######## block 1 ########
**Block 1: nets reached from selected ports**

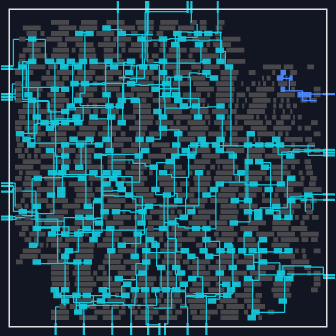
**Block 1: sequential cells colored by netlist name**

Bar = 50 um. Other sequential cells in the stronger gray, the rest of the logic in the fainter gray.
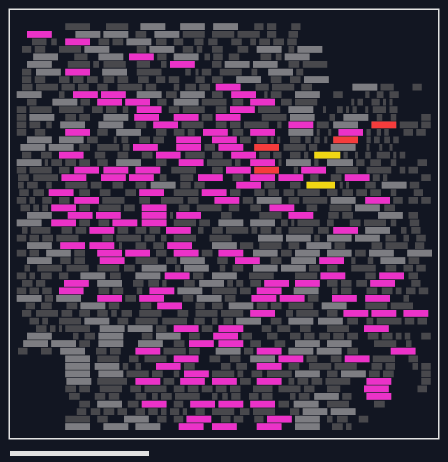
<file path="src/rtl/operand_tile_pkg.sv">
`default_nettype none
// ============================================================================
// Module  : operand_tile_pkg
// Brief   : Shared types and helpers for the operand tile loader.
// Revision: 1.0
// ============================================================================
package operand_tile_pkg;

    typedef enum logic {
        LOAD   = 1'b0,
        STREAM = 1'b1
    } loader_state_t;

    // Index width for an n-entry dimension; never narrower than one bit.
    function automatic int idx_bits(input int n);
        return (n > 1) ? $clog2(n) : 1;
    endfunction

endpackage
`default_nettype wire

</file>
<file path="src/rtl/operand_tile_buffer.sv">
`default_nettype none
// ============================================================================
// Module  : operand_tile_buffer
// Brief   : NxN element store, row-write port, column or row read at index.
// Revision: 1.0
// ============================================================================
module operand_tile_buffer #(
    parameter int DATA_WIDTH  = 8,
    parameter int N           = 4,
    parameter int IDX_BITS    = 2,
    parameter bit READ_COLUMN = 1'b1
) (
    input  logic                         clk,
    input  logic                         reset,
    input  logic                         wr_en,
    input  logic [IDX_BITS-1:0]          wr_row,
    input  logic [N-1:0][DATA_WIDTH-1:0] wr_data,
    input  logic [IDX_BITS-1:0]          rd_idx,
    output logic [N-1:0][DATA_WIDTH-1:0] rd_data
);

    logic [N-1:0][DATA_WIDTH-1:0] r_mem [N];

    always_ff @(posedge clk or negedge reset) begin
        if (!reset) begin
            for (int i = 0; i < N; i++) begin
                r_mem[i] <= '0;
            end
        end else if (wr_en) begin
            r_mem[wr_row] <= wr_data;
        end
    end

    generate
        if (READ_COLUMN) begin : g_col_read
            // A side: element i of the beat is A[i][k].
            for (genvar i = 0; i < N; i++) begin : g_elem
                assign rd_data[i] = r_mem[i][rd_idx];
            end
        end else begin : g_row_read
            assign rd_data = r_mem[rd_idx];
        end
    endgenerate

endmodule
`default_nettype wire

</file>
<file path="src/rtl/operand_tile_loader.sv">
`default_nettype none
// ============================================================================
// Module  : operand_tile_loader
// Brief   : Loads A/B tiles row by row, then streams N column/row beats.
// Revision: 1.0
// ============================================================================
module operand_tile_loader
    import operand_tile_pkg::*;
#(
    parameter int DATA_WIDTH = 8,
    parameter int N          = 4,
    parameter int IDX_BITS   = idx_bits(N)
) (
    input  logic                         clk,
    input  logic                         reset,
    input  logic                         load_valid,
    output logic                         load_ready,
    input  logic                         load_sel,
    input  logic [IDX_BITS-1:0]          load_row,
    input  logic [N-1:0][DATA_WIDTH-1:0] load_data,
    output logic [N-1:0][DATA_WIDTH-1:0] a_data,
    output logic [N-1:0][DATA_WIDTH-1:0] b_data,
    output logic                         a_valid,
    output logic                         b_valid,
    output logic                         last,
    input  logic                         stream_ready,
    output logic                         busy
);

    localparam logic [IDX_BITS:0]   c_N      = (IDX_BITS + 1)'(N);
    localparam logic [IDX_BITS-1:0] c_K_LAST = IDX_BITS'(N - 1);

    loader_state_t       r_state, w_state_nxt;
    logic [N-1:0]        r_a_mask, w_a_mask_nxt;
    logic [N-1:0]        r_b_mask, w_b_mask_nxt;
    logic [IDX_BITS-1:0] r_k, w_k_nxt;

    logic                         w_row_ok;
    logic                         w_a_wr;
    logic                         w_b_wr;
    logic [N-1:0]                 w_row_bit;
    logic [N-1:0][DATA_WIDTH-1:0] w_a_col;
    logic [N-1:0][DATA_WIDTH-1:0] w_b_row;

    // Writes happen only in LOAD, so the buffers are frozen while streaming.
    assign w_row_ok  = ({1'b0, load_row} < c_N);
    assign w_a_wr    = load_valid && (r_state == LOAD) && !load_sel && w_row_ok;
    assign w_b_wr    = load_valid && (r_state == LOAD) &&  load_sel && w_row_ok;
    assign w_row_bit = N'(1) << load_row;

    operand_tile_buffer #(
        .DATA_WIDTH (DATA_WIDTH),
        .N          (N),
        .IDX_BITS   (IDX_BITS),
        .READ_COLUMN(1'b1)
    ) u_a_buf (
        .clk    (clk),
        .reset  (reset),
        .wr_en  (w_a_wr),
        .wr_row (load_row),
        .wr_data(load_data),
        .rd_idx (r_k),
        .rd_data(w_a_col)
    );

    operand_tile_buffer #(
        .DATA_WIDTH (DATA_WIDTH),
        .N          (N),
        .IDX_BITS   (IDX_BITS),
        .READ_COLUMN(1'b0)
    ) u_b_buf (
        .clk    (clk),
        .reset  (reset),
        .wr_en  (w_b_wr),
        .wr_row (load_row),
        .wr_data(load_data),
        .rd_idx (r_k),
        .rd_data(w_b_row)
    );

    always_ff @(posedge clk or negedge reset) begin
        if (!reset) begin
            r_state  <= LOAD;
            r_a_mask <= '0;
            r_b_mask <= '0;
            r_k      <= '0;
        end else begin
            r_state  <= w_state_nxt;
            r_a_mask <= w_a_mask_nxt;
            r_b_mask <= w_b_mask_nxt;
            r_k      <= w_k_nxt;
        end
    end

    always_comb begin
        w_state_nxt  = r_state;
        w_a_mask_nxt = r_a_mask;
        w_b_mask_nxt = r_b_mask;
        w_k_nxt      = r_k;
        load_ready   = 1'b0;
        a_valid      = 1'b0;
        b_valid      = 1'b0;
        last         = 1'b0;
        busy         = 1'b0;
        a_data       = '0;
        b_data       = '0;

        case (r_state)
            LOAD: begin
                load_ready = 1'b1;
                if (w_a_wr) w_a_mask_nxt = r_a_mask | w_row_bit;
                if (w_b_wr) w_b_mask_nxt = r_b_mask | w_row_bit;
                if ((w_a_wr || w_b_wr) && (&w_a_mask_nxt) && (&w_b_mask_nxt)) begin
                    w_state_nxt = STREAM;
                    w_k_nxt     = '0;
                end
            end
            STREAM: begin
                // Valids depend on state only; the engine's ready is built from them.
                a_valid = 1'b1;
                b_valid = 1'b1;
                busy    = 1'b1;
                last    = (r_k == c_K_LAST);
                a_data  = w_a_col;
                b_data  = w_b_row;
                if (stream_ready) begin
                    if (r_k == c_K_LAST) begin
                        w_state_nxt  = LOAD;
                        w_a_mask_nxt = '0;
                        w_b_mask_nxt = '0;
                        w_k_nxt      = '0;
                    end else begin
                        w_k_nxt = r_k + 1'b1;
                    end
                end
            end
            default: w_state_nxt = LOAD;
        endcase
    end

endmodule
`default_nettype wire

</file>
<file path="config.mk">
export PLATFORM = sky130hd
export DESIGN_NAME = operand_tile_loader
export DESIGN_NICKNAME = d
export VERILOG_FILES = /design/src/rtl/operand_tile_pkg.sv /design/src/rtl/operand_tile_buffer.sv /design/src/rtl/operand_tile_loader.sv
export SDC_FILE = /design/constraint.sdc
export NUM_CORES = 1
export LEC_CHECK = 0
export CAP_MARGIN = 10
export CELL_PAD_IN_SITES_DETAIL_PLACEMENT = 1
export CELL_PAD_IN_SITES_GLOBAL_PLACEMENT = 1
export CORE_MARGIN = 2
export CORE_UTILIZATION = 53
export DETAILED_ROUTE_END_ITERATION = 7
export PLACE_DENSITY = 0.9
export REMOVE_ABC_BUFFERS = 1
export SYNTH_ARGS = -nofsm -noshare
export SYNTH_HDL_FRONTEND = slang
export SYNTH_SLANG_ARGS = --single-unit
</file>
<file path="constraint.sdc">
create_clock -name clk -period 5.3 [get_ports clk]
set_input_delay 1.325 -clock clk [delete_from_list [all_inputs] [get_ports clk]]
set_output_delay 1.325 -clock clk [all_outputs]
set_load 0.005 [all_outputs]
</file>
==> results.txt <==
run results: largest net degree at the start of global routing=138, Clock Pin Slew Worst Setup and Hold Paths=0.06 ns, flop2flop setup slack=2.45 ns, status=finished clean, Final Wtd Congestion=0.759, MUX area fraction=36.1%, PortBufs=107, Critical Path Source Type=flip-flop, most frequent logic cell in the layout=dfrtp_1, count leader, synth=dfrtp_1, Via density=6.23, fin nets=895, # clock sinks=267, skew final=0.0131 ns, sequential cell area share=46.9%, vias=7205, number of buffers created by CTS=29, post-DP HPWL=18800 um, FF-to-FF path depth=3, tool warning count=27, WL final=32600 um, commonest cells in the netlist=dfrtp_1, mux2_2, and2_1, Synth area leaders=dfrtp_1, mux2_2, mux4_2, post-synth cell types=29, count of non-CTS inverters in the layout=2, Critical Path Max Stage Delay=0.85 ns, kind of critical path=flip-flop to output pin, Clock Tree Root=clkbuf_16, worst r2r dst=u_b_buf.r_mem[120], EDFF count, synth=0, Max stage delay cell, worst path=dfrtp_4, crit path max fanout=31, Latency at later pin=0.54 ns, Synth logic family=multiplexers, DR WL/cell=28.2 um, Slew @ Worst Pin=1.16 ns, ClkCell Share=6.60%, wire length of the first global-routing pass=51400 um, yosys warning tally=0, Leak=5.81 nW, area delta synth->final=19.0%, post-synthesis xor/xnor area fraction=0%, CTS tree=done, Signal buffers=118, final worst path period share=80.9%, FMAX=233 MHz, DIE AREA=23800 um^2, final setup violation count=0, fp util=54.3%, sequence of cells on the critical path=buf_12, mux4_2, and2_1, clkdlybuf4s50_1, clock power share=24.1%, Power Total=0.00830 W, Die Y=154 um, Tmin final=4.29 ns
Notes on 'nets reached from selected ports' of block 1 above:
Cyan shows `load_data`, direction input, edge 10 left, 9 bottom, 7 right, 6 top, end cells 256, wire 4140 um. Blue shows `load_sel`, direction input, edge right, end cells 5, wire 44.8 um.

Notes on 'sequential cells colored by netlist name' of block 1 above:
Magenta shows `u_b_buf.r_mem`, placed flops 128, where widely spread. Yellow shows `r_k`, placed flops 2. Red shows `r_b_mask`, placed flops 4.
Another 133 sequential cells are not colored.

-- worst min path at each step --
stage                     cells past startpoint         startpoint                 to
after global placement                        1   u_a_buf.r_mem[4]   u_a_buf.r_mem[4]
final                                         1  u_a_buf.r_mem[65]  u_a_buf.r_mem[65]
after detailed placement                      1  u_a_buf.r_mem[55]  u_a_buf.r_mem[55]
after floorplan                               1        r_a_mask[2]        r_a_mask[2]
after CTS                                     1  u_a_buf.r_mem[55]  u_a_buf.r_mem[55]
after global routing                          1   u_a_buf.r_mem[4]   u_a_buf.r_mem[4]
-- per-stage QoR --
stage	setup WS (ns)	util, %
2_1_floorplan	0.552	-
3_3_place_gp	1.53	60.4
3_5_place_dp	1.46	60.4
4_1_cts	0.913	64.7
5_1_grt	0.839	64.7
6_report	1.01	64.7
-- routing by layer --
layer	vias up	routed length, um	track usage, %
met2	232	16800	49.2
met4	0	856	7.63
li1	2981	-	-
met1	3920	13600	37.8
met3	72	1350	3.70
met5	-	0	0
-- worst max-delay path, delay by kind of cell (launching register included) --
kind	cells	cell delay, ns
buf+inv	2	0.80
flops	1	0.85
mux	1	0.55
simple gates	1	0.21

######## block 2 ########
**Block 2: drive-strength map**

Bar = 50 um.
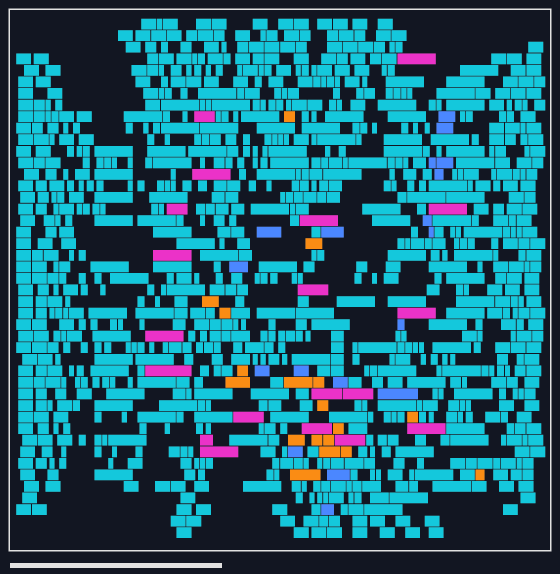
### src/rtl/debug_pkg.sv
// Shared debug-unit definitions: protocol opcodes and the UART frame scheduler state encoding.
package debug_pkg;

    localparam logic [7:0] OP_SIGNAL  = 8'h01;
    localparam logic [7:0] OP_OK      = 8'h02;
    localparam logic [7:0] OP_PING    = 8'h03;
    localparam logic [7:0] OP_PAUSE   = 8'h04;
    localparam logic [7:0] OP_RESUME  = 8'h05;
    localparam logic [7:0] OP_NEXT    = 8'h06;
    localparam logic [7:0] OP_PROGRAM = 8'h07;

    typedef enum logic [1:0] {
        ST_IDLE = 2'd0,
        ST_LOAD = 2'd1,
        ST_WAIT = 2'd2
    } sched_state_t;

endpackage

### src/rtl/round_robin_arbiter.sv
// Round-robin pick: first asserted request searching upward from last+1, wrapping.
// Latency: combinational. Backpressure: none, the caller decides when to consume the pick.
// No state: the caller owns and updates last.
module round_robin_arbiter #(
    parameter int NUM_REQ = 3,
    parameter int LAST_W  = (NUM_REQ > 1) ? $clog2(NUM_REQ) : 1
) (
    input  logic [NUM_REQ-1:0] req,
    input  logic [LAST_W-1:0]  last,
    output logic [NUM_REQ-1:0] pick
);

    logic              found;
    logic [LAST_W-1:0] cand;

    always_comb begin
        pick  = '0;
        found = 1'b0;
        cand  = '0;
        for (int off = 1; off <= NUM_REQ; off++) begin
            cand = LAST_W'((int'(last) + off) % NUM_REQ);
            if (!found && req[cand]) begin
                pick[cand] = 1'b1;
                found      = 1'b1;
            end
        end
    end

endmodule

### src/rtl/uart_tx_scheduler.sv
// Frame scheduler sharing one UART byte transmitter among NUM_REQ requesters; optional TX_SCHED_CHECKSUM_EN appends an XOR byte.
// Latency: grant one cycle after req in idle, opcode tx_start one cycle later, each next byte one cycle after tx_done.
// Backpressure: holds tx_start low while tx_busy is high; requesters stay pending (req held) until granted.
module uart_tx_scheduler
    import debug_pkg::*;
#(
    parameter int NUM_REQ       = 3,
    parameter int PAYLOAD_BYTES = 8,
    parameter int LEN_WIDTH     = 4
) (
    input  logic                                 clk,
    input  logic                                 rst,
    input  logic [NUM_REQ-1:0]                   req,
    input  logic [8*NUM_REQ-1:0]                 req_opcode,
    input  logic [8*PAYLOAD_BYTES*NUM_REQ-1:0]   req_payload,
    input  logic [LEN_WIDTH*NUM_REQ-1:0]         req_len,
    output logic [NUM_REQ-1:0]                   grant,
    output logic [NUM_REQ-1:0]                   done,
    output logic                                 busy,
    output logic [7:0]                           tx_byte,
    output logic                                 tx_start,
    input  logic                                 tx_busy,
    input  logic                                 tx_done
);

    localparam int LW    = (NUM_REQ > 1) ? $clog2(NUM_REQ) : 1;
    localparam int IDX_W = LEN_WIDTH + 1;
    localparam int PW    = 8 * PAYLOAD_BYTES;

    sched_state_t         state_q;
    logic [NUM_REQ-1:0]   grant_q, done_q;
    logic                 busy_q, tx_start_q;
    logic [7:0]           tx_byte_q;
    logic [LW-1:0]        last_q;
    logic [7:0]           opcode_q;
    logic [PW-1:0]        payload_q;
    logic [LEN_WIDTH-1:0] len_q;
    logic [IDX_W-1:0]     byte_idx_q;
`ifdef TX_SCHED_CHECKSUM_EN
    logic [7:0]           csum_q;
`endif

    logic [NUM_REQ-1:0]   pick;
    logic [LW-1:0]        pick_idx_d;
    logic [7:0]           opcode_d;
    logic [PW-1:0]        payload_d;
    logic [LEN_WIDTH-1:0] len_raw_d, len_d;
    logic [7:0]           cur_byte_d;
    logic [IDX_W-1:0]     last_idx_d;

    round_robin_arbiter #(.NUM_REQ(NUM_REQ), .LAST_W(LW)) u_arb (
        .req  (req),
        .last (last_q),
        .pick (pick)
    );

    always_comb begin
        pick_idx_d = '0;
        opcode_d   = '0;
        payload_d  = '0;
        len_raw_d  = '0;
        for (int i = 0; i < NUM_REQ; i++) begin
            if (pick[i]) begin
                pick_idx_d = LW'(i);
                opcode_d   = req_opcode[8*i +: 8];
                payload_d  = req_payload[PW*i +: PW];
                len_raw_d  = req_len[LEN_WIDTH*i +: LEN_WIDTH];
            end
        end
        len_d = (len_raw_d > LEN_WIDTH'(PAYLOAD_BYTES)) ? LEN_WIDTH'(PAYLOAD_BYTES) : len_raw_d;
    end

    // Byte 0 is the opcode, 1..len the payload; the checksum slot (len+1) overrides.
    always_comb begin
        cur_byte_d = opcode_q;
        for (int j = 0; j < PAYLOAD_BYTES; j++) begin
            if (byte_idx_q == IDX_W'(j + 1)) cur_byte_d = payload_q[8*j +: 8];
        end
        last_idx_d = IDX_W'(len_q);
`ifdef TX_SCHED_CHECKSUM_EN
        if (byte_idx_q == IDX_W'(len_q) + 1'b1) cur_byte_d = csum_q;
        last_idx_d = IDX_W'(len_q) + 1'b1;
`endif
    end

    always_ff @(posedge clk or posedge rst) begin
        if (rst) begin
            state_q    <= ST_IDLE;
            grant_q    <= '0;
            done_q     <= '0;
            busy_q     <= 1'b0;
            tx_start_q <= 1'b0;
            tx_byte_q  <= 8'h00;
            last_q     <= LW'(NUM_REQ - 1);
            opcode_q   <= '0;
            payload_q  <= '0;
            len_q      <= '0;
            byte_idx_q <= '0;
`ifdef TX_SCHED_CHECKSUM_EN
            csum_q     <= '0;
`endif
        end else begin
            grant_q    <= '0;
            done_q     <= '0;
            tx_start_q <= 1'b0;
            case (state_q)
                ST_IDLE: begin
                    if (|req) begin
                        grant_q    <= pick;
                        last_q     <= pick_idx_d;
                        opcode_q   <= opcode_d;
                        payload_q  <= payload_d;
                        len_q      <= len_d;
                        byte_idx_q <= '0;
                        busy_q     <= 1'b1;
`ifdef TX_SCHED_CHECKSUM_EN
                        csum_q     <= '0;
`endif
                        state_q    <= ST_LOAD;
                    end
                end
                ST_LOAD: begin
                    if (!tx_busy) begin
                        tx_byte_q  <= cur_byte_d;
                        tx_start_q <= 1'b1;
`ifdef TX_SCHED_CHECKSUM_EN
                        csum_q     <= csum_q ^ cur_byte_d;
`endif
                        state_q    <= ST_WAIT;
                    end
                end
                ST_WAIT: begin
                    if (tx_done) begin
                        if (byte_idx_q == last_idx_d) begin
                            done_q  <= NUM_REQ'(1) << last_q;
                            busy_q  <= 1'b0;
                            state_q <= ST_IDLE;
                        end else begin
                            byte_idx_q <= byte_idx_q + 1'b1;
                            state_q    <= ST_LOAD;
                        end
                    end
                end
                default: state_q <= ST_IDLE;
            endcase
        end
    end

    assign grant    = grant_q;
    assign done     = done_q;
    assign busy     = busy_q;
    assign tx_byte  = tx_byte_q;
    assign tx_start = tx_start_q;

endmodule

### config.mk
export PLATFORM = sky130hd
export DESIGN_NAME = uart_tx_scheduler
export DESIGN_NICKNAME = d
export VERILOG_FILES = /design/src/rtl/debug_pkg.sv /design/src/rtl/round_robin_arbiter.sv /design/src/rtl/uart_tx_scheduler.sv
export SDC_FILE = /design/constraint.sdc
export NUM_CORES = 1
export LEC_CHECK = 0
export CAP_MARGIN = 0
export CORE_UTILIZATION = 40
export DETAILED_ROUTE_END_ITERATION = 10
export PLACE_DENSITY = 0.88
export SLEW_MARGIN = 20
export SYNTH_ARGS = -nofsm -noshare
export SYNTH_HDL_FRONTEND = slang
export SYNTH_HIERARCHICAL = 1
export SYNTH_SLANG_ARGS = --single-unit
### constraint.sdc
create_clock -name clk -period 3.55 [get_ports clk]
set_input_delay 0.71 -clock clk [delete_from_list [all_inputs] [get_ports clk]]
set_output_delay 0.71 -clock clk [all_outputs]
set_load 0.02 [all_outputs]
==> results.txt <==
run results: status=finished clean, Synth area leaders=dfrtp_1, a22oi_1, o21ai_0, Latency at later pin=0.35 ns, Synth area leader=dfrtp_1, fraction of area in multi-input gates=36.7%, Post-DP Area=8920 um^2, yosys warning tally=6, tool warning count=32, Multi-In Gates=580, Clock net power=0.00102 W, Worst Hold End=payload_q[26], kind of critical path=flip-flop to flip-flop, Flops after synth=101, Logic cell area=3390 um^2, Finished Layout Cells=1190, dpl ws=0.482 ns
Notes on 'drive-strength map' of block 2 above:
Blue shows drive 2, cells 18, share 1.8%. Cyan shows drive 1 or less, cells 924, share 94%. Orange shows drive 3 to 4, cells 18, share 1.8%. Magenta shows drive 6 and up, cells 19, share 1.9%.
post-layout instance area: 9230 um^2
setup slack after layout: 0.728 ns
area delta synth->final: 47.5%
Signal buffers: 264

## registers in the layout (all words and copies together) (netlist names), 2 cells and up
name / count
payload_q: 64
state_q: 2
byte_idx_q: 5
grant: 3
opcode_q: 8
len_q: 4
tx_byte: 8
last_q: 2
done: 3
## stage by stage
step | power, W | utilization [%]
after floorplan | 0.00427 | -
after global placement | 0.00538 | 58.5
after CTS | 0.00651 | 60.5
final | 0.00649 | 60.5
after global routing | 0.00703 | 60.5
after detailed placement | 0.00547 | 58.5
## worst min-delay path: cells and delay by family (launching register included)
family	cells	cell delay [ns]
flops	1	0.34
simple gates	1	0.04
compound gates	1	0.06
## synth_stat cells, drive strengths merged (4+ instances only)
master   instances
a22o             6
o21ai          101
ha               8
a21oi           75
nor3             6
a221oi           8
nor2b           11
a211oi           5
a32oi            4
o221ai           5
o31ai            4
a22oi           80
o22ai            7
dfrtp          100
or3              4
clkbuf          30
a2bb2oi          5
nand3            7
nand3b           4
buf             37
nand2b           8
nor2            81
inv             18
nand2          102
## cell families after synthesis
family,count (synthesis)
xor gates and xnor gates,4
buffers and inverters,85
muxes,3
adders and majority gates,8
DFF,101
AOI/OAI and AO/OA,321
and+or+nand+nor,244

######## block 3 ########
**Block 3: metal layers overlaid**

Bar = 20 um.
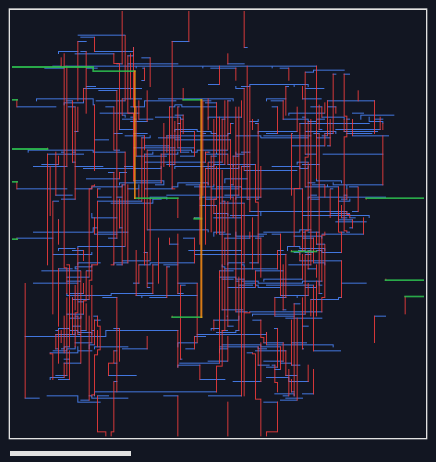
**Block 3: nets reached from selected ports**

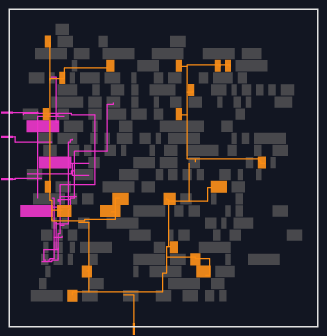
**Block 3: clock routing**

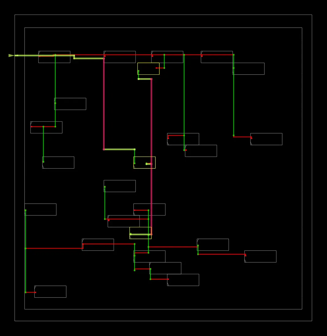
### config.mk
export PLATFORM = sky130hd
export DESIGN_NAME = ac_climate_scheduler
export DESIGN_NICKNAME = d
export VERILOG_FILES = /design/src/rtl/ac_pkg.sv /design/src/rtl/ac_tick_gen.sv /design/src/rtl/ac_climate_scheduler.sv
export SDC_FILE = /design/constraint.sdc
export NUM_CORES = 1
export LEC_CHECK = 0
export CAP_MARGIN = 20
export CELL_PAD_IN_SITES_DETAIL_PLACEMENT = 1
export CELL_PAD_IN_SITES_GLOBAL_PLACEMENT = 2
export CORE_AREA = 2 2 67 69
export CTS_BUF_LIST = sky130_fd_sc_hd__clkbuf_8
export DETAILED_ROUTE_END_ITERATION = 16
export DIE_AREA = 0 0 69 71
export PLACE_DENSITY_LB_ADDON = 0.2
export SLEW_MARGIN = 20
export SYNTH_ARGS = -nofsm -noshare
export SYNTH_HDL_FRONTEND = slang
export SYNTH_HIERARCHICAL = 1
export SYNTH_SLANG_ARGS = --single-unit
### constraint.sdc
create_clock -name clk_2 -period 2.4 [get_ports clk_2]
set_input_delay 0.36 -clock clk_2 [delete_from_list [all_inputs] [get_ports clk_2]]
set_output_delay 0.36 -clock clk_2 [all_outputs]
set_load 0.01 [all_outputs]
### src/rtl/ac_pkg.sv
// Shared types and default constants for the air-conditioner climate scheduler.
// State encodings match the state_o debug output seen by the board.
package ac_pkg;

    typedef enum logic [2:0] {
        ST_IDLE  = 3'd0,
        ST_COOL  = 3'd1,
        ST_HEAT  = 3'd2,
        ST_HOLD  = 3'd3,
        ST_DRAIN = 3'd4
    } ac_state_t;

    localparam int AC_TEMP_BITS     = 3;
    localparam int AC_TICK_DIV      = 4;
    localparam int AC_MIN_OFF_TICKS = 3;
    localparam int AC_DRIP_LIMIT    = 10;

endpackage

### src/rtl/ac_tick_gen.sv
// Free-running step-tick generator: tick is high for the one cycle where the
// counter sits at TICK_DIV-1, after which the counter wraps to 0.
module ac_tick_gen
    import ac_pkg::*;
#(
    parameter int TICK_DIV = AC_TICK_DIV
) (
    input  logic clk_2,
    input  logic reset,
    output logic tick
);

    localparam int CW = (TICK_DIV > 1) ? $clog2(TICK_DIV) : 1;
    localparam logic [CW-1:0] LAST = CW'(TICK_DIV - 1);

    logic [CW-1:0] count;

    always_ff @(posedge clk_2) begin
        if (reset) begin
            count <= '0;
        end else if (count == LAST) begin
            count <= '0;
        end else begin
            count <= count + 1'b1;
        end
    end

    assign tick = (count == LAST);

endmodule

### src/rtl/ac_climate_scheduler.sv
// Setpoint handling and cool/heat/hold/drain sequencing for the AC datapath.
// Optional drain-timeout fault flag is enabled by defining AC_DRIP_TIMEOUT_EN.
module ac_climate_scheduler
    import ac_pkg::*;
#(
    parameter int TEMP_BITS     = AC_TEMP_BITS,
    parameter int TICK_DIV      = AC_TICK_DIV,
    parameter int MIN_OFF_TICKS = AC_MIN_OFF_TICKS,
    parameter int DRIP_LIMIT    = AC_DRIP_LIMIT
`ifdef AC_DRIP_TIMEOUT_EN
    ,
    parameter int DRIP_TIMEOUT_TICKS = 8
`endif
) (
    input  logic                 clk_2,
    input  logic                 reset,
    input  logic                 btn_up,
    input  logic                 btn_down,
    input  logic                 drip_ack,
    output logic [TEMP_BITS-1:0] desired,
    output logic [TEMP_BITS-1:0] actual,
    output logic                 cool_on,
    output logic                 heat_on,
    output logic                 drip_req,
`ifdef AC_DRIP_TIMEOUT_EN
    output logic                 drip_fault,
`endif
    output logic [2:0]           state_o
);

    localparam int HW = $clog2(MIN_OFF_TICKS + 1);
    localparam int CW = $clog2(DRIP_LIMIT + 1);
    localparam logic [TEMP_BITS-1:0] T_MAX    = {TEMP_BITS{1'b1}};
    localparam logic [HW-1:0]        HOLD_LD  = HW'(MIN_OFF_TICKS);
    localparam logic [HW-1:0]        HOLD_END = HW'(1);
    localparam logic [CW-1:0]        DRIP_MAX = CW'(DRIP_LIMIT);

    logic tick;

    ac_tick_gen #(
        .TICK_DIV (TICK_DIV)
    ) u_tick (
        .clk_2 (clk_2),
        .reset (reset),
        .tick  (tick)
    );

    ac_state_t            state, state_n;
    logic [TEMP_BITS-1:0] actual_n;
    logic [HW-1:0]        hold_cnt, hold_n;
    logic [CW-1:0]        cool_cnt, cool_cnt_n;
    logic                 up_q, down_q;
    logic                 up_rise, down_rise;

    assign up_rise   = btn_up & ~up_q;
    assign down_rise = btn_down & ~down_q;
    assign state_o   = state;

    // Setpoint follows button rises in every state; simultaneous rises cancel.
    always_ff @(posedge clk_2) begin
        if (reset) begin
            up_q    <= 1'b0;
            down_q  <= 1'b0;
            desired <= '0;
        end else begin
            up_q   <= btn_up;
            down_q <= btn_down;
            if (up_rise && !down_rise && desired != T_MAX) begin
                desired <= desired + 1'b1;
            end else if (down_rise && !up_rise && desired != '0) begin
                desired <= desired - 1'b1;
            end
        end
    end

    always_comb begin
        state_n    = state;
        actual_n   = actual;
        hold_n     = hold_cnt;
        cool_cnt_n = cool_cnt;
        case (state)
            ST_IDLE: begin
                if (tick) begin
                    if (desired > actual) begin
                        state_n = ST_HEAT;
                    end else if (desired < actual) begin
                        state_n = ST_COOL;
                    end
                end
            end
            ST_COOL: begin
                if (tick) begin
                    if (desired >= actual) begin
                        state_n = ST_HOLD;
                    end else begin
                        actual_n   = actual - 1'b1;
                        cool_cnt_n = cool_cnt + 1'b1;
                        // Drain service outranks the normal settle into HOLD.
                        if (cool_cnt_n == DRIP_MAX) begin
                            state_n = ST_DRAIN;
                        end else if (actual_n == desired) begin
                            state_n = ST_HOLD;
                        end
                    end
                end
            end
            ST_HEAT: begin
                if (tick) begin
                    if (desired <= actual) begin
                        state_n = ST_HOLD;
                    end else begin
                        actual_n = actual + 1'b1;
                        if (actual_n == desired) begin
                            state_n = ST_HOLD;
                        end
                    end
                end
            end
            ST_HOLD: begin
                if (tick) begin
                    if (hold_cnt <= HOLD_END) begin
                        state_n = ST_IDLE;
                    end else begin
                        hold_n = hold_cnt - 1'b1;
                    end
                end
            end
            ST_DRAIN: begin
                if (drip_ack) begin
                    cool_cnt_n = '0;
                    state_n    = ST_HOLD;
                end
            end
            default: begin
                state_n = ST_IDLE;
            end
        endcase
        if (state_n == ST_HOLD && state != ST_HOLD) begin
            hold_n = HOLD_LD;
        end
    end

    // Actuator and request outputs are registered from the next state (Moore).
    always_ff @(posedge clk_2) begin
        if (reset) begin
            state    <= ST_IDLE;
            actual   <= '0;
            hold_cnt <= '0;
            cool_cnt <= '0;
            cool_on  <= 1'b0;
            heat_on  <= 1'b0;
            drip_req <= 1'b0;
        end else begin
            state    <= state_n;
            actual   <= actual_n;
            hold_cnt <= hold_n;
            cool_cnt <= cool_cnt_n;
            cool_on  <= (state_n == ST_COOL);
            heat_on  <= (state_n == ST_HEAT);
            drip_req <= (state_n == ST_DRAIN);
        end
    end

`ifdef AC_DRIP_TIMEOUT_EN
    localparam int TW = $clog2(DRIP_TIMEOUT_TICKS + 1);
    localparam logic [TW-1:0] T_LIMIT = TW'(DRIP_TIMEOUT_TICKS);

    logic [TW-1:0] drain_ticks;
    logic [TW-1:0] drain_ticks_inc;

    assign drain_ticks_inc = drain_ticks + 1'b1;

    // Fault is sticky; the FSM keeps waiting in DRAIN for the ack regardless.
    always_ff @(posedge clk_2) begin
        if (reset) begin
            drain_ticks <= '0;
            drip_fault  <= 1'b0;
        end else if (state != ST_DRAIN) begin
            drain_ticks <= '0;
        end else if (tick && drain_ticks != T_LIMIT) begin
            drain_ticks <= drain_ticks_inc;
            if (drain_ticks_inc == T_LIMIT) begin
                drip_fault <= 1'b1;
            end
        end
    end
`endif

endmodule

==> results.txt <==
run results: Latency at later pin=0.27 ns, largest net degree at the start of global routing=13, Layout non-clock buf frac=13.6%, worst r2r dst=cool_on, post-synthesis xor/xnor area fraction=5.14%, Top delay family on crit path=AND-OR/OR-AND gates, fraction of area in multi-input gates=51.6%, Final Slew Violations=0, Pre-antenna DRT Iters=4, wire length of the first global-routing pass=6000 um, Max-Slew Margin vs Limit=64.7%, Tmin final=2.27 ns, critical path capture point type=flip-flop, flop2flop setup slack=0.13 ns, sequential cell area share=26.2%, Yosys Instances=160, Mapped Area=1360 um^2, FMAX=440 MHz, Synth area leader=dfxtp_1, count of non-CTS inverters in the layout=10, startpoint of the worst hold path=u_tick/count[0], commonest cells in the netlist=dfxtp_1, nor2_1, a21oi_1, inv_1, nand2_1, yosys adder share=9.73%, crit path capture=cool_on, Largest area class, layout=combinational gates, Final Wtd Congestion=0.741, Worst Hold Path Cells=1, FF-to-FF path depth=8, post-DP HPWL=2750 um, Yosys chip area=1360 um^2, Worst Path Arrival=2.45 ns, skew final=0.00378 ns, Syn Nets=175, PortBufs=16, Worst Hold End=u_tick/count[0], # clock sinks=22, Overflow after GRT=0, Synth logic family=simple AND/OR/NAND/NOR gates, status=finished clean, Async SR Flop Fraction=0%
## Picture notes: 'metal layers overlaid' of block 3
Red shows met2, wire length 1920 um. Green shows met3, wire length 67.6 um. Blue shows met1, wire length 1510 um. Orange shows met4, wire length 57.1 um.
total track usage: 15.0%
WL final: 3550 um
vias: 1216
DR WL/cell: 15.2 um

## Picture notes: 'nets reached from selected ports' of block 3
Magenta shows `desired`, direction output, edge left, end cells 3, wire 243 um. Orange shows `reset`, direction input, edge bottom, end cells 21, wire 243 um.

## Picture notes: 'clock routing' of block 3
sequential cell count: 22
number of buffers created by CTS: 3

-- metal layers --
layer	share of wire [%]	vias up	routed length, um	track usage (%)
li1	-	608	-	-
met2	54	13	1920	28.2
met1	43	590	1510	16.5
met3	1.9	5	67	2.42
met5	0	-	0	0
met4	1.6	0	57	6.54
-- flip-flops by register name, indices dropped and copies added (netlist names), 2 cells and up --
register / count
cool_cnt: 4
actual: 3
desired: 3
state_o: 3
hold_cnt: 2
u_tick/count: 2
-- stage by stage --
step / TNS (ns) / setup WS, ns / power [W]
2_1_floorplan: 0 / 0.356 / 0.000586
3_3_place_gp: 0 / 0.0945 / 0.000676
3_5_place_dp: -0.0621 / -0.0621 / 0.000691
4_1_cts: 0 / 0.133 / 0.000932
5_1_grt: -0.0653 / -0.0392 / 0.000979
6_report: 0 / 0.125 / 0.000928
-- cell usage in the layout, fill, tap and decap left out, drive strengths merged, types with 4 or more instances in the layout --
cell	count
a21oi	10
and2	4
buf	9
clkdlybuf4s50	16
dfxtp	22
ha	9
inv	10
mux2i	4
nand2	10
nor2	18
nor3	7
o21ai	6
o22ai	4
xnor2	6
-- report_power, final --
group	internal, W	switching, W
registers	0.000386	0.0000165
clock network	0.000113	0.000129
logic	0.000135	0.000150

######## block 4 ########
**Block 4: clock routing**

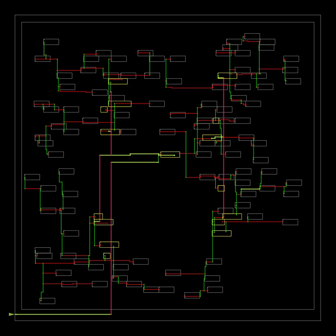
**Block 4: nets reached from selected ports**

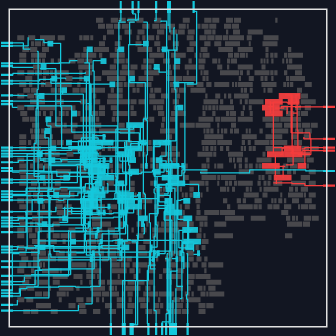
**Block 4: metal layers overlaid**

Bar = 50 um.
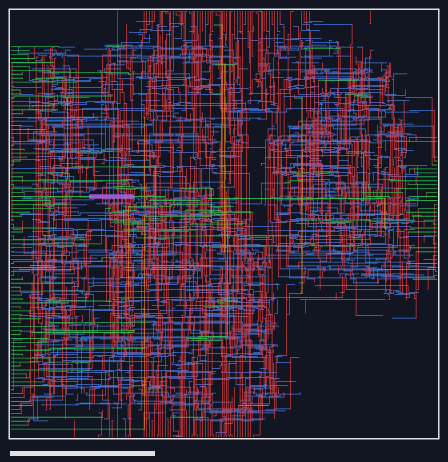
[config.mk]
export PLATFORM = sky130hd
export DESIGN_NAME = ysyx_040750_wbu_flat
export DESIGN_NICKNAME = d
export VERILOG_FILES = /design/src/rtl/ysyx_040750_wbu_if.sv /design/src/rtl/ysyx_040750_wbu.sv /design/src/flat_wrapper.sv
export SDC_FILE = /design/constraint.sdc
export NUM_CORES = 1
export LEC_CHECK = 0
export CELL_PAD_IN_SITES_DETAIL_PLACEMENT = 0
export CELL_PAD_IN_SITES_GLOBAL_PLACEMENT = 1
export CORE_MARGIN = 3
export CORE_UTILIZATION = 33
export DETAILED_ROUTE_END_ITERATION = 12
export PLACE_DENSITY = 0.78
export SLEW_MARGIN = 20
export SYNTH_ARGS = -nofsm -noshare
export SYNTH_HDL_FRONTEND = slang
export SYNTH_SLANG_ARGS = --single-unit
[constraint.sdc]
create_clock -name I_sys_clk -period 3.5 [get_ports I_sys_clk]
set_clock_uncertainty 0.15 [all_clocks]
set_input_delay 0.7 -clock I_sys_clk [delete_from_list [all_inputs] [get_ports I_sys_clk]]
set_output_delay 0.7 -clock I_sys_clk [all_outputs]
set_load 0.05 [all_outputs]
[src/rtl/ysyx_040750_wbu_if.sv]
// Writeback unit bus bundle: ALU/LSU result beats, issue tracking,
// operand busy lookups and the registered GPR write port.
interface ysyx_040750_wbu_if #(
    parameter int XLEN = 64
);
    logic            I_alu_valid;
    logic            O_alu_ready;
    logic [4:0]      I_alu_rd;
    logic            I_alu_wen;
    logic [XLEN-1:0] I_alu_data;

    logic            I_lsu_valid;
    logic            O_lsu_ready;
    logic [4:0]      I_lsu_rd;
    logic [XLEN-1:0] I_lsu_data;
    logic [1:0]      I_lsu_size;
    logic            I_lsu_unsigned;
    logic [2:0]      I_lsu_offset;

    logic            I_issue_valid;
    logic [4:0]      I_issue_rd;
    logic [4:0]      I_rs1_addr;
    logic [4:0]      I_rs2_addr;
    logic            O_rs1_busy;
    logic            O_rs2_busy;

    logic            O_wen;
    logic [4:0]      O_rd_addr;
    logic [XLEN-1:0] O_wr_data;

    modport slave (
        input  I_alu_valid, I_alu_rd, I_alu_wen, I_alu_data,
        output O_alu_ready,
        input  I_lsu_valid, I_lsu_rd, I_lsu_data, I_lsu_size,
        input  I_lsu_unsigned, I_lsu_offset,
        output O_lsu_ready,
        input  I_issue_valid, I_issue_rd, I_rs1_addr, I_rs2_addr,
        output O_rs1_busy, O_rs2_busy,
        output O_wen, O_rd_addr, O_wr_data
    );

    modport master (
        output I_alu_valid, I_alu_rd, I_alu_wen, I_alu_data,
        input  O_alu_ready,
        output I_lsu_valid, I_lsu_rd, I_lsu_data, I_lsu_size,
        output I_lsu_unsigned, I_lsu_offset,
        input  O_lsu_ready,
        output I_issue_valid, I_issue_rd, I_rs1_addr, I_rs2_addr,
        input  O_rs1_busy, O_rs2_busy,
        input  O_wen, O_rd_addr, O_wr_data
    );
endinterface

[src/rtl/ysyx_040750_wbu.sv]
// Writeback unit: LSU-priority arbitration, load lane select/extension,
// registered GPR write port and per-register pending-writeback scoreboard.
module ysyx_040750_wbu #(
    parameter int XLEN = 64,
    parameter int NREG = 32
) (
    input logic                 I_sys_clk,
    input logic                 I_rst,
    ysyx_040750_wbu_if.slave    bus
);
    logic            wen_q, wen_d;
    logic [4:0]      rd_q, rd_d;
    logic [XLEN-1:0] data_q, data_d;
    logic [NREG-1:0] busy_q, busy_d;

    logic            lsu_fire;
    logic            alu_fire;
    logic [XLEN-1:0] ld_sh;
    logic [XLEN-1:0] ld_val;

    assign bus.O_lsu_ready = 1'b1;
    assign bus.O_alu_ready = ~bus.I_lsu_valid;

    assign lsu_fire = bus.I_lsu_valid & ~I_rst;
    assign alu_fire = bus.I_alu_valid & ~bus.I_lsu_valid & ~I_rst;

    // Lane is aligned to size, so low offset bits below the size are dropped.
    always_comb begin
        ld_sh  = bus.I_lsu_data;
        ld_val = bus.I_lsu_data;
        unique case (bus.I_lsu_size)
            2'd0: begin
                ld_sh  = bus.I_lsu_data >> {bus.I_lsu_offset, 3'b000};
                ld_val = bus.I_lsu_unsigned
                       ? {{(XLEN-8){1'b0}}, ld_sh[7:0]}
                       : {{(XLEN-8){ld_sh[7]}}, ld_sh[7:0]};
            end
            2'd1: begin
                ld_sh  = bus.I_lsu_data >> {bus.I_lsu_offset[2:1], 4'b0000};
                ld_val = bus.I_lsu_unsigned
                       ? {{(XLEN-16){1'b0}}, ld_sh[15:0]}
                       : {{(XLEN-16){ld_sh[15]}}, ld_sh[15:0]};
            end
            2'd2: begin
                ld_sh  = bus.I_lsu_data >> {bus.I_lsu_offset[2], 5'b00000};
                ld_val = bus.I_lsu_unsigned
                       ? {{(XLEN-32){1'b0}}, ld_sh[31:0]}
                       : {{(XLEN-32){ld_sh[31]}}, ld_sh[31:0]};
            end
            2'd3: begin
                ld_sh  = bus.I_lsu_data;
                ld_val = bus.I_lsu_data;
            end
        endcase
    end

    always_comb begin
        wen_d  = 1'b0;
        rd_d   = rd_q;
        data_d = data_q;
        if (lsu_fire) begin
            wen_d = (bus.I_lsu_rd != 5'd0);
            if (wen_d) begin
                rd_d   = bus.I_lsu_rd;
                data_d = ld_val;
            end
        end else if (alu_fire) begin
            wen_d = bus.I_alu_wen & (bus.I_alu_rd != 5'd0);
            if (wen_d) begin
                rd_d   = bus.I_alu_rd;
                data_d = bus.I_alu_data;
            end
        end
    end

    // Clear before set so a new producer issued on the commit edge wins.
    always_comb begin
        busy_d = busy_q;
        if (wen_q)
            busy_d[rd_q] = 1'b0;
        if (bus.I_issue_valid && bus.I_issue_rd != 5'd0)
            busy_d[bus.I_issue_rd] = 1'b1;
        busy_d[0] = 1'b0;
    end

    always_ff @(posedge I_sys_clk) begin
        if (I_rst) begin
            wen_q  <= 1'b0;
            rd_q   <= 5'd0;
            data_q <= '0;
            busy_q <= '0;
        end else begin
            wen_q  <= wen_d;
            rd_q   <= rd_d;
            data_q <= data_d;
            busy_q <= busy_d;
        end
    end

    assign bus.O_wen      = wen_q;
    assign bus.O_rd_addr  = rd_q;
    assign bus.O_wr_data  = data_q;
    assign bus.O_rs1_busy = busy_q[bus.I_rs1_addr];
    assign bus.O_rs2_busy = busy_q[bus.I_rs2_addr];
endmodule

[src/flat_wrapper.sv]
// flat-port wrapper written by rule: the top's interface ports become plain ports
module ysyx_040750_wbu_flat 
#(
    parameter int XLEN = 64,
    parameter int NREG = 32
)
  (I_sys_clk, I_rst, bus_I_alu_valid, bus_I_alu_rd, bus_I_alu_wen, bus_I_alu_data, bus_O_alu_ready, bus_I_lsu_valid, bus_I_lsu_rd, bus_I_lsu_data, bus_I_lsu_size, bus_I_lsu_unsigned, bus_I_lsu_offset, bus_O_lsu_ready, bus_I_issue_valid, bus_I_issue_rd, bus_I_rs1_addr, bus_I_rs2_addr, bus_O_rs1_busy, bus_O_rs2_busy, bus_O_wen, bus_O_rd_addr, bus_O_wr_data);
  ysyx_040750_wbu_if #(.XLEN(XLEN)) bus_i ();
  input logic I_sys_clk;
  input logic I_rst;
  input wire logic [$bits(bus_i.I_alu_valid)-1:0] bus_I_alu_valid;
  input wire logic [$bits(bus_i.I_alu_rd)-1:0] bus_I_alu_rd;
  input wire logic [$bits(bus_i.I_alu_wen)-1:0] bus_I_alu_wen;
  input wire logic [$bits(bus_i.I_alu_data)-1:0] bus_I_alu_data;
  output wire logic [$bits(bus_i.O_alu_ready)-1:0] bus_O_alu_ready;
  input wire logic [$bits(bus_i.I_lsu_valid)-1:0] bus_I_lsu_valid;
  input wire logic [$bits(bus_i.I_lsu_rd)-1:0] bus_I_lsu_rd;
  input wire logic [$bits(bus_i.I_lsu_data)-1:0] bus_I_lsu_data;
  input wire logic [$bits(bus_i.I_lsu_size)-1:0] bus_I_lsu_size;
  input wire logic [$bits(bus_i.I_lsu_unsigned)-1:0] bus_I_lsu_unsigned;
  input wire logic [$bits(bus_i.I_lsu_offset)-1:0] bus_I_lsu_offset;
  output wire logic [$bits(bus_i.O_lsu_ready)-1:0] bus_O_lsu_ready;
  input wire logic [$bits(bus_i.I_issue_valid)-1:0] bus_I_issue_valid;
  input wire logic [$bits(bus_i.I_issue_rd)-1:0] bus_I_issue_rd;
  input wire logic [$bits(bus_i.I_rs1_addr)-1:0] bus_I_rs1_addr;
  input wire logic [$bits(bus_i.I_rs2_addr)-1:0] bus_I_rs2_addr;
  output wire logic [$bits(bus_i.O_rs1_busy)-1:0] bus_O_rs1_busy;
  output wire logic [$bits(bus_i.O_rs2_busy)-1:0] bus_O_rs2_busy;
  output wire logic [$bits(bus_i.O_wen)-1:0] bus_O_wen;
  output wire logic [$bits(bus_i.O_rd_addr)-1:0] bus_O_rd_addr;
  output wire logic [$bits(bus_i.O_wr_data)-1:0] bus_O_wr_data;
  assign bus_i.I_alu_valid = bus_I_alu_valid;
  assign bus_i.I_alu_rd = bus_I_alu_rd;
  assign bus_i.I_alu_wen = bus_I_alu_wen;
  assign bus_i.I_alu_data = bus_I_alu_data;
  assign bus_O_alu_ready = bus_i.O_alu_ready;
  assign bus_i.I_lsu_valid = bus_I_lsu_valid;
  assign bus_i.I_lsu_rd = bus_I_lsu_rd;
  assign bus_i.I_lsu_data = bus_I_lsu_data;
  assign bus_i.I_lsu_size = bus_I_lsu_size;
  assign bus_i.I_lsu_unsigned = bus_I_lsu_unsigned;
  assign bus_i.I_lsu_offset = bus_I_lsu_offset;
  assign bus_O_lsu_ready = bus_i.O_lsu_ready;
  assign bus_i.I_issue_valid = bus_I_issue_valid;
  assign bus_i.I_issue_rd = bus_I_issue_rd;
  assign bus_i.I_rs1_addr = bus_I_rs1_addr;
  assign bus_i.I_rs2_addr = bus_I_rs2_addr;
  assign bus_O_rs1_busy = bus_i.O_rs1_busy;
  assign bus_O_rs2_busy = bus_i.O_rs2_busy;
  assign bus_O_wen = bus_i.O_wen;
  assign bus_O_rd_addr = bus_i.O_rd_addr;
  assign bus_O_wr_data = bus_i.O_wr_data;
  ysyx_040750_wbu #(.XLEN(XLEN), .NREG(NREG)) u_core (.I_sys_clk(I_sys_clk), .I_rst(I_rst), .bus(bus_i));
endmodule
==> results.txt <==
run results: Psw=0.00129 W, tool warning count=26, most frequent logic cell in the layout=clkdlybuf4s50_1, Worst VDD drop=0.216 mV, placed cells=1239, Final Wtd Congestion=0.902, ao+oa area frac=33.2%, sequential share of power=35.8%, final worst path period share=95.9%, final setup violation count=0, total track usage=24.6%, Post-DP Area=9330 um^2, Ant. Diodes=0, Rows=51, Detailed Route Iter0 Violations=501, MUX area fraction=16.8%, crit path max fanout=3, comb pwr=0.00124 W, Pre-antenna DRT Iters=6, DRC errors left=0, hold buffers post-CTS=0, status=finished clean, worst r2r dst=u_core.busy_q[8], Top delay family on crit path=multiplexers, Mapped Area=6620 um^2, Leak=3.50 nW, share of layout cells above drive strength 1=12.6%, Clock Tree Root=clkbuf_16, Synth logic family=AND-OR/OR-AND gates, Tmin final=3.36 ns, Flops after synth=101, Final Slew Violations=0, Post-synth top flop=dfxtp_1, fin nets=1151, Syn Nets=947
About 'clock routing' of block 4:
Latency at later pin: 0.36 ns
number of buffers created by CTS: 9
clock buffer count: 9

About 'nets reached from selected ports' of block 4:
Cyan shows `bus_I_lsu_data`, direction input, edge 42 left, 14 bottom, 7 top, 1 right, end cells 116, wire 5620 um. Red shows `bus_I_rs2_addr`, direction input, edge right, end cells 13, wire 313 um.
Ports: 239
PortBufs: 237

About 'metal layers overlaid' of block 4:
Green shows met3, wire length 2320 um. Orange shows met4, wire length 461 um. Blue shows met1, wire length 11100 um. Purple shows met5, wire length 13.8 um. Red shows met2, wire length 13800 um.
DR WL/cell: 22.0 um
vias: 7185

cell type report:
type / count / area, um^2
Fill cell: 1907 / 9920
Timing Repair Buffer: 268 / 2720
Multi-Input combinational cell: 602 / 4270
Inverter: 4 / 15.0
Clock buffer: 9 / 225
Clock inverter: 7 / 91.3
Tap cell: 265 / 332
Sequential cell: 101 / 2020
worst min path at each step:
stage / from / end / cells past startpoint
after detailed placement: u_core.bus.O_wr_data[29] / u_core.bus.O_wr_data[29] / 2
after CTS: u_core.bus.O_wr_data[29] / u_core.bus.O_wr_data[29] / 2
after floorplan: u_core.busy_q[18] / u_core.busy_q[18] / 2
after global routing: u_core.bus.O_wr_data[29] / u_core.bus.O_wr_data[29] / 2
final: u_core.bus.O_wr_data[29] / u_core.bus.O_wr_data[29] / 2
after global placement: u_core.bus.O_wr_data[26] / u_core.bus.O_wr_data[26] / 2
state kept, by name, indices dropped and copies added (netlist names):
signal	count
u_core.bus.O_wr_data	64
u_core.bus.O_rd_addr	5
u_core.busy_q	31
u_core.bus.O_wen	1
layer usage:
layer	vias to the layer above	global-route usage (%)	part of all wire, %
met3	32	6.38	8.4
met2	301	41.9	50
li1	3374	-	-
met4	2	6.90	1.7
met5	-	0	0.047
met1	3476	30.8	40

######## block 5 ########
**Block 5: drive-strength map**

Bar = 20 um.
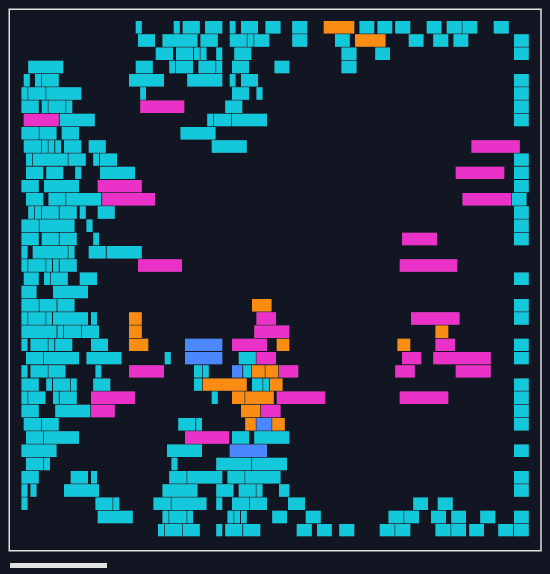
**Block 5: sequential cells colored by netlist name**

Bar = 20 um. Other sequential cells in the stronger gray, the rest of the logic in the fainter gray.
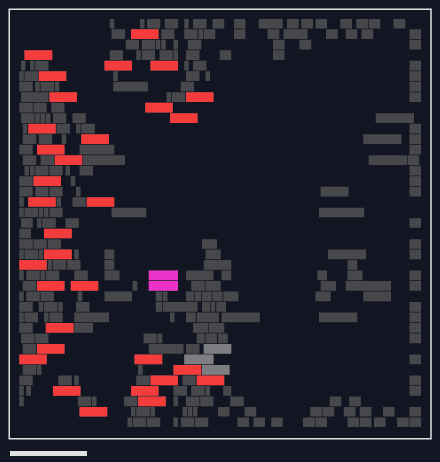
**config.mk**
```make
export PLATFORM = sky130hd
export DESIGN_NAME = alu_arbiter
export DESIGN_NICKNAME = d
export VERILOG_FILES = /design/src/rtl/alu_arbiter_pkg.sv /design/src/rtl/alu_arb_grant.sv /design/src/rtl/alu_arbiter.sv
export SDC_FILE = /design/constraint.sdc
export NUM_CORES = 1
export LEC_CHECK = 0
export CORE_AREA = 2 2 107 109
export DETAILED_ROUTE_END_ITERATION = 12
export DIE_AREA = 0 0 109 111
export DONT_BUFFER_PORTS = 1
export PLACE_DENSITY = 0.43
export SYNTH_ARGS = -nofsm -noshare
export SYNTH_HDL_FRONTEND = slang
export SYNTH_SLANG_ARGS = --single-unit
```
**constraint.sdc**
```tcl
create_clock -name clk -period 1.5 [get_ports clk]
set_clock_uncertainty 0.1 [all_clocks]
set_input_delay 0.15 -clock clk [delete_from_list [all_inputs] [get_ports clk]]
set_output_delay 0.15 -clock clk [all_outputs]
set_load 0.005 [all_outputs]
```
**src/rtl/alu_arbiter_pkg.sv**
```systemverilog
// rtl/alu_arbiter_pkg.sv - shared ALU opcode encoding and arbiter state encoding
package alu_arbiter_pkg;

    localparam logic [3:0] ALU_ADD = 4'b0000;
    localparam logic [3:0] ALU_AND = 4'b0001;
    localparam logic [3:0] ALU_XOR = 4'b0010;
    localparam logic [3:0] ALU_SUB = 4'b0100;
    localparam logic [3:0] ALU_OR  = 4'b0101;

    // Opcode presented to the shared ALU when nobody owns it.
    localparam logic [3:0] ALU_IDLE = 4'b0000;

    typedef enum logic {
        ST_IDLE   = 1'b0,
        ST_LOCKED = 1'b1
    } arb_state_e;

endpackage

```
**src/rtl/alu_arb_grant.sv**
```systemverilog
// rtl/alu_arb_grant.sv - combinational grant decision from req0/req1, state and starve_cnt
module alu_arb_grant
    import alu_arbiter_pkg::*;
#(
    parameter int STARVE_MAX = 3,
    parameter int CW         = 2
) (
    input  logic            req0,
    input  logic            req1,
    input  arb_state_e      state,
    input  logic [CW-1:0]   starve_cnt,
    output logic            gnt0,
    output logic            gnt1
);

    logic starved;

    assign starved = (starve_cnt == CW'(STARVE_MAX));

    always_comb begin
        gnt0 = 1'b0;
        gnt1 = 1'b0;
        case (state)
            // Port 1 owns the ALU; port 0 waits even if port 1 goes quiet.
            ST_LOCKED: gnt1 = req1;
            default: begin
                // Port 0 has priority unless port 1 has waited STARVE_MAX cycles.
                if (req1 && (!req0 || starved)) begin
                    gnt1 = 1'b1;
                end else begin
                    gnt0 = req0;
                end
            end
        endcase
    end

endmodule

```
**src/rtl/alu_arbiter.sv**
```systemverilog
// rtl/alu_arbiter.sv - two-port arbiter in front of an external shared ALU with registered result
module alu_arbiter
    import alu_arbiter_pkg::*;
#(
    parameter int STARVE_MAX = 3
) (
    input  logic        clk,
    input  logic        resetn,
    input  logic        req0,
    input  logic        req1,
    input  logic [31:0] a0,
    input  logic [31:0] b0,
    input  logic [31:0] a1,
    input  logic [31:0] b1,
    input  logic [3:0]  aluc0,
    input  logic [3:0]  aluc1,
    input  logic        lock1,
    output logic        gnt0,
    output logic        gnt1,
    output logic [31:0] alu_a,
    output logic [31:0] alu_b,
    output logic [3:0]  alu_aluc,
    input  logic [31:0] alu_s,
    output logic        rvalid0,
    output logic        rvalid1,
    output logic [31:0] rdata
);

    localparam int CW = (STARVE_MAX < 1) ? 1 : $clog2(STARVE_MAX + 1);

    arb_state_e    state;
    arb_state_e    state_nxt;
    logic [CW-1:0] starve_cnt;
    logic [CW-1:0] starve_nxt;
    logic          gnt0_raw;
    logic          gnt1_raw;

    alu_arb_grant #(
        .STARVE_MAX (STARVE_MAX),
        .CW         (CW)
    ) u_grant (
        .req0       (req0),
        .req1       (req1),
        .state      (state),
        .starve_cnt (starve_cnt),
        .gnt0       (gnt0_raw),
        .gnt1       (gnt1_raw)
    );

    // No grant may be visible while reset is held.
    assign gnt0 = gnt0_raw & resetn;
    assign gnt1 = gnt1_raw & resetn;

    always_comb begin
        state_nxt  = ST_IDLE;
        starve_nxt = '0;
        alu_a      = '0;
        alu_b      = '0;
        alu_aluc   = ALU_IDLE;

        // Ownership persists only while port 1 keeps winning with lock1 held.
        if (gnt1 && lock1) begin
            state_nxt = ST_LOCKED;
        end

        if (req1 && !gnt1) begin
            starve_nxt = (starve_cnt == CW'(STARVE_MAX)) ? starve_cnt : starve_cnt + CW'(1);
        end

        if (gnt0) begin
            alu_a    = a0;
            alu_b    = b0;
            alu_aluc = aluc0;
        end else if (gnt1) begin
            alu_a    = a1;
            alu_b    = b1;
            alu_aluc = aluc1;
        end
    end

    always_ff @(posedge clk) begin
        if (!resetn) begin
            state      <= ST_IDLE;
            starve_cnt <= '0;
            rvalid0    <= 1'b0;
            rvalid1    <= 1'b0;
            rdata      <= '0;
        end else begin
            state      <= state_nxt;
            starve_cnt <= starve_nxt;
            rvalid0    <= gnt0;
            rvalid1    <= gnt1;
            if (gnt0 || gnt1) begin
                rdata <= alu_s;
            end
        end
    end

endmodule

```
==> results.txt <==
run results: Critical R2R Launch=starve_cnt[0], largest net degree at the start of global routing=45, Top Layout Cells=nand2_1, a22o_1, dlygate4sd3_1, dfxtp_1, mux2i_1, ao+oa area frac=28.6%, final setup violation count=70, failing checks=negative setup slack, WL final=8750 um, simple-gate share of the synthesized area=14.0%, Ant. Diodes=0, Worst Hold Path Cells=2, Via density=4.96, Detailed Route Iter0 Violations=67, Die Width=109 um, dpl ws=-0.240 ns, post-synthesis xor/xnor area fraction=0%, H-tree depth=2, setup slack after layout=-0.330 ns, clock buffer count=7, DR WL/cell=19.3 um, Yosys chip area=2130 um^2, status=finished with violations, PortBufs=0
## Picture notes: 'drive-strength map' of block 5
Cyan shows drive 1 or less, cells 260, share 84%. Orange shows drive 3 to 4, cells 18, share 5.8%. Magenta shows drive 6 and up, cells 28, share 9.0%. Blue shows drive 2, cells 5, share 1.6%.

## Picture notes: 'sequential cells colored by netlist name' of block 5
Red shows `rdata`, placed flops 32. Magenta shows `starve_cnt`, placed flops 2.
P_seq: 0.00110 W
sequential cell area share: 21.5%
Core Util, Final: 31.2%

[flip-flops by register name, summed over array words and instances, names as in the netlist]
signal,cells
rvalid1,1
rdata,32
state,1
rvalid0,1
starve_cnt,2
[per-layer routing]
layer / wire [um] / GRT usage, % / up-vias / part of all wire (%)
met3: 665 / 3.64 / 9 / 7.6
met5: 0 / 0 / - / 0
met4: 161 / 4.53 / 0 / 1.8
met2: 4770 / 26.8 / 144 / 55
li1: - / - / 1021 / -
met1: 3150 / 14.5 / 1076 / 36
[report_power, final]
part / total (W) / switching, W / internal (W) / leakage, nW
registers: 0.00110 / 0.0000533 / 0.00105 / 0.308
logic: 0.000635 / 0.000261 / 0.000374 / 0.978
clock network: 0.00121 / 0.000379 / 0.000829 / 0.0841
total: 0.00295 / 0.000693 / 0.00225 / 1.37
[synth_stat cells]
cell	number	area (um^2)
nand2_1	67	251
dfxtp_1	37	741
clkbuf_1	12	45.0
mux2i_1	32	320
inv_1	2	7.51
and3_4	1	11.3
and2_1	1	6.26
a22o_1	68	596
nor2b_1	1	6.26
a21oi_1	1	5.00
and3_1	1	6.26
nor3_1	2	10.0
a21oi_2	1	8.76
nor2_2	1	6.26
ha_1	1	12.5
buf_2	10	50.1
buf_6	4	45.0

######## block 6 ########
`src/rtl/demux_onehot_stream_pkg.sv`:
```
// Shared one-hot channel codes and helpers for the four-way sample demultiplexer.
package demux_onehot_stream_pkg;

    localparam logic [3:0] ONEHOT_CH1 = 4'b0001;
    localparam logic [3:0] ONEHOT_CH2 = 4'b0010;
    localparam logic [3:0] ONEHOT_CH3 = 4'b0100;
    localparam logic [3:0] ONEHOT_CH4 = 4'b1000;

    typedef enum logic {
        ROUTE_SEL = 1'b0,
        ROUTE_PTR = 1'b1
    } route_mode_e;

    function automatic logic is_onehot4(input logic [3:0] v);
        return (v != '0) && ((v & (v - 4'd1)) == '0);
    endfunction

endpackage

```
`src/rtl/demux_onehot_stream_chan_reg.sv`:
```
// One-deep output holding register with valid; a load always wins over a drain.
module demux_chan_reg #(
    parameter int unsigned WIDTH = 16
) (
    input  logic             clk,
    input  logic             rst_n,
    input  logic             load,
    input  logic [WIDTH-1:0] data_in,
    input  logic             out_ready,
    output logic [WIDTH-1:0] data_out,
    output logic             valid
);

    always_ff @(posedge clk or negedge rst_n) begin
        if (!rst_n) begin
            data_out <= '0;
            valid    <= 1'b0;
        end else if (load) begin
            data_out <= data_in;
            valid    <= 1'b1;
        end else if (valid && out_ready) begin
            // data is kept after a drain; only the valid flag drops
            valid    <= 1'b0;
        end
    end

endmodule

```
`src/rtl/demux_onehot_stream.sv`:
```
// Steers one input sample stream to four held output channels by one-hot SEL or a rotating pointer.
module demux_onehot_stream
    import demux_onehot_stream_pkg::*;
#(
    parameter int unsigned INPUT_WIDTH = 16,
    parameter logic [3:0]  PTR_RESET   = ONEHOT_CH1
) (
    input  logic                   CLK,
    input  logic                   RST_N,
    input  logic [INPUT_WIDTH-1:0] IN,
    input  logic                   IN_VALID,
    output logic                   IN_READY,
    input  logic [3:0]             SEL,
    input  logic                   MODE,
    output logic [3:0]             PTR,
    output logic [INPUT_WIDTH-1:0] OUT1,
    output logic [INPUT_WIDTH-1:0] OUT2,
    output logic [INPUT_WIDTH-1:0] OUT3,
    output logic [INPUT_WIDTH-1:0] OUT4,
    output logic [3:0]             OUT_VALID,
    input  logic [3:0]             OUT_READY,
    output logic                   ERR,
    input  logic                   ERR_CLR
);

    route_mode_e route_mode;
    logic [3:0]  tgt;
    logic        tgt_ok;
    logic [3:0]  chan_free;
    logic        accept;
    logic        drop;
    logic [3:0]  load;

    assign route_mode = route_mode_e'(MODE);
    assign tgt        = (route_mode == ROUTE_PTR) ? PTR : SEL;
    assign tgt_ok     = is_onehot4(tgt);
    assign chan_free  = ~OUT_VALID | OUT_READY;

    // Invalid targets are always ready so a bad select never stalls the source.
    always_comb begin
        IN_READY = 1'b1;
        case (tgt)
            ONEHOT_CH1: IN_READY = chan_free[0];
            ONEHOT_CH2: IN_READY = chan_free[1];
            ONEHOT_CH3: IN_READY = chan_free[2];
            ONEHOT_CH4: IN_READY = chan_free[3];
            default:    IN_READY = 1'b1;
        endcase
    end

    assign accept = IN_VALID & IN_READY & tgt_ok;
    assign drop   = IN_VALID & ~tgt_ok;
    assign load   = {4{accept}} & tgt;

    always_ff @(posedge CLK or negedge RST_N) begin
        if (!RST_N) begin
            PTR <= PTR_RESET;
            ERR <= 1'b0;
        end else begin
            if (accept && (route_mode == ROUTE_PTR)) begin
                PTR <= {PTR[2:0], PTR[3]};
            end
            if (drop) begin
                ERR <= 1'b1;
            end else if (ERR_CLR) begin
                ERR <= 1'b0;
            end
        end
    end

    demux_chan_reg #(.WIDTH(INPUT_WIDTH)) u_ch1 (
        .clk       (CLK),
        .rst_n     (RST_N),
        .load      (load[0]),
        .data_in   (IN),
        .out_ready (OUT_READY[0]),
        .data_out  (OUT1),
        .valid     (OUT_VALID[0])
    );

    demux_chan_reg #(.WIDTH(INPUT_WIDTH)) u_ch2 (
        .clk       (CLK),
        .rst_n     (RST_N),
        .load      (load[1]),
        .data_in   (IN),
        .out_ready (OUT_READY[1]),
        .data_out  (OUT2),
        .valid     (OUT_VALID[1])
    );

    demux_chan_reg #(.WIDTH(INPUT_WIDTH)) u_ch3 (
        .clk       (CLK),
        .rst_n     (RST_N),
        .load      (load[2]),
        .data_in   (IN),
        .out_ready (OUT_READY[2]),
        .data_out  (OUT3),
        .valid     (OUT_VALID[2])
    );

    demux_chan_reg #(.WIDTH(INPUT_WIDTH)) u_ch4 (
        .clk       (CLK),
        .rst_n     (RST_N),
        .load      (load[3]),
        .data_in   (IN),
        .out_ready (OUT_READY[3]),
        .data_out  (OUT4),
        .valid     (OUT_VALID[3])
    );

endmodule
```
`config.mk`:
```
export PLATFORM = sky130hd
export DESIGN_NAME = demux_onehot_stream
export DESIGN_NICKNAME = d
export VERILOG_FILES = /design/src/rtl/demux_onehot_stream_pkg.sv /design/src/rtl/demux_onehot_stream_chan_reg.sv /design/src/rtl/demux_onehot_stream.sv
export SDC_FILE = /design/constraint.sdc
export NUM_CORES = 1
export LEC_CHECK = 0
export ABC_AREA = 1
export CAP_MARGIN = 20
export CORE_MARGIN = 2
export CORE_UTILIZATION = 27
export CTS_CLUSTER_DIAMETER = 100
export DETAILED_ROUTE_END_ITERATION = 8
export GPL_TIMING_DRIVEN = 0
export PLACE_DENSITY = 0.52
export SYNTH_ARGS = -nofsm -noshare
export SYNTH_HDL_FRONTEND = slang
export SYNTH_HIERARCHICAL = 1
export SYNTH_SLANG_ARGS = --single-unit
```
`constraint.sdc`:
```
create_clock -name CLK -period 2.3 [get_ports CLK]
set_clock_uncertainty 0.15 [all_clocks]
set_input_delay 0.345 -clock CLK [delete_from_list [all_inputs] [get_ports CLK]]
set_output_delay 0.345 -clock CLK [all_outputs]
set_load 0.01 [all_outputs]
```
==> results.txt <==
run results: Synth area leader=dfrtp_1, status=finished clean, fin nets=529, initial antenna violation count=0, Synth logic family=simple AND/OR/NAND/NOR gates, sequential cell area share=38.2%, yosys warning tally=6, Flops after synth=73, fraction of area in multi-input gates=23.3%, comb pwr=0.00149 W, sequence of cells on the critical path=inv_1, nand2_1, nand2_2, nand2_2, nand2_1, nand2_2, nand4_1, clkdlybuf4s15_1, Worst VDD drop=0.413 mV, maximum clock path buffer count=2, post-DP HPWL=6440 um, min-delay worst type=flip-flop to flip-flop
## worst min-delay path: stages, from the launching register on
cell and delay, ns:
dfrtp_1 0.34, nand2_1 0.05, nand2_1 0.05
## cells in the mapped netlist, drive strengths merged
library cell and n:
nand2 252, dfrtp 72, inv 25, buf 9
nand3 5, nand4 5, nor2 5, clkbuf 4
dfstp 1, o21ai 1
## path summary, 6_finish.rpt
kind	startpoint	endpoint
max in group asynchronous	RST_N	u_ch1/data_out[10]
hold / removal	u_ch4/data_out[7]	u_ch4/data_out[7]
hold reg to reg	u_ch4/data_out[7]	u_ch4/data_out[7]
setup / recovery	PTR[0]	IN_READY
setup reg to reg	PTR[0]	u_ch3/data_out[5]
min in group asynchronous	RST_N	u_ch1/data_out[14]
## registers in the layout, indices dropped and copies added (netlist names)
register        cells
u_ch2/data_out     16
ERR                 1
u_ch4/data_out     16
u_ch1/valid         1
u_ch2/valid         1
PTR                 4
u_ch4/valid         1
u_ch3/data_out     16
u_ch3/valid         1
u_ch1/data_out     16
## metrics by stage
step,std cells,hold WS (ns),cell area [um^2]
after global routing,648,0.334,4780
after global placement,624,0.305,4440
after floorplan,379,-0.101,3240
final,648,0.318,4780
after detailed placement,625,0.163,4460
after CTS,642,0.322,4740
**Block 6: drive-strength map**

Bar = 20 um.
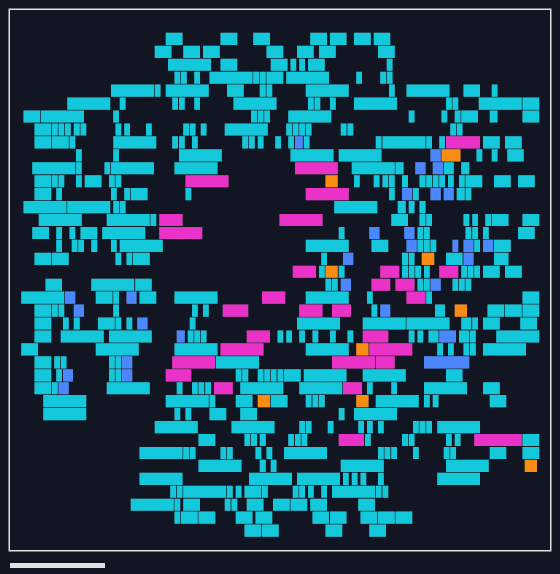
Orange shows drive 3 to 4, cells 9, share 1.8%. Cyan shows drive 1 or less, cells 438, share 87%. Blue shows drive 2, cells 29, share 5.7%. Magenta shows drive 6 and up, cells 29, share 5.7%.
Signal buffers: 123
setup slack after layout: 0.155 ns
area delta synth->final: 47.8%
post-layout instance area: 4780 um^2

**Block 6: nets reached from selected ports**

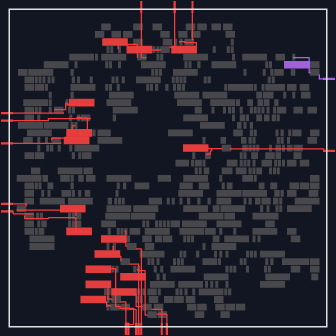
Purple shows `ERR`, direction output, edge right, end cells 1, wire 15.1 um. Red shows `OUT4`, direction output, edge 7 bottom, 5 left, 3 top, 1 right, end cells 16, wire 472 um.


######## block 7 ########
**Block 7: clock routing**

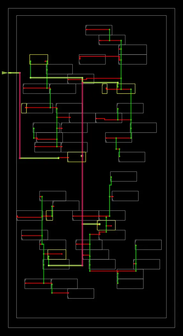
### config.mk
export PLATFORM = sky130hd
export DESIGN_NAME = harness_io_frontend
export DESIGN_NICKNAME = d
export VERILOG_FILES = /design/src/rtl/harness_io_frontend.sv
export SDC_FILE = /design/constraint.sdc
export NUM_CORES = 1
export LEC_CHECK = 0
export CAP_MARGIN = 5
export CORE_ASPECT_RATIO = 2
export CORE_MARGIN = 2
export CORE_UTILIZATION = 43
export DETAILED_ROUTE_END_ITERATION = 7
export PLACE_DENSITY = 0.74
export SLEW_MARGIN = 20
export SYNTH_ARGS = -nofsm -noshare
export SYNTH_HDL_FRONTEND = slang
export SYNTH_SLANG_ARGS = --single-unit
### constraint.sdc
create_clock -name clk -period 1.5 [get_ports clk]
set_clock_uncertainty 0.2 [all_clocks]
set_input_delay 0.15 -clock clk [delete_from_list [all_inputs] [get_ports clk]]
set_output_delay 0.15 -clock clk [all_outputs]
set_load 0.05 [all_outputs]
### src/rtl/harness_io_frontend.sv
// I/O front end: sequences core reset from PLL lock flags, synchronises and deglitches
// input pins, registers output data/enable pairs and drives one registered debug probe.
module harness_io_frontend #(
    parameter int CHANNELS    = 4,
    parameter int LOCK_INPUTS = 2,
    parameter int SYNC_STAGES = 2,
    parameter int FILTER_LEN  = 3,
    parameter int RESET_HOLD  = 16,
    parameter int PROBE_W     = $clog2(2*CHANNELS+2)
) (
    input  logic                   clk,
    input  logic                   reset,
    input  logic [LOCK_INPUTS-1:0] locked,
    input  logic [CHANNELS-1:0]    in_pins,
    input  logic [CHANNELS-1:0]    out_data,
    input  logic [CHANNELS-1:0]    out_en,
    output logic                   core_reset,
    output logic [CHANNELS-1:0]    in_clean,
    output logic [CHANNELS-1:0]    in_edge,
    output logic [CHANNELS-1:0]    pin_out,
    output logic [CHANNELS-1:0]    pin_oe,
    input  logic [PROBE_W-1:0]     probe_sel,
    output logic                   probe
);

    localparam int HOLD_W = (RESET_HOLD > 1) ? $clog2(RESET_HOLD) : 1;
    localparam int FILT_W = (FILTER_LEN > 1) ? $clog2(FILTER_LEN) : 1;

    typedef enum logic [1:0] {
        HOLD  = 2'd0,
        COUNT = 2'd1,
        RUN   = 2'd2
    } state_t;

    // ---------------- lock synchroniser ----------------
    logic [LOCK_INPUTS-1:0] lock_sync_reg [SYNC_STAGES];
    logic                   all_locked;

    always_ff @(posedge clk) begin
        if (reset) begin
            for (int s = 0; s < SYNC_STAGES; s++) begin
                lock_sync_reg[s] <= '0;
            end
        end else begin
            lock_sync_reg[0] <= locked;
            for (int s = 1; s < SYNC_STAGES; s++) begin
                lock_sync_reg[s] <= lock_sync_reg[s-1];
            end
        end
    end

    assign all_locked = &lock_sync_reg[SYNC_STAGES-1];

    // ---------------- reset sequencer FSM ----------------
    state_t              state_reg, state_next;
    logic [HOLD_W-1:0]   hold_cnt_reg, hold_cnt_next;

    always_ff @(posedge clk) begin
        if (reset) begin
            state_reg    <= HOLD;
            hold_cnt_reg <= '0;
        end else begin
            state_reg    <= state_next;
            hold_cnt_reg <= hold_cnt_next;
        end
    end

    // Lock loss is checked before the terminal count so a drop always wins.
    always_comb begin
        state_next    = state_reg;
        hold_cnt_next = '0;
        case (state_reg)
            HOLD: begin
                if (all_locked) begin
                    state_next = COUNT;
                end
            end
            COUNT: begin
                if (!all_locked) begin
                    state_next = HOLD;
                end else if (hold_cnt_reg == HOLD_W'(RESET_HOLD-1)) begin
                    state_next = RUN;
                end else begin
                    hold_cnt_next = hold_cnt_reg + 1'b1;
                end
            end
            RUN: begin
                if (!all_locked) begin
                    state_next = HOLD;
                end
            end
            default: state_next = HOLD;
        endcase
    end

    always_comb begin
        core_reset = (state_reg != RUN);
    end

    // ---------------- input synchroniser and filter ----------------
    genvar gi;
    generate
        for (gi = 0; gi < CHANNELS; gi++) begin : g_chan
            logic [SYNC_STAGES-1:0] sync_reg;
            logic                   synced;
            logic                   clean_reg;
            logic                   edge_reg;
            logic [FILT_W-1:0]      filt_cnt_reg;

            assign synced = sync_reg[SYNC_STAGES-1];

            always_ff @(posedge clk) begin
                if (reset) begin
                    sync_reg     <= '0;
                    clean_reg    <= 1'b0;
                    edge_reg     <= 1'b0;
                    filt_cnt_reg <= '0;
                end else begin
                    sync_reg <= {sync_reg[SYNC_STAGES-2:0], in_pins[gi]};
                    edge_reg <= 1'b0;
                    // Counter tracks consecutive disagreeing samples; any agreement restarts it.
                    if (synced != clean_reg) begin
                        if (filt_cnt_reg == FILT_W'(FILTER_LEN-1)) begin
                            clean_reg    <= synced;
                            edge_reg     <= 1'b1;
                            filt_cnt_reg <= '0;
                        end else begin
                            filt_cnt_reg <= filt_cnt_reg + 1'b1;
                        end
                    end else begin
                        filt_cnt_reg <= '0;
                    end
                end
            end

            assign in_clean[gi] = clean_reg;
            assign in_edge[gi]  = edge_reg;
        end
    endgenerate

    // ---------------- output registers and probe ----------------
    logic [CHANNELS-1:0] pin_out_reg;
    logic [CHANNELS-1:0] pin_oe_reg;
    logic                probe_reg;
    logic                probe_next;

    always_comb begin
        probe_next = 1'b0;
        for (int i = 0; i < CHANNELS; i++) begin
            if (probe_sel == PROBE_W'(i)) begin
                probe_next = in_clean[i];
            end
            if (probe_sel == PROBE_W'(CHANNELS + i)) begin
                probe_next = pin_out_reg[i];
            end
        end
        if (probe_sel == PROBE_W'(2*CHANNELS)) begin
            probe_next = core_reset;
        end
        if (probe_sel == PROBE_W'(2*CHANNELS + 1)) begin
            probe_next = |in_edge;
        end
    end

    always_ff @(posedge clk) begin
        if (reset) begin
            pin_out_reg <= '0;
            pin_oe_reg  <= '0;
            probe_reg   <= 1'b0;
        end else begin
            pin_out_reg <= out_data;
            pin_oe_reg  <= out_en & {CHANNELS{~core_reset}};
            probe_reg   <= probe_next;
        end
    end

    assign pin_out = pin_out_reg;
    assign pin_oe  = pin_oe_reg;
    assign probe   = probe_reg;

endmodule
==> results.txt <==
run results: sequence of cells on the critical path=ha_4, and3_4, or4b_4, nor2_2, Detail Route Antenna Nets=0, Critical R2R Launch=hold_cnt_reg[1], WL final=2570 um, total track usage=15.7%, PwrDens=887 nW/um^2, hold slack=0.209 ns, setup slack after layout=-0.0470 ns, FMAX=646 MHz, H-tree depth=2, Yosys chip area=1560 um^2, Die Width=46.5 um, Post-synth seq share=55.3%, fin nets=218, status=finished with violations, post-DP HPWL=2020 um, DIE AREA=4140 um^2, Final Wtd Congestion=0.679, clock power share=33.5%, Critical Path Source Type=flip-flop, EDFF count, synth=0, flop2flop setup slack=-0.05 ns, Max-Slew Margin vs Limit=75.5%, synthesized netlist cell count=148, Rows=31, startpoint of the worst hold path=out_data[1], met1 wire length=1050 um, Worst Hold Path Cells=2, initial antenna violation count=0, crit path capture=hold_cnt_reg[1], Synth logic family=simple AND/OR/NAND/NOR gates, failing checks=negative setup slack, DRC errors left=0, crit path DRT=1.54 ns, Met3 Wirelength=165 um, Tmin final=1.55 ns, Worst Hold End=pin_out[1], Max stage delay cell, worst path=or4b_4, final setup violation count=4, critical path capture point type=flip-flop
## Picture notes: 'clock routing' of block 7
clock buffer count: 7
# clock sinks: 43

-- stage by stage --
| step | instances | setup slack [ns] | total power (W) | util (%) | cell area (um^2) |
|---|---|---|---|---|---|
| floorplan | 148 | 0.0112 | 0.00128 | - | 1570 |
| detailed placement | 235 | -0.387 | 0.00138 | 62.2 | 2190 |
| finish | 243 | -0.0470 | 0.00204 | 65.0 | 2300 |
| CTS | 243 | -0.0463 | 0.00206 | 64.4 | 2270 |
| global route | 243 | -0.0852 | 0.00213 | 65.0 | 2300 |
| global placement | 235 | -0.345 | 0.00138 | 62.2 | 2190 |
-- cell type report --
cell class / count / area share (%)
Tap cell: 49 / 2.67
Sequential cell: 43 / 37.6
Multi-Input combinational cell: 84 / 26.7
Timing Repair Buffer: 49 / 27.8
Clock buffer: 7 / 3.32
Inverter: 10 / 1.63
Clock inverter: 1 / 0.218
-- repair_timing --
action / 4_1_cts / 5_1_grt
pin swaps: 1 / 1
setup endpoints to repair: 5 / 5
resized: 1 / 6
setup buffers: 0 / 0
-- critical path, delay by kind of cell, from the launching register on --
| kind | cells | cell delay [ns] |
|---|---|---|
| DFF | 1 | 0.34 |
| adders and majority gates | 1 | 0.15 |
| and+or+nand+nor | 3 | 0.79 |

######## block 8 ########
**Block 8: sequential cells colored by netlist name**

Bar = 50 um. Other sequential cells in the stronger gray, the rest of the logic in the fainter gray.
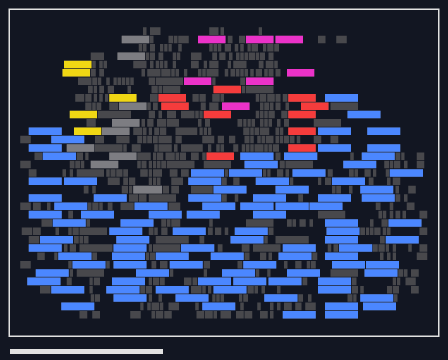
**Block 8: drive-strength map**

Bar = 50 um.
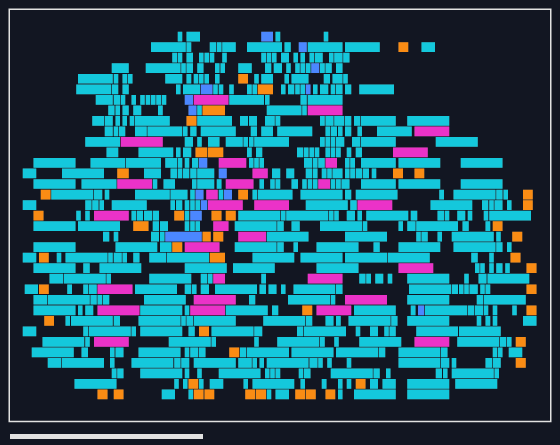
### src/rtl/fir_decimate.sv
// fir_decimate: drops FIR warm-up samples after frame_start, keeps 1 of DEC,
// and emits NSAMP tagged samples per frame through a show-ahead FIFO.
// Ports: clk, rst (async active-low), ce/data_i (FIR samples),
// frame_start (chirp start / abort), ready_i (consumer), data_o/idx_o/last_o/
// valid_o (FIFO head), overflow_o (sticky drop flag), busy_o (frame active).
module fir_decimate #(
   parameter int IW         = 14,
   parameter int DEC        = 20,
   parameter int NDISCARD   = 120,
   parameter int NSAMP      = 1024,
   parameter int FIFO_DEPTH = 4,
   localparam int XW        = (NSAMP > 1) ? $clog2(NSAMP) : 1
) (
   input  logic          clk,
   input  logic          rst,
   input  logic          ce,
   input  logic          frame_start,
   input  logic [IW-1:0] data_i,
   input  logic          ready_i,
   output logic [IW-1:0] data_o,
   output logic          valid_o,
   output logic [XW-1:0] idx_o,
   output logic          last_o,
   output logic          overflow_o,
   output logic          busy_o
);

   localparam int DW    = (NDISCARD > 1) ? $clog2(NDISCARD) : 1;
   localparam int CW    = (DEC > 1) ? $clog2(DEC) : 1;
   localparam int AW    = $clog2(FIFO_DEPTH);
   localparam int EW    = IW + XW + 1;
   localparam int DLAST = (NDISCARD > 0) ? NDISCARD - 1 : 0;
   localparam int CLAST = (DEC > 0) ? DEC - 1 : 0;

   typedef enum logic [1:0] {
      IDLE,
      SETTLE,
      RUN,
      DONE
   } state_t;

   state_t          state;
   logic [DW-1:0]   disc_cnt;
   logic [CW-1:0]   dec_cnt;
   logic [XW-1:0]   smp_cnt;
   logic            overflow;

   // Extra MSB on each pointer tells full from empty.
   logic [AW:0]     wr_ptr;
   logic [AW:0]     rd_ptr;
   logic [EW-1:0]   mem [FIFO_DEPTH];
   logic [EW-1:0]   head;

   logic empty;
   logic full;
   logic smp_last;
   logic keep;
   logic pop;
   logic push;
   logic drop;

   assign empty = (wr_ptr == rd_ptr);
   assign full  = (wr_ptr[AW] != rd_ptr[AW]) &&
                  (wr_ptr[AW-1:0] == rd_ptr[AW-1:0]);
   assign head  = mem[rd_ptr[AW-1:0]];

   assign smp_last = (smp_cnt == XW'(NSAMP - 1));

   // A frame_start cycle flushes and restarts, so its ce is not kept.
   assign keep = (state == RUN) && ce && !frame_start &&
                 (dec_cnt == '0);
   assign pop  = !empty && ready_i;
   // A full FIFO still accepts when the head leaves on the same edge.
   assign push = keep && (!full || pop);
   assign drop = keep && full && !pop;

   always_ff @(posedge clk or negedge rst) begin
      if (!rst) begin
         state    <= IDLE;
         disc_cnt <= '0;
         dec_cnt  <= '0;
         smp_cnt  <= '0;
         overflow <= 1'b0;
         wr_ptr   <= '0;
         rd_ptr   <= '0;
      end else if (frame_start) begin
         state    <= (NDISCARD == 0) ? RUN : SETTLE;
         disc_cnt <= '0;
         dec_cnt  <= '0;
         smp_cnt  <= '0;
         overflow <= 1'b0;
         wr_ptr   <= '0;
         rd_ptr   <= '0;
      end else begin
         if (push) wr_ptr <= wr_ptr + 1'b1;
         if (pop)  rd_ptr <= rd_ptr + 1'b1;
         if (drop) overflow <= 1'b1;
         unique case (state)
            SETTLE: begin
               if (ce) begin
                  if (disc_cnt == DW'(DLAST)) state <= RUN;
                  else disc_cnt <= disc_cnt + 1'b1;
               end
            end
            RUN: begin
               if (ce) begin
                  if (dec_cnt == CW'(CLAST)) dec_cnt <= '0;
                  else dec_cnt <= dec_cnt + 1'b1;
                  // Dropped samples still consume an index.
                  if (dec_cnt == '0) begin
                     smp_cnt <= smp_cnt + 1'b1;
                     if (smp_last) state <= DONE;
                  end
               end
            end
            IDLE: ;
            DONE: ;
         endcase
      end
   end

   always_ff @(posedge clk) begin
      if (push) mem[wr_ptr[AW-1:0]] <= {smp_last, smp_cnt, data_i};
   end

   // Head is masked while empty so outputs read 0 after reset or flush.
   always_comb begin
      data_o = '0;
      idx_o  = '0;
      last_o = 1'b0;
      if (!empty) begin
         data_o = head[IW-1:0];
         idx_o  = head[IW+XW-1:IW];
         last_o = head[EW-1];
      end
   end

   assign valid_o    = !empty;
   assign overflow_o = overflow;
   assign busy_o     = (state == SETTLE) || (state == RUN) || !empty;

endmodule

### config.mk
export PLATFORM = sky130hd
export DESIGN_NAME = fir_decimate
export DESIGN_NICKNAME = d
export VERILOG_FILES = /design/src/rtl/fir_decimate.sv
export SDC_FILE = /design/constraint.sdc
export NUM_CORES = 1
export LEC_CHECK = 0
export ABC_AREA = 1
export CAP_MARGIN = 20
export CORE_ASPECT_RATIO = 0.75
export CORE_MARGIN = 3
export CORE_UTILIZATION = 44
export DETAILED_ROUTE_END_ITERATION = 8
export PLACE_DENSITY = 0.66
export SLEW_MARGIN = 20
export SYNTH_ARGS = -nofsm -noshare
export SYNTH_HDL_FRONTEND = slang
export SYNTH_SLANG_ARGS = --single-unit
### constraint.sdc
create_clock -name clk -period 2.54 [get_ports clk]
set_clock_uncertainty 0.15 [all_clocks]
set_input_delay 0.254 -clock clk [delete_from_list [all_inputs] [get_ports clk]]
set_output_delay 0.254 -clock clk [all_outputs]
set_load 0.03 [all_outputs]
==> results.txt <==
run results: status=finished clean, post-DP HPWL=7620 um, Syn Nets=591, Yosys Instances=561, Pre-antenna DRT Iters=6, Fillers=1043, DR WL/cell=15.5 um, Rows=35, fraction of area in multi-input gates=24.3%, DIE AREA=14800 um^2, critical path capture point type=output pin, sequential cell count=131, Well Taps=166, Critical Path Source Type=flip-flop, WL final=12300 um, Post-synth seq share=64.2%, Max-Slew Margin vs Limit=57.9%, tool warning count=32, placed cells=765, final worst path period share=93.6%, Post-CTS Resized=1, Mapped Area=5890 um^2, crit path max fanout=20, Largest area class, layout=flip-flops and latches, Flops after synth=131, crit path DRT=2.14 ns, Critical R2R Launch=state[0], Final Wtd Congestion=0.870, H-tree depth=4, post-layout instance area=7170 um^2, Overflow after GRT=0, Detailed Route Iter0 Violations=383, Multi-In Gates=339, fp util=46.5%, Detail Route Antenna Nets=0, Via density=5.20, synthesized netlist cell count=561, kind of critical path=flip-flop to output pin, FF-to-FF path depth=9, DRC errors left=0
Notes on 'sequential cells colored by netlist name' of block 8 above:
Yellow shows `dec_cnt`, placed flops 5, where top left. Magenta shows `disc_cnt`, placed flops 7, where top middle. Blue shows `mem`, placed flops 100. Red shows `smp_cnt`, placed flops 10.
Another 9 sequential cells are not colored.
total area of sequential cells: 3780 um^2
P_seq: 0.00244 W
sequential cell area share: 52.8%
Core Util, Final: 56.6%

Notes on 'drive-strength map' of block 8 above:
Blue shows drive 2, cells 15, share 2.4%. Magenta shows drive 6 and up, cells 30, share 4.8%. Orange shows drive 3 to 4, cells 48, share 7.6%. Cyan shows drive 1 or less, cells 538, share 85%.
Signal buffers: 61
setup slack after layout: 0.163 ns

sequential cells by signal, indices dropped and copies added, names as in the netlist:
register    cells
mem           100
smp_cnt        10
disc_cnt        7
dec_cnt         5
rd_ptr          3
wr_ptr          3
state           2
overflow_o      1
kinds of logic (layout without fill, tap and decap cells):
family,after synthesis,in the layout,synth area share (%)
AND-OR/OR-AND,104,104,10.1
XOR/XNOR,8,8,1.19
adder cells (fa/ha/maj),11,11,2.34
buffers and inverters,91,161,6.52
flip-flops,131,131,64.2
AND/OR/NAND/NOR,216,216,15.7
worst max-delay path: stages (launching register included):
cell and delay (ns):
dfrtp_1 0.42, inv_1 0.15, nand2_1 0.08, a21oi_2 0.23, nand2_4 0.17, buf_6 0.22, nand2_1 0.09, inv_1 0.04
buf_4 0.16
metal layers:
layer,global-route usage (%),share of wire [%],vias to the layer above
met5,0,0,-
met4,5.88,1.2,0
met3,4.23,4.2,14
met2,27.5,47,101
met1,24.5,48,1986
li1,-,-,2041
report_power, final:
part / internal [W] / switching, W / total (W)
registers: 0.00239 / 0.0000577 / 0.00244
clock network: 0.00165 / 0.000939 / 0.00259
logic: 0.000346 / 0.000712 / 0.00106
total: 0.00438 / 0.00171 / 0.00609

######## block 9 ########
**Block 9: clock routing**

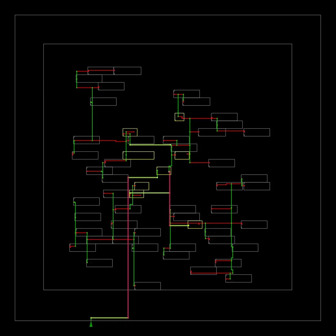
**Block 9: sequential cells colored by netlist name**

Bar = 20 um. Other sequential cells in the stronger gray, the rest of the logic in the fainter gray.
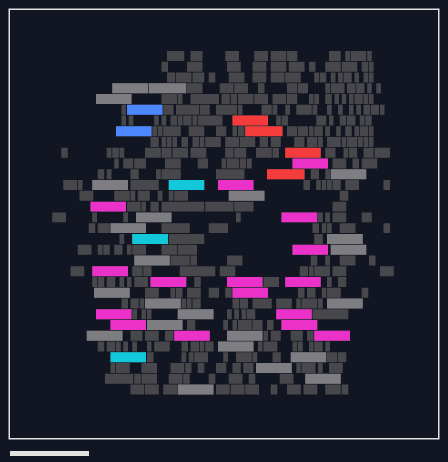
$ cat src/rtl/alu_result_stage_if.sv
// Handshake bundle between the ALU, the result stage and writeback.
// The master side is the ALU/writeback environment; the slave side is the stage.
`ifndef N_FLAG
`define N_FLAG 3
`endif
`ifndef Z_FLAG
`define Z_FLAG 2
`endif
`ifndef C_FLAG
`define C_FLAG 1
`endif
`ifndef V_FLAG
`define V_FLAG 0
`endif

interface alu_result_stage_if #(
    parameter int DATA_W     = 16,
    parameter int FR_FLAG_W  = 4,
    parameter int REG_ADDR_W = 3
);
    logic                  in_valid;
    logic                  in_ready;
    logic [DATA_W-1:0]     in_y;
    logic [FR_FLAG_W-1:0]  in_flags;
    logic [REG_ADDR_W-1:0] in_rd;
    logic                  in_rd_we;
    logic                  in_flag_we;
    logic                  out_valid;
    logic                  out_ready;
    logic [DATA_W-1:0]     out_y;
    logic [REG_ADDR_W-1:0] out_rd;
    logic                  out_rd_we;

    modport master (
        output in_valid, in_y, in_flags, in_rd, in_rd_we, in_flag_we, out_ready,
        input  in_ready, out_valid, out_y, out_rd, out_rd_we
    );

    modport slave (
        input  in_valid, in_y, in_flags, in_rd, in_rd_we, in_flag_we, out_ready,
        output in_ready, out_valid, out_y, out_rd, out_rd_we
    );
endinterface

$ cat src/rtl/alu_result_stage.sv
// Execute-to-writeback stage: 2-entry in-order skid FIFO toward writeback,
// plus the architectural flag register and branch-condition evaluation.
`ifndef N_FLAG
`define N_FLAG 3
`endif
`ifndef Z_FLAG
`define Z_FLAG 2
`endif
`ifndef C_FLAG
`define C_FLAG 1
`endif
`ifndef V_FLAG
`define V_FLAG 0
`endif

module alu_result_stage #(
    parameter int DATA_W     = 16,
    parameter int FR_FLAG_W  = 4,
    parameter int REG_ADDR_W = 3
) (
    input  logic                 clk,
    input  logic                 rst_n,
    alu_result_stage_if.slave    bus,
    output logic [FR_FLAG_W-1:0] fr,
    input  logic                 fr_we_ext,
    input  logic [FR_FLAG_W-1:0] fr_wdata,
    input  logic                 flush,
    input  logic [3:0]           cond,
    output logic                 cond_true
);

    typedef enum logic [1:0] {EMPTY, ONE, FULL} state_t;

    state_t                state, state_next;
    logic                  push, pop;
    logic                  head_load, head_from_tail, tail_load, clear_head_we;
    logic                  in_ready_q, out_valid_q;
    logic [DATA_W-1:0]     head_y, tail_y;
    logic [REG_ADDR_W-1:0] head_rd, tail_rd;
    logic                  head_rd_we, tail_rd_we;

    assign push = bus.in_valid & in_ready_q & ~flush;
    assign pop  = out_valid_q & bus.out_ready & ~flush;

    assign bus.in_ready  = in_ready_q;
    assign bus.out_valid = out_valid_q;
    assign bus.out_y     = head_y;
    assign bus.out_rd    = head_rd;
    assign bus.out_rd_we = head_rd_we;

    always_ff @(posedge clk or negedge rst_n) begin
        if (!rst_n) begin
            state       <= EMPTY;
            in_ready_q  <= 1'b1;
            out_valid_q <= 1'b0;
        end else begin
            state       <= state_next;
            in_ready_q  <= (state_next != FULL);
            out_valid_q <= (state_next != EMPTY);
        end
    end

    // A simultaneous push and pop at ONE replaces the head with the incoming entry.
    always_comb begin
        state_next     = state;
        head_load      = 1'b0;
        head_from_tail = 1'b0;
        tail_load      = 1'b0;
        clear_head_we  = 1'b0;
        if (flush) begin
            state_next    = EMPTY;
            clear_head_we = 1'b1;
        end else begin
            case (state)
                EMPTY: if (push) begin
                    state_next = ONE;
                    head_load  = 1'b1;
                end
                ONE: if (push && pop) begin
                    head_load = 1'b1;
                end else if (pop) begin
                    state_next    = EMPTY;
                    clear_head_we = 1'b1;
                end else if (push) begin
                    state_next = FULL;
                    tail_load  = 1'b1;
                end
                FULL: if (pop) begin
                    state_next     = ONE;
                    head_from_tail = 1'b1;
                end
                default: state_next = EMPTY;
            endcase
        end
    end

    always_ff @(posedge clk or negedge rst_n) begin
        if (!rst_n) begin
            head_y     <= '0;
            head_rd    <= '0;
            head_rd_we <= 1'b0;
            tail_y     <= '0;
            tail_rd    <= '0;
            tail_rd_we <= 1'b0;
        end else begin
            if (head_load) begin
                head_y     <= bus.in_y;
                head_rd    <= bus.in_rd;
                head_rd_we <= bus.in_rd_we;
            end else if (head_from_tail) begin
                head_y     <= tail_y;
                head_rd    <= tail_rd;
                head_rd_we <= tail_rd_we;
            end else if (clear_head_we) begin
                head_rd_we <= 1'b0;
            end
            if (tail_load) begin
                tail_y     <= bus.in_y;
                tail_rd    <= bus.in_rd;
                tail_rd_we <= bus.in_rd_we;
            end
        end
    end

    // Flags update at accept so the very next instruction branches on them.
    always_ff @(posedge clk or negedge rst_n) begin
        if (!rst_n) begin
            fr <= '0;
        end else if (fr_we_ext) begin
            fr <= fr_wdata;
        end else if (push && bus.in_flag_we) begin
            fr <= bus.in_flags;
        end
    end

    always_comb begin
        cond_true = 1'b0;
        case (cond)
            4'h0: cond_true = 1'b1;
            4'h1: cond_true = fr[`Z_FLAG];
            4'h2: cond_true = ~fr[`Z_FLAG];
            4'h3: cond_true = fr[`C_FLAG];
            4'h4: cond_true = ~fr[`C_FLAG];
            4'h5: cond_true = fr[`N_FLAG];
            4'h6: cond_true = ~fr[`N_FLAG];
            4'h7: cond_true = fr[`V_FLAG];
            4'h8: cond_true = ~fr[`V_FLAG];
            4'h9: cond_true = fr[`C_FLAG];
            4'hA: cond_true = ~fr[`C_FLAG];
            4'hB: cond_true = ~fr[`Z_FLAG] & (fr[`N_FLAG] == fr[`V_FLAG]);
            4'hC: cond_true = (fr[`N_FLAG] == fr[`V_FLAG]);
            4'hD: cond_true = (fr[`N_FLAG] != fr[`V_FLAG]);
            4'hE: cond_true = fr[`Z_FLAG] | (fr[`N_FLAG] != fr[`V_FLAG]);
            default: cond_true = 1'b0;
        endcase
    end

endmodule

$ cat src/flat_wrapper.sv
// flat-port wrapper written by rule: the top's interface ports become plain ports
module alu_result_stage_flat 
#(
    parameter int DATA_W     = 16,
    parameter int FR_FLAG_W  = 4,
    parameter int REG_ADDR_W = 3
)
  (clk, rst_n, fr, fr_we_ext, fr_wdata, flush, cond, cond_true, bus_in_valid, bus_in_y, bus_in_flags, bus_in_rd, bus_in_rd_we, bus_in_flag_we, bus_out_ready, bus_in_ready, bus_out_valid, bus_out_y, bus_out_rd, bus_out_rd_we);
  alu_result_stage_if #(.DATA_W(DATA_W), .FR_FLAG_W(FR_FLAG_W), .REG_ADDR_W(REG_ADDR_W)) bus_i ();
  input  logic clk;
  input  logic rst_n;
  output logic [FR_FLAG_W-1:0] fr;
  input  logic fr_we_ext;
  input  logic [FR_FLAG_W-1:0] fr_wdata;
  input  logic flush;
  input  logic [3:0] cond;
  output logic cond_true;
  input wire logic [$bits(bus_i.in_valid)-1:0] bus_in_valid;
  input wire logic [$bits(bus_i.in_y)-1:0] bus_in_y;
  input wire logic [$bits(bus_i.in_flags)-1:0] bus_in_flags;
  input wire logic [$bits(bus_i.in_rd)-1:0] bus_in_rd;
  input wire logic [$bits(bus_i.in_rd_we)-1:0] bus_in_rd_we;
  input wire logic [$bits(bus_i.in_flag_we)-1:0] bus_in_flag_we;
  input wire logic [$bits(bus_i.out_ready)-1:0] bus_out_ready;
  output wire logic [$bits(bus_i.in_ready)-1:0] bus_in_ready;
  output wire logic [$bits(bus_i.out_valid)-1:0] bus_out_valid;
  output wire logic [$bits(bus_i.out_y)-1:0] bus_out_y;
  output wire logic [$bits(bus_i.out_rd)-1:0] bus_out_rd;
  output wire logic [$bits(bus_i.out_rd_we)-1:0] bus_out_rd_we;
  assign bus_i.in_valid = bus_in_valid;
  assign bus_i.in_y = bus_in_y;
  assign bus_i.in_flags = bus_in_flags;
  assign bus_i.in_rd = bus_in_rd;
  assign bus_i.in_rd_we = bus_in_rd_we;
  assign bus_i.in_flag_we = bus_in_flag_we;
  assign bus_i.out_ready = bus_out_ready;
  assign bus_in_ready = bus_i.in_ready;
  assign bus_out_valid = bus_i.out_valid;
  assign bus_out_y = bus_i.out_y;
  assign bus_out_rd = bus_i.out_rd;
  assign bus_out_rd_we = bus_i.out_rd_we;
  alu_result_stage #(.DATA_W(DATA_W), .FR_FLAG_W(FR_FLAG_W), .REG_ADDR_W(REG_ADDR_W)) u_core (.clk(clk), .rst_n(rst_n), .bus(bus_i), .fr(fr), .fr_we_ext(fr_we_ext), .fr_wdata(fr_wdata), .flush(flush), .cond(cond), .cond_true(cond_true));
endmodule
$ cat config.mk
export PLATFORM = sky130hd
export DESIGN_NAME = alu_result_stage_flat
export DESIGN_NICKNAME = d
export VERILOG_FILES = /design/src/rtl/alu_result_stage_if.sv /design/src/rtl/alu_result_stage.sv /design/src/flat_wrapper.sv
export SDC_FILE = /design/constraint.sdc
export NUM_CORES = 1
export LEC_CHECK = 0
export ABC_AREA = 1
export CORE_MARGIN = 10
export CORE_UTILIZATION = 30
export CTS_CLUSTER_DIAMETER = 60
export DETAILED_ROUTE_END_ITERATION = 6
export MAX_ROUTING_LAYER = met4
export PLACE_DENSITY = 0.64
export SYNTH_ARGS = -nofsm -noshare
export SYNTH_HDL_FRONTEND = slang
export SYNTH_SLANG_ARGS = --single-unit
$ cat constraint.sdc
create_clock -name clk -period 1.36 [get_ports clk]
set_input_delay 0.408 -clock clk [delete_from_list [all_inputs] [get_ports clk]]
set_output_delay 0.408 -clock clk [all_outputs]
set_load 0.01 [all_outputs]
==> results.txt <==
run results: status=finished with violations, failing checks=negative setup slack, ClkCell Share=3.09%, DRC errors left=0, clock buffer count=6, Multi-In Gates=207, Layout non-clock buf frac=25.3%, post-synth cell types=23, CTS tree=done, synthesized netlist cell count=301, Overflow after GRT=0, Detailed Route Iter0 Violations=72, total track usage=11.5%, Fillers=736, Met3 Wirelength=153 um, Finished Layout Cells=513, final setup violation count=47, PortBufs=65, Mapped Area=2330 um^2, MUX area fraction=1.93%, met2 GRT Util=20.0%, Tmin final=1.84 ns, share of layout cells above drive strength 1=44.5%, Signal buffers=107, Worst path depth=6, Well Taps=102, number of buffers created by CTS=5, critical path capture point type=output pin, fp util=30.5%, Flops after synth=48, metal2 WL=3900 um, crit path max fanout=3, hold slack=0.0781 ns, DIE AREA=11700 um^2, Clock Tree Root=clkbuf_8, count leader, synth=nand2_1, post-synthesis xor/xnor area fraction=0%, DR WL/cell=13.9 um, count of non-CTS inverters in the layout=41, Pre-antenna DRT Iters=4, placed cells=480, Synth logic family=simple AND/OR/NAND/NOR gates, Latency at later pin=0.30 ns, tool warning count=29, Yosys top cell area share=50.4%, Worst Path Arrival=1.44 ns, Clock Pin Slew Worst Setup and Hold Paths=0.09 ns, crit path capture=cond_true, Top Layout Cells=nand2_1, dfrtp_1, nand2_2, inv_1, clkdlybuf4s50_1, Detail Route Antenna Nets=0, Ant. Diodes=0, Largest area class, layout=combinational gates, met1 wire length=3000 um, Syn Nets=340, vias=2314, initial antenna violation count=0, Logic cell area=1290 um^2, commonest cells in the netlist=nand2_1, dfrtp_1, inv_1, CP startpoint=cond[2], H-tree depth=2, setup slack after layout=-0.484 ns, Synth area leaders=dfrtp_1, nand2_1, nand3_1, fin nets=449, comb pwr=0.00133 W
Notes on 'clock routing' of block 9 above:
skew final: 0.0110 ns
Clock net power: 0.00108 W

Notes on 'sequential cells colored by netlist name' of block 9 above:
Red shows `u_core.fr`, placed flops 4. Magenta shows `u_core.tail_y`, placed flops 16. Cyan shows `u_core.bus.out_rd`, placed flops 3. Blue shows `u_core.state`, placed flops 2.
sequential cell area share: 30.7%
P_seq: 0.00201 W
Core Util, Final: 51.3%
total area of sequential cells: 1200 um^2

[per-stage QoR]
step	total power (W)	cell area [um^2]
after floorplan	0.00240	2330
after global placement	0.00298	3230
after detailed placement	0.00301	3230
after CTS	0.00421	3640
after global routing	0.00468	3930
final	0.00442	3930
[timing repair]
item / CTS / global route
pin swaps: 5 / 15
hold buffers: 0 / 0
resized: 166 / 83
gates cloned: 3 / 3
setup endpoints to repair: 67 / 67
buffers inserted: 8 / 12
[worst min-delay path by stage]
stage / from / cells past startpoint / end / slack [ns]
after CTS: rst_n / 2 / u_core.bus.out_rd[2] / 0.09
after global placement: rst_n / 2 / u_core.tail_rd[2] / 0.41
after global routing: rst_n / 2 / u_core.bus.out_y[11] / 0.09
final: rst_n / 2 / u_core.bus.out_rd[2] / 0.08
after floorplan: rst_n / 0 / u_core.bus.out_rd[0] / 0.11
after detailed placement: rst_n / 2 / u_core.bus.out_y[11] / 0.42
[registers in the layout (all words and copies together), names as in the netlist]
register	count
u_core.tail_rd_we	1
u_core.tail_rd	3
u_core.bus.out_rd_we	1
u_core.bus.out_rd	3
u_core.bus.in_ready	1
u_core.tail_y	16
u_core.bus.out_valid	1
u_core.state	2
u_core.fr	4
u_core.bus.out_y	16

######## block 10 ########
[src/rtl/alu_shift_sched_pkg.sv]
// rtl/alu_shift_sched_pkg.sv - shared types and opcode mapping for alu_shift_scheduler
package alu_shift_sched_pkg;

  localparam int SHAMT_W = 5;

  typedef enum logic [1:0] {
    SH_SLL = 2'd0,
    SH_SRL = 2'd1,
    SH_SRA = 2'd2,
    SH_ROR = 2'd3
  } shift_op_e;

  typedef enum logic [1:0] {
    ST_IDLE  = 2'd0,
    ST_ISSUE = 2'd1,
    ST_RESP  = 2'd2
  } sched_state_e;

  // Local copy of the cv32e40p_pkg::alu_opcode_e shift encodings, bit-identical
  typedef enum logic [6:0] {
    ALU_SRA = 7'b0100100,
    ALU_SRL = 7'b0100101,
    ALU_ROR = 7'b0100110,
    ALU_SLL = 7'b0100111
  } alu_opcode_e;

  function automatic alu_opcode_e to_alu_op(shift_op_e op);
    case (op)
      SH_SRL:  return ALU_SRL;
      SH_SRA:  return ALU_SRA;
      SH_ROR:  return ALU_ROR;
      default: return ALU_SLL;
    endcase
  endfunction

endpackage

[src/rtl/alu_shift_scheduler_if.sv]
// rtl/alu_shift_scheduler_if.sv - requester request/response bundle for alu_shift_scheduler
interface alu_shift_scheduler_if #(
  parameter int NUM_REQ = 2,
  parameter int WIDTH   = 32
);
  logic [NUM_REQ-1:0]            req_valid_i;
  logic [NUM_REQ-1:0]            req_ready_o;
  logic [NUM_REQ-1:0][1:0]       req_op_i;
  logic [NUM_REQ-1:0][WIDTH-1:0] req_a_i;
  logic [NUM_REQ-1:0][WIDTH-1:0] req_b_i;
  logic [NUM_REQ-1:0]            rsp_valid_o;
  logic [NUM_REQ-1:0]            rsp_ready_i;
  logic [WIDTH-1:0]              rsp_data_o;

  modport master (
    output req_valid_i, req_op_i, req_a_i, req_b_i, rsp_ready_i,
    input  req_ready_o, rsp_valid_o, rsp_data_o
  );

  modport slave (
    input  req_valid_i, req_op_i, req_a_i, req_b_i, rsp_ready_i,
    output req_ready_o, rsp_valid_o, rsp_data_o
  );
endinterface

[src/rtl/alu_shift_scheduler_rr_arbiter.sv]
// rtl/alu_shift_scheduler_rr_arbiter.sv - round-robin arbiter, one-hot grant, pointer moves past winner on advance
module alu_shift_scheduler_rr_arbiter #(
  parameter int NUM_REQ = 2,
  parameter int IDX_W   = 1
) (
  input  logic               clk,
  input  logic               rst,
  input  logic [NUM_REQ-1:0] req_i,
  input  logic               advance_i,
  output logic [NUM_REQ-1:0] gnt_o,
  output logic [IDX_W-1:0]   gnt_idx_o,
  output logic               gnt_valid_o
);

  logic [IDX_W-1:0] ptr_q, ptr_d;

  function automatic logic [IDX_W-1:0] wrap(int v);
    return IDX_W'(v % NUM_REQ);
  endfunction

  always_comb begin
    gnt_o       = '0;
    gnt_idx_o   = '0;
    gnt_valid_o = 1'b0;
    for (int i = 0; i < NUM_REQ; i++) begin
      if (!gnt_valid_o && req_i[wrap(int'(ptr_q) + i)]) begin
        gnt_valid_o                    = 1'b1;
        gnt_idx_o                      = wrap(int'(ptr_q) + i);
        gnt_o[wrap(int'(ptr_q) + i)]   = 1'b1;
      end
    end
  end

  always_comb begin
    ptr_d = ptr_q;
    if (advance_i) begin
      ptr_d = wrap(int'(gnt_idx_o) + 1);
    end
  end

  always_ff @(posedge clk) begin
    if (rst) begin
      ptr_q <= '0;
    end else begin
      ptr_q <= ptr_d;
    end
  end

endmodule

[src/rtl/alu_shift_scheduler.sv]
// rtl/alu_shift_scheduler.sv - shares one ALU between requesters for shift/rotate ops
// Optional ALU_SHIFT_SCHED_STATS_EN adds saturating grant and stall counters.
module alu_shift_scheduler
  import alu_shift_sched_pkg::*;
#(
  parameter int NUM_REQ = 2,
  parameter int WIDTH   = 32
) (
  input  logic                clk,
  input  logic                rst,
  alu_shift_scheduler_if.slave bus,
  output logic [6:0]          alu_operator_o,
  output logic [WIDTH-1:0]    alu_operand_a_o,
  output logic [WIDTH-1:0]    alu_operand_b_o,
  output logic                alu_enable_o,
  input  logic [WIDTH-1:0]    alu_result_i,
  input  logic                alu_ready_i
`ifdef ALU_SHIFT_SCHED_STATS_EN
  ,
  output logic [NUM_REQ-1:0][15:0] stat_grants_o,
  output logic [15:0]              stat_stall_o
`endif
);

  localparam int IDX_W = (NUM_REQ > 1) ? $clog2(NUM_REQ) : 1;

  sched_state_e     state_q, state_d;
  alu_opcode_e      op_q, op_d;
  logic [WIDTH-1:0] a_q, a_d;
  logic [WIDTH-1:0] data_q, data_d;
  logic [SHAMT_W-1:0] b_q, b_d;
  logic [IDX_W-1:0] gnt_q, gnt_d;

  logic [NUM_REQ-1:0] arb_gnt;
  logic [IDX_W-1:0]   arb_idx;
  logic               arb_valid;
  logic               advance;
  logic [NUM_REQ-1:0] req_ready;
  logic [NUM_REQ-1:0] rsp_valid;
  logic               enable;
  logic [WIDTH-1:0]   b_sel;
  logic               unused_b_hi;

  alu_shift_scheduler_rr_arbiter #(
    .NUM_REQ (NUM_REQ),
    .IDX_W   (IDX_W)
  ) u_arb (
    .clk         (clk),
    .rst         (rst),
    .req_i       (bus.req_valid_i),
    .advance_i   (advance),
    .gnt_o       (arb_gnt),
    .gnt_idx_o   (arb_idx),
    .gnt_valid_o (arb_valid)
  );

  // Only the low five bits select a shift amount, so larger amounts wrap mod 32
  assign b_sel       = bus.req_b_i[arb_idx];
  assign unused_b_hi = ^b_sel[WIDTH-1:SHAMT_W];

  always_comb begin
    state_d   = state_q;
    op_d      = op_q;
    a_d       = a_q;
    b_d       = b_q;
    gnt_d     = gnt_q;
    data_d    = data_q;
    advance   = 1'b0;
    req_ready = '0;
    rsp_valid = '0;
    enable    = 1'b0;
    case (state_q)
      ST_IDLE: begin
        if (arb_valid) begin
          req_ready = arb_gnt;
          advance   = 1'b1;
          op_d      = to_alu_op(shift_op_e'(bus.req_op_i[arb_idx]));
          a_d       = bus.req_a_i[arb_idx];
          b_d       = b_sel[SHAMT_W-1:0];
          gnt_d     = arb_idx;
          state_d   = ST_ISSUE;
        end
      end
      ST_ISSUE: begin
        enable = 1'b1;
        if (alu_ready_i) begin
          data_d  = alu_result_i;
          state_d = ST_RESP;
        end
      end
      ST_RESP: begin
        rsp_valid[gnt_q] = 1'b1;
        if (bus.rsp_ready_i[gnt_q]) begin
          state_d = ST_IDLE;
        end
      end
      default: state_d = ST_IDLE;
    endcase
  end

  always_ff @(posedge clk) begin
    if (rst) begin
      state_q <= ST_IDLE;
      op_q    <= ALU_SLL;
      a_q     <= '0;
      b_q     <= '0;
      gnt_q   <= '0;
      data_q  <= '0;
    end else begin
      state_q <= state_d;
      op_q    <= op_d;
      a_q     <= a_d;
      b_q     <= b_d;
      gnt_q   <= gnt_d;
      data_q  <= data_d;
    end
  end

  assign bus.req_ready_o = req_ready;
  assign bus.rsp_valid_o = rsp_valid;
  assign bus.rsp_data_o  = data_q;
  assign alu_operator_o  = op_q;
  assign alu_operand_a_o = a_q;
  assign alu_operand_b_o = {{(WIDTH-SHAMT_W){1'b0}}, b_q};
  assign alu_enable_o    = enable;

`ifdef ALU_SHIFT_SCHED_STATS_EN
  logic [NUM_REQ-1:0][15:0] grants_q, grants_d;
  logic [15:0]              stall_q, stall_d;

  always_comb begin
    grants_d = grants_q;
    stall_d  = stall_q;
    if (advance && (grants_q[arb_idx] != 16'hFFFF)) begin
      grants_d[arb_idx] = grants_q[arb_idx] + 16'd1;
    end
    if ((state_q == ST_ISSUE) && !alu_ready_i && (stall_q != 16'hFFFF)) begin
      stall_d = stall_q + 16'd1;
    end
  end

  always_ff @(posedge clk) begin
    if (rst) begin
      grants_q <= '0;
      stall_q  <= '0;
    end else begin
      grants_q <= grants_d;
      stall_q  <= stall_d;
    end
  end

  assign stat_grants_o = grants_q;
  assign stat_stall_o  = stall_q;
`endif

endmodule

[src/flat_wrapper.sv]
// flat-port wrapper written by rule: the top's interface ports become plain ports
module alu_shift_scheduler_flat import alu_shift_sched_pkg::*;
#(
  parameter int NUM_REQ = 2,
  parameter int WIDTH   = 32
)
  (clk, rst, alu_operator_o, alu_operand_a_o, alu_operand_b_o, alu_enable_o, alu_result_i, alu_ready_i, bus_req_valid_i, bus_req_op_i, bus_req_a_i, bus_req_b_i, bus_rsp_ready_i, bus_req_ready_o, bus_rsp_valid_o, bus_rsp_data_o);
  alu_shift_scheduler_if #(.NUM_REQ(NUM_REQ), .WIDTH(WIDTH)) bus_i ();
  input  logic clk;
  input  logic rst;
  output logic [6:0] alu_operator_o;
  output logic [WIDTH-1:0] alu_operand_a_o;
  output logic [WIDTH-1:0] alu_operand_b_o;
  output logic alu_enable_o;
  input  logic [WIDTH-1:0] alu_result_i;
  input  logic alu_ready_i;
  input wire logic [$bits(bus_i.req_valid_i)-1:0] bus_req_valid_i;
  input wire logic [$bits(bus_i.req_op_i)-1:0] bus_req_op_i;
  input wire logic [$bits(bus_i.req_a_i)-1:0] bus_req_a_i;
  input wire logic [$bits(bus_i.req_b_i)-1:0] bus_req_b_i;
  input wire logic [$bits(bus_i.rsp_ready_i)-1:0] bus_rsp_ready_i;
  output wire logic [$bits(bus_i.req_ready_o)-1:0] bus_req_ready_o;
  output wire logic [$bits(bus_i.rsp_valid_o)-1:0] bus_rsp_valid_o;
  output wire logic [$bits(bus_i.rsp_data_o)-1:0] bus_rsp_data_o;
  assign bus_i.req_valid_i = bus_req_valid_i;
  assign bus_i.req_op_i = bus_req_op_i;
  assign bus_i.req_a_i = bus_req_a_i;
  assign bus_i.req_b_i = bus_req_b_i;
  assign bus_i.rsp_ready_i = bus_rsp_ready_i;
  assign bus_req_ready_o = bus_i.req_ready_o;
  assign bus_rsp_valid_o = bus_i.rsp_valid_o;
  assign bus_rsp_data_o = bus_i.rsp_data_o;
  alu_shift_scheduler #(.NUM_REQ(NUM_REQ), .WIDTH(WIDTH)) u_core (.clk(clk), .rst(rst), .bus(bus_i), .alu_operator_o(alu_operator_o), .alu_operand_a_o(alu_operand_a_o), .alu_operand_b_o(alu_operand_b_o), .alu_enable_o(alu_enable_o), .alu_result_i(alu_result_i), .alu_ready_i(alu_ready_i));
endmodule
[config.mk]
export PLATFORM = sky130hd
export DESIGN_NAME = alu_shift_scheduler_flat
export DESIGN_NICKNAME = d
export VERILOG_FILES = /design/src/rtl/alu_shift_sched_pkg.sv /design/src/rtl/alu_shift_scheduler_if.sv /design/src/rtl/alu_shift_scheduler_rr_arbiter.sv /design/src/rtl/alu_shift_scheduler.sv /design/src/flat_wrapper.sv
export SDC_FILE = /design/constraint.sdc
export NUM_CORES = 1
export LEC_CHECK = 0
export CAP_MARGIN = 10
export CORE_AREA = 2 2 109 111
export DETAILED_ROUTE_END_ITERATION = 10
export DIE_AREA = 0 0 111 113
export GPL_TIMING_DRIVEN = 0
export PLACE_DENSITY = 0.76
export SLEW_MARGIN = 20
export SYNTH_ARGS = -nofsm -noshare
export SYNTH_HDL_FRONTEND = slang
export SYNTH_SLANG_ARGS = --single-unit
[constraint.sdc]
create_clock -name clk -period 1.6 [get_ports clk]
set_input_delay 0.32 -clock clk [delete_from_list [all_inputs] [get_ports clk]]
set_output_delay 0.32 -clock clk [all_outputs]
set_load 0.01 [all_outputs]
**Block 10: clock routing**

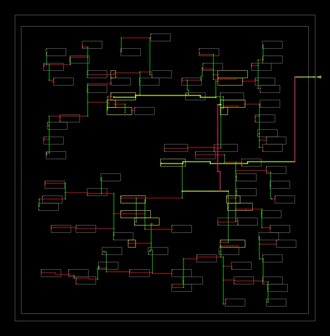
sequential cell count: 75
Latency at later pin: 0.33 ns
clock buffer count: 10

**Block 10: drive-strength map**

Bar = 20 um.
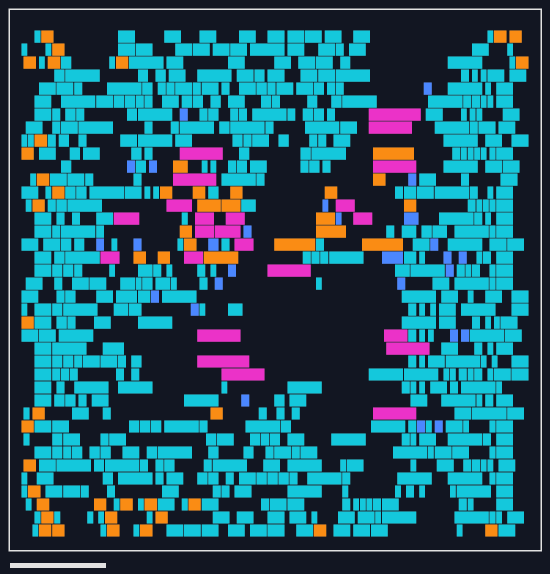
Magenta shows drive 6 and up, cells 23, share 3.4%. Orange shows drive 3 to 4, cells 52, share 7.7%. Cyan shows drive 1 or less, cells 575, share 85%. Blue shows drive 2, cells 27, share 4.0%.
Signal buffers: 274
area delta synth->final: 77.2%
setup slack after layout: -0.107 ns

power by group through the flow:
stage / clock network [W] / logic [W] / registers, W
2_1_floorplan: 0 / 0.000589 / 0.00218
3_3_place_gp: 0 / 0.00138 / 0.00212
3_5_place_dp: 0 / 0.00140 / 0.00212
4_1_cts: 0.00225 / 0.00144 / 0.00209
5_1_grt: 0.00237 / 0.00157 / 0.00211
6_report: 0.00220 / 0.00147 / 0.00209
how the worst min path moves through the flow:
stage | start | end | slack, ns | cells after the start
2_1_floorplan | alu_result_i[0] | u_core.bus.rsp_data_o[0] | 0.46 | 2
5_1_grt | bus_req_valid_i[1] | u_core.alu_operator_o[0] | 0.41 | 3
4_1_cts | bus_req_valid_i[1] | u_core.alu_operator_o[0] | 0.39 | 3
3_3_place_gp | u_core.bus.rsp_data_o[12] | u_core.bus.rsp_data_o[12] | 0.44 | 2
3_5_place_dp | u_core.bus.rsp_data_o[12] | u_core.bus.rsp_data_o[12] | 0.45 | 2
6_report | bus_req_valid_i[1] | u_core.alu_operator_o[0] | 0.40 | 3
logic make-up after synthesis:
group                  Yosys count
AND/OR/NAND/NOR                155
AND-OR/OR-AND                  119
buffers and inverters           81
flip-flops                      75
XOR/XNOR                         2
other                            2
multiplexers                     1
==> results.txt <==
run results: final setup violation count=1, Post-synth seq share=43.4%, failing checks=negative setup slack, Largest area class, layout=non-clock buffers, Pint=0.00420 W, setup slack after layout=-0.107 ns, min-delay worst type=input port to flip-flop, RSZ-0062 raised after global routing=true, sequential cell area share=24.7%, Ant. Diodes=0, Yosys top cell area share=43.4%, commonest cells in the netlist=dfxtp_1, nand2_1, nand3_1, status=finished with violations, Leak=2.34 nW, PortBufs=191, Clock Pin Slew Worst Setup and Hold Paths=0.06 ns, most frequent logic cell in the layout=clkdlybuf4s50_1, final worst path period share=107%, met3 global-route usage=7.18%, worst r2r dst=u_core.b_q[4], DRC errors left=0, GR peak layer=met2, Power Total=0.00577 W, post-synthesis xor/xnor area fraction=0.507%, tool warning count=82, Final Hold Fails=0, Ports=279, EDFF count, synth=0, crit path max fanout=4, CP dominant cell by count=buf_6, fp util=30.7%, count of non-CTS inverters in the layout=3, GR Util met1=23.3%, Clock Tree Root=clkbuf_16, worst path buffer plus inverter count=4, hold slack=0.404 ns, Fillers=1050, Die Y=113 um, Rows=39, Critical Path Max Stage Delay=0.36 ns, Yosys chip area=3460 um^2, final setup TNS=-0.107 ns, Synth area leader=dfxtp_1

######## block 11 ########
$ cat src/rtl/crc_check.sv
// crc_check: receive-side CRC5/CRC16 residual checker with length error detection.
module crc_check #(
  parameter int CNT_W = 14
) (
  input  logic             clk,
  input  logic             rst,
  input  logic             clear,
  input  logic             start,
  input  logic             pkttype,
  input  logic             recving,
  input  logic             inb,
  input  logic             pause,
  output logic             done,
  output logic             crc_ok,
  output logic             crc_err,
  output logic             len_err,
  output logic [CNT_W-1:0] bit_cnt
);
  typedef enum logic [1:0] {IDLE, CHECK, REPORT} state_t;
  localparam logic [4:0]  POLY5 = 5'b00101;
  localparam logic [15:0] POLY16 = 16'h8005;
  localparam logic [4:0]  RES5 = 5'b01100;
  localparam logic [15:0] RES16 = 16'h800D;
  state_t state_q, state_d;
  logic [4:0] crc5_q, crc5_d, crc5_n;
  logic [15:0] crc16_q, crc16_d, crc16_n;
  logic [CNT_W-1:0] cnt_q, cnt_d;
  logic type_q, type_d, done_q, done_d, ok_q, ok_d, err_q, err_d, len_q, len_d;
  logic short_pkt, res_ok;
  assign crc5_n = {crc5_q[3:0], 1'b0} ^ ((inb ^ crc5_q[4]) ? POLY5 : 5'h00);
  assign crc16_n = {crc16_q[14:0], 1'b0} ^ ((inb ^ crc16_q[15]) ? POLY16 : 16'h0000);
  assign short_pkt = cnt_q < (type_q ? CNT_W'(16) : CNT_W'(5));
  assign res_ok = type_q ? (crc16_q == RES16) : (crc5_q == RES5);
  always_comb begin
    state_d = state_q;
    crc5_d = crc5_q;
    crc16_d = crc16_q;
    cnt_d = cnt_q;
    type_d = type_q;
    done_d = 1'b0;
    ok_d = ok_q;
    err_d = err_q;
    len_d = len_q;
    if (clear) begin
      state_d = IDLE;
      crc5_d = 5'h1F;
      crc16_d = 16'hFFFF;
      cnt_d = '0;
      ok_d = 1'b0;
      err_d = 1'b0;
      len_d = 1'b0;
    end else if (start && state_q != REPORT) begin
      state_d = CHECK;
      type_d = pkttype;
      crc5_d = 5'h1F;
      crc16_d = 16'hFFFF;
      cnt_d = '0;
      ok_d = 1'b0;
      err_d = 1'b0;
      len_d = 1'b0;
    end else if (state_q == CHECK && !recving) begin
      state_d = REPORT;
      done_d = 1'b1;
      len_d = short_pkt;
      ok_d = !short_pkt && res_ok;
      err_d = !short_pkt && !res_ok;
    end else if (state_q == CHECK && !pause) begin
      crc5_d = crc5_n;
      crc16_d = crc16_n;
      cnt_d = (&cnt_q) ? cnt_q : cnt_q + 1'b1;
    end else if (state_q == REPORT) begin
      state_d = IDLE;
      crc5_d = 5'h1F;
      crc16_d = 16'hFFFF;
    end
  end
  always_ff @(posedge clk) begin
    if (rst) begin
      state_q <= IDLE;
      crc5_q <= 5'h1F;
      crc16_q <= 16'hFFFF;
      cnt_q <= '0;
      type_q <= 1'b0;
      done_q <= 1'b0;
      ok_q <= 1'b0;
      err_q <= 1'b0;
      len_q <= 1'b0;
    end else begin
      state_q <= state_d;
      crc5_q <= crc5_d;
      crc16_q <= crc16_d;
      cnt_q <= cnt_d;
      type_q <= type_d;
      done_q <= done_d;
      ok_q <= ok_d;
      err_q <= err_d;
      len_q <= len_d;
    end
  end
  assign done = done_q;
  assign crc_ok = ok_q;
  assign crc_err = err_q;
  assign len_err = len_q;
  assign bit_cnt = cnt_q;
endmodule

$ cat config.mk
export PLATFORM = sky130hd
export DESIGN_NAME = crc_check
export DESIGN_NICKNAME = d
export VERILOG_FILES = /design/src/rtl/crc_check.sv
export SDC_FILE = /design/constraint.sdc
export NUM_CORES = 1
export LEC_CHECK = 0
export CAP_MARGIN = 20
export CORE_MARGIN = 5
export CORE_UTILIZATION = 35
export CTS_CLUSTER_SIZE = 10
export DETAILED_ROUTE_END_ITERATION = 7
export DONT_BUFFER_PORTS = 1
export PLACE_DENSITY_LB_ADDON = 0.2
export SYNTH_ARGS = -nofsm -noshare
export SYNTH_HDL_FRONTEND = slang
export SYNTH_SLANG_ARGS = --single-unit
$ cat constraint.sdc
create_clock -name clk -period 5.2 [get_ports clk]
set_input_delay 0.52 -clock clk [delete_from_list [all_inputs] [get_ports clk]]
set_output_delay 0.52 -clock clk [all_outputs]
set_load 0.02 [all_outputs]
**Block 11: clock routing**

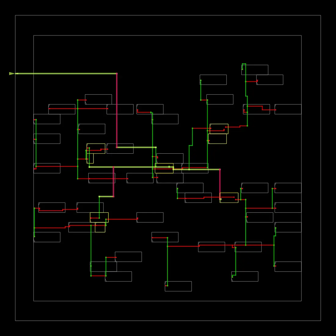
skew final: 0.00966 ns
Latency at later pin: 0.29 ns
number of buffers created by CTS: 5

**Block 11: nets reached from selected ports**

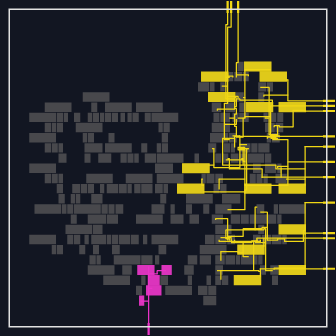
Yellow shows `bit_cnt`, direction output, edge 11 right, 3 top, end cells 14, wire 730 um. Magenta shows `recving`, direction input, edge bottom, end cells 5, wire 24.3 um.
Ports: 26
PortBufs: 0

==> results.txt <==
run results: Detailed Route Iter0 Violations=102, status=finished clean, Synth area leader=dfxtp_1, Ant. Diodes=0, ClkCell Share=4.56%, EDFF count, synth=0, post-synth cell types=44, Highest Signal Layer=met4, crit path max fanout=11, Syn Nets=246, total track usage=13.2%, yosys warning tally=0, Max-Slew Margin vs Limit=45.4%, FMAX=459 MHz, yosys adder share=1.93%, Critical R2R Launch=state_q[0], met2 GRT Util=19.4%, Post-DP Area=1990 um^2, share of layout cells above drive strength 1=6.06%, Pint=0.000435 W, count leader, synth=dfxtp_1, PwrDens=269 nW/um^2, Psw=0.000126 W, sequential cell count=42, Flops after synth=42, Layout non-clock buf frac=0.360%, min-delay worst type=input port to flip-flop, Slew @ Worst Pin=0.812 ns, Critical Path Source Type=flip-flop, final worst path period share=41.9%, worst r2r dst=bit_cnt[11], Yosys chip area=1940 um^2, Max Cap Viol=0, ao+oa area frac=18.2%, Met3 Wirelength=299 um, commonest cells in the netlist=dfxtp_1, nor2_1, nor3_1, Mean Syn Cell Area=8.26 um^2, DIE AREA=7130 um^2, crit path DRT=5.43 ns, Post-CTS Resized=0, fraction of area in multi-input gates=49.6%, startpoint of the worst hold path=rst, Detail Route Antenna Nets=0, Worst VDD drop=0.136 mV
**Block 11: sequential cells colored by netlist name**

Bar = 20 um. Other sequential cells in the stronger gray, the rest of the logic in the fainter gray.
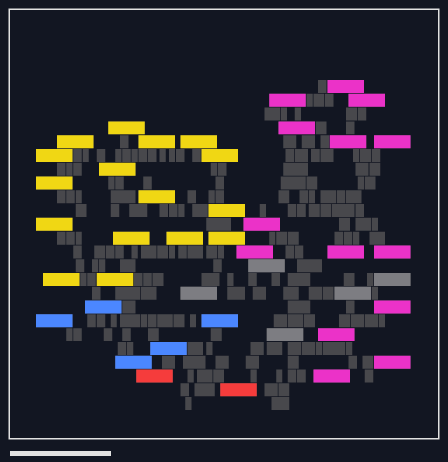
Yellow shows `crc16_q`, placed flops 16. Blue shows `crc5_q`, placed flops 5. Red shows `state_q`, placed flops 2. Magenta shows `bit_cnt`, placed flops 14.
P_seq: 0.000324 W
sequential cell area share: 40.3%

[flip-flops by register name, indices dropped and copies added (netlist names)]
register and count:
crc16_q 16, bit_cnt 14, crc5_q 5, state_q 2, crc_err 1, crc_ok 1, done 1, len_err 1
type_q 1
[worst max-delay path, stage by stage (launching register included)]
cell	delay (ns)
dfxtp_1	0.44
nand4bb_1	0.43
or3_1	0.60
or4_1	0.49
a21oi_1	0.14
[power by group through the flow]
stage	Combinational [W]	Clock [W]	Sequential [W]
floorplan	0.0000147	0	0.000331
global placement	0.0000183	0	0.000332
detailed placement	0.0000183	0	0.000332
CTS	0.0000183	0.000230	0.000324
global route	0.0000202	0.000243	0.000324
finish	0.0000180	0.000219	0.000324
[stage by stage]
step,setup WS [ns],power [W],cells,hold WS [ns],utilization [%]
2_1_floorplan,3.22,0.000346,235,0.487,-
3_3_place_gp,2.98,0.000350,295,0.518,36.6
3_5_place_dp,2.92,0.000350,295,0.516,36.6
4_1_cts,3.04,0.000572,303,0.274,38.3
5_1_grt,2.79,0.000588,303,0.259,38.3
6_report,3.02,0.000561,303,0.285,38.3


==> layout pictures side by side <==
Metal layers overlaid.
panel A
Bar = 50 um.
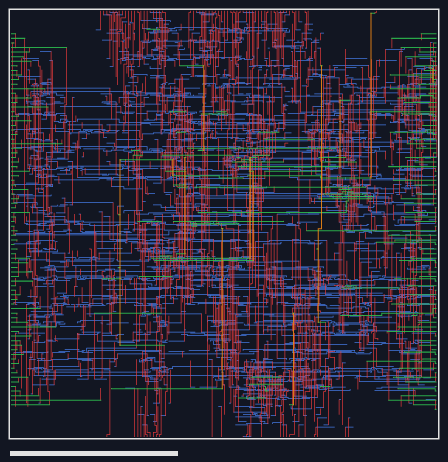
panel B
Bar = 20 um.
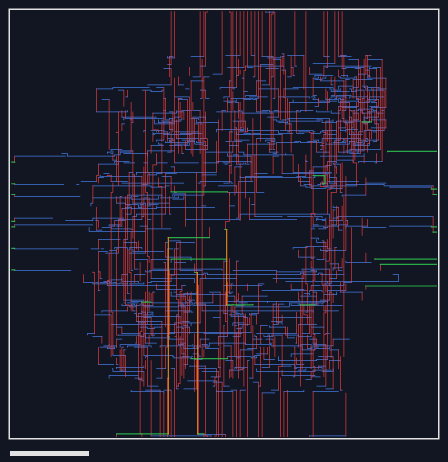
panel C
Bar = 20 um.
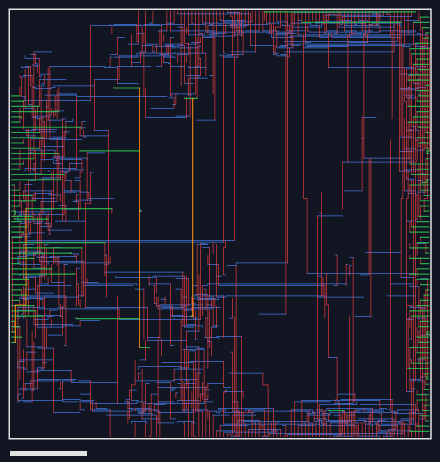
panel D
Bar = 20 um.
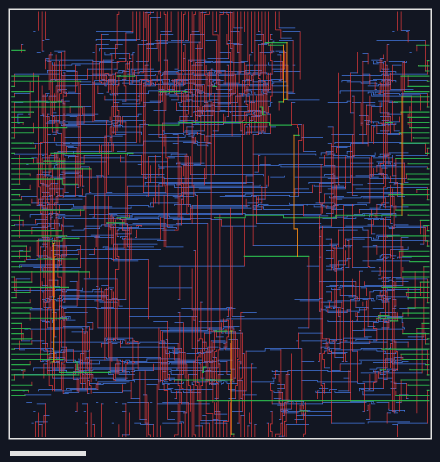
panel E
Bar = 20 um.
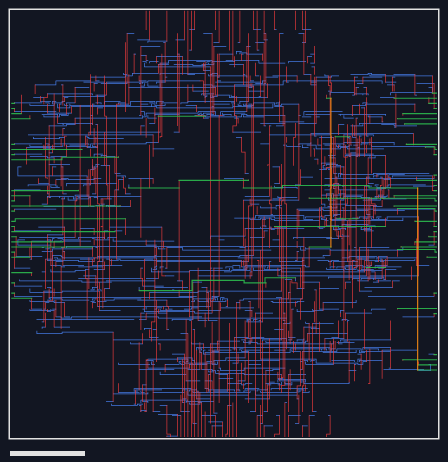
panel F
Bar = 20 um.
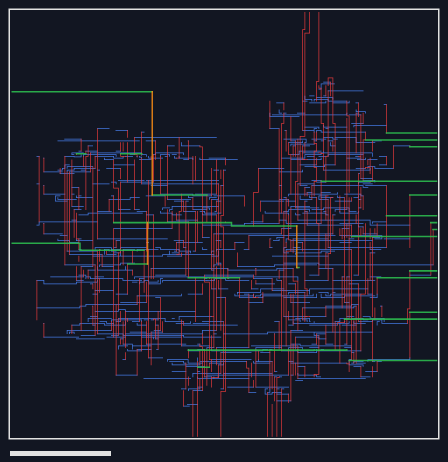
block 6: panel E
block 9: panel B
block 5: panel C
block 11: panel F
block 2: panel A
block 10: panel D
- most wire: panel A
- least wire: panel F

Key to panel E:
Red shows met2, wire length 3950 um. Blue shows met1, wire length 4440 um. Orange shows met4, wire length 87.7 um. Green shows met3, wire length 610 um.


## Gallery

Metal layers overlaid.
(a)
Bar = 50 um.
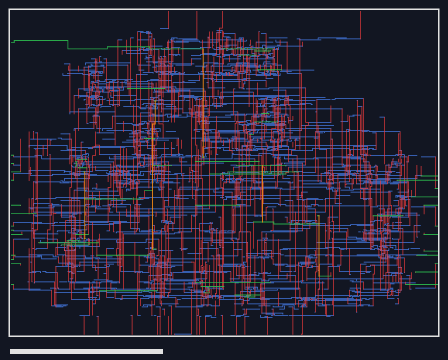
(b)
Bar = 10 um.
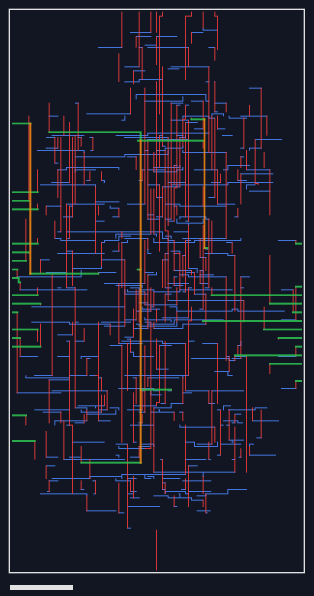
(c)
Bar = 50 um.
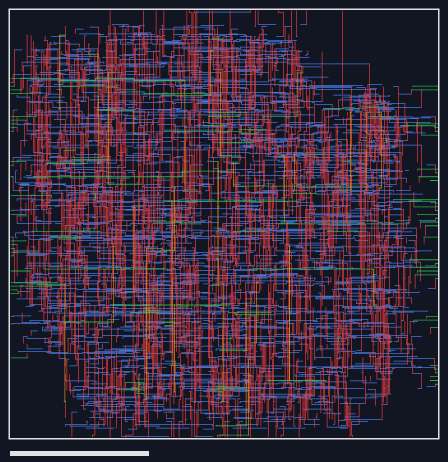
- most wire: (c)
- smallest die: (b)
| from | picture |
|---|---|
| block 8 | (a) |
| block 7 | (b) |
| block 1 | (c) |

Key to (b):
Orange shows met4, wire length 95.2 um. Red shows met2, wire length 1270 um. Green shows met3, wire length 166 um. Blue shows met1, wire length 1050 um.

Power and IR drop assume default switching activity.
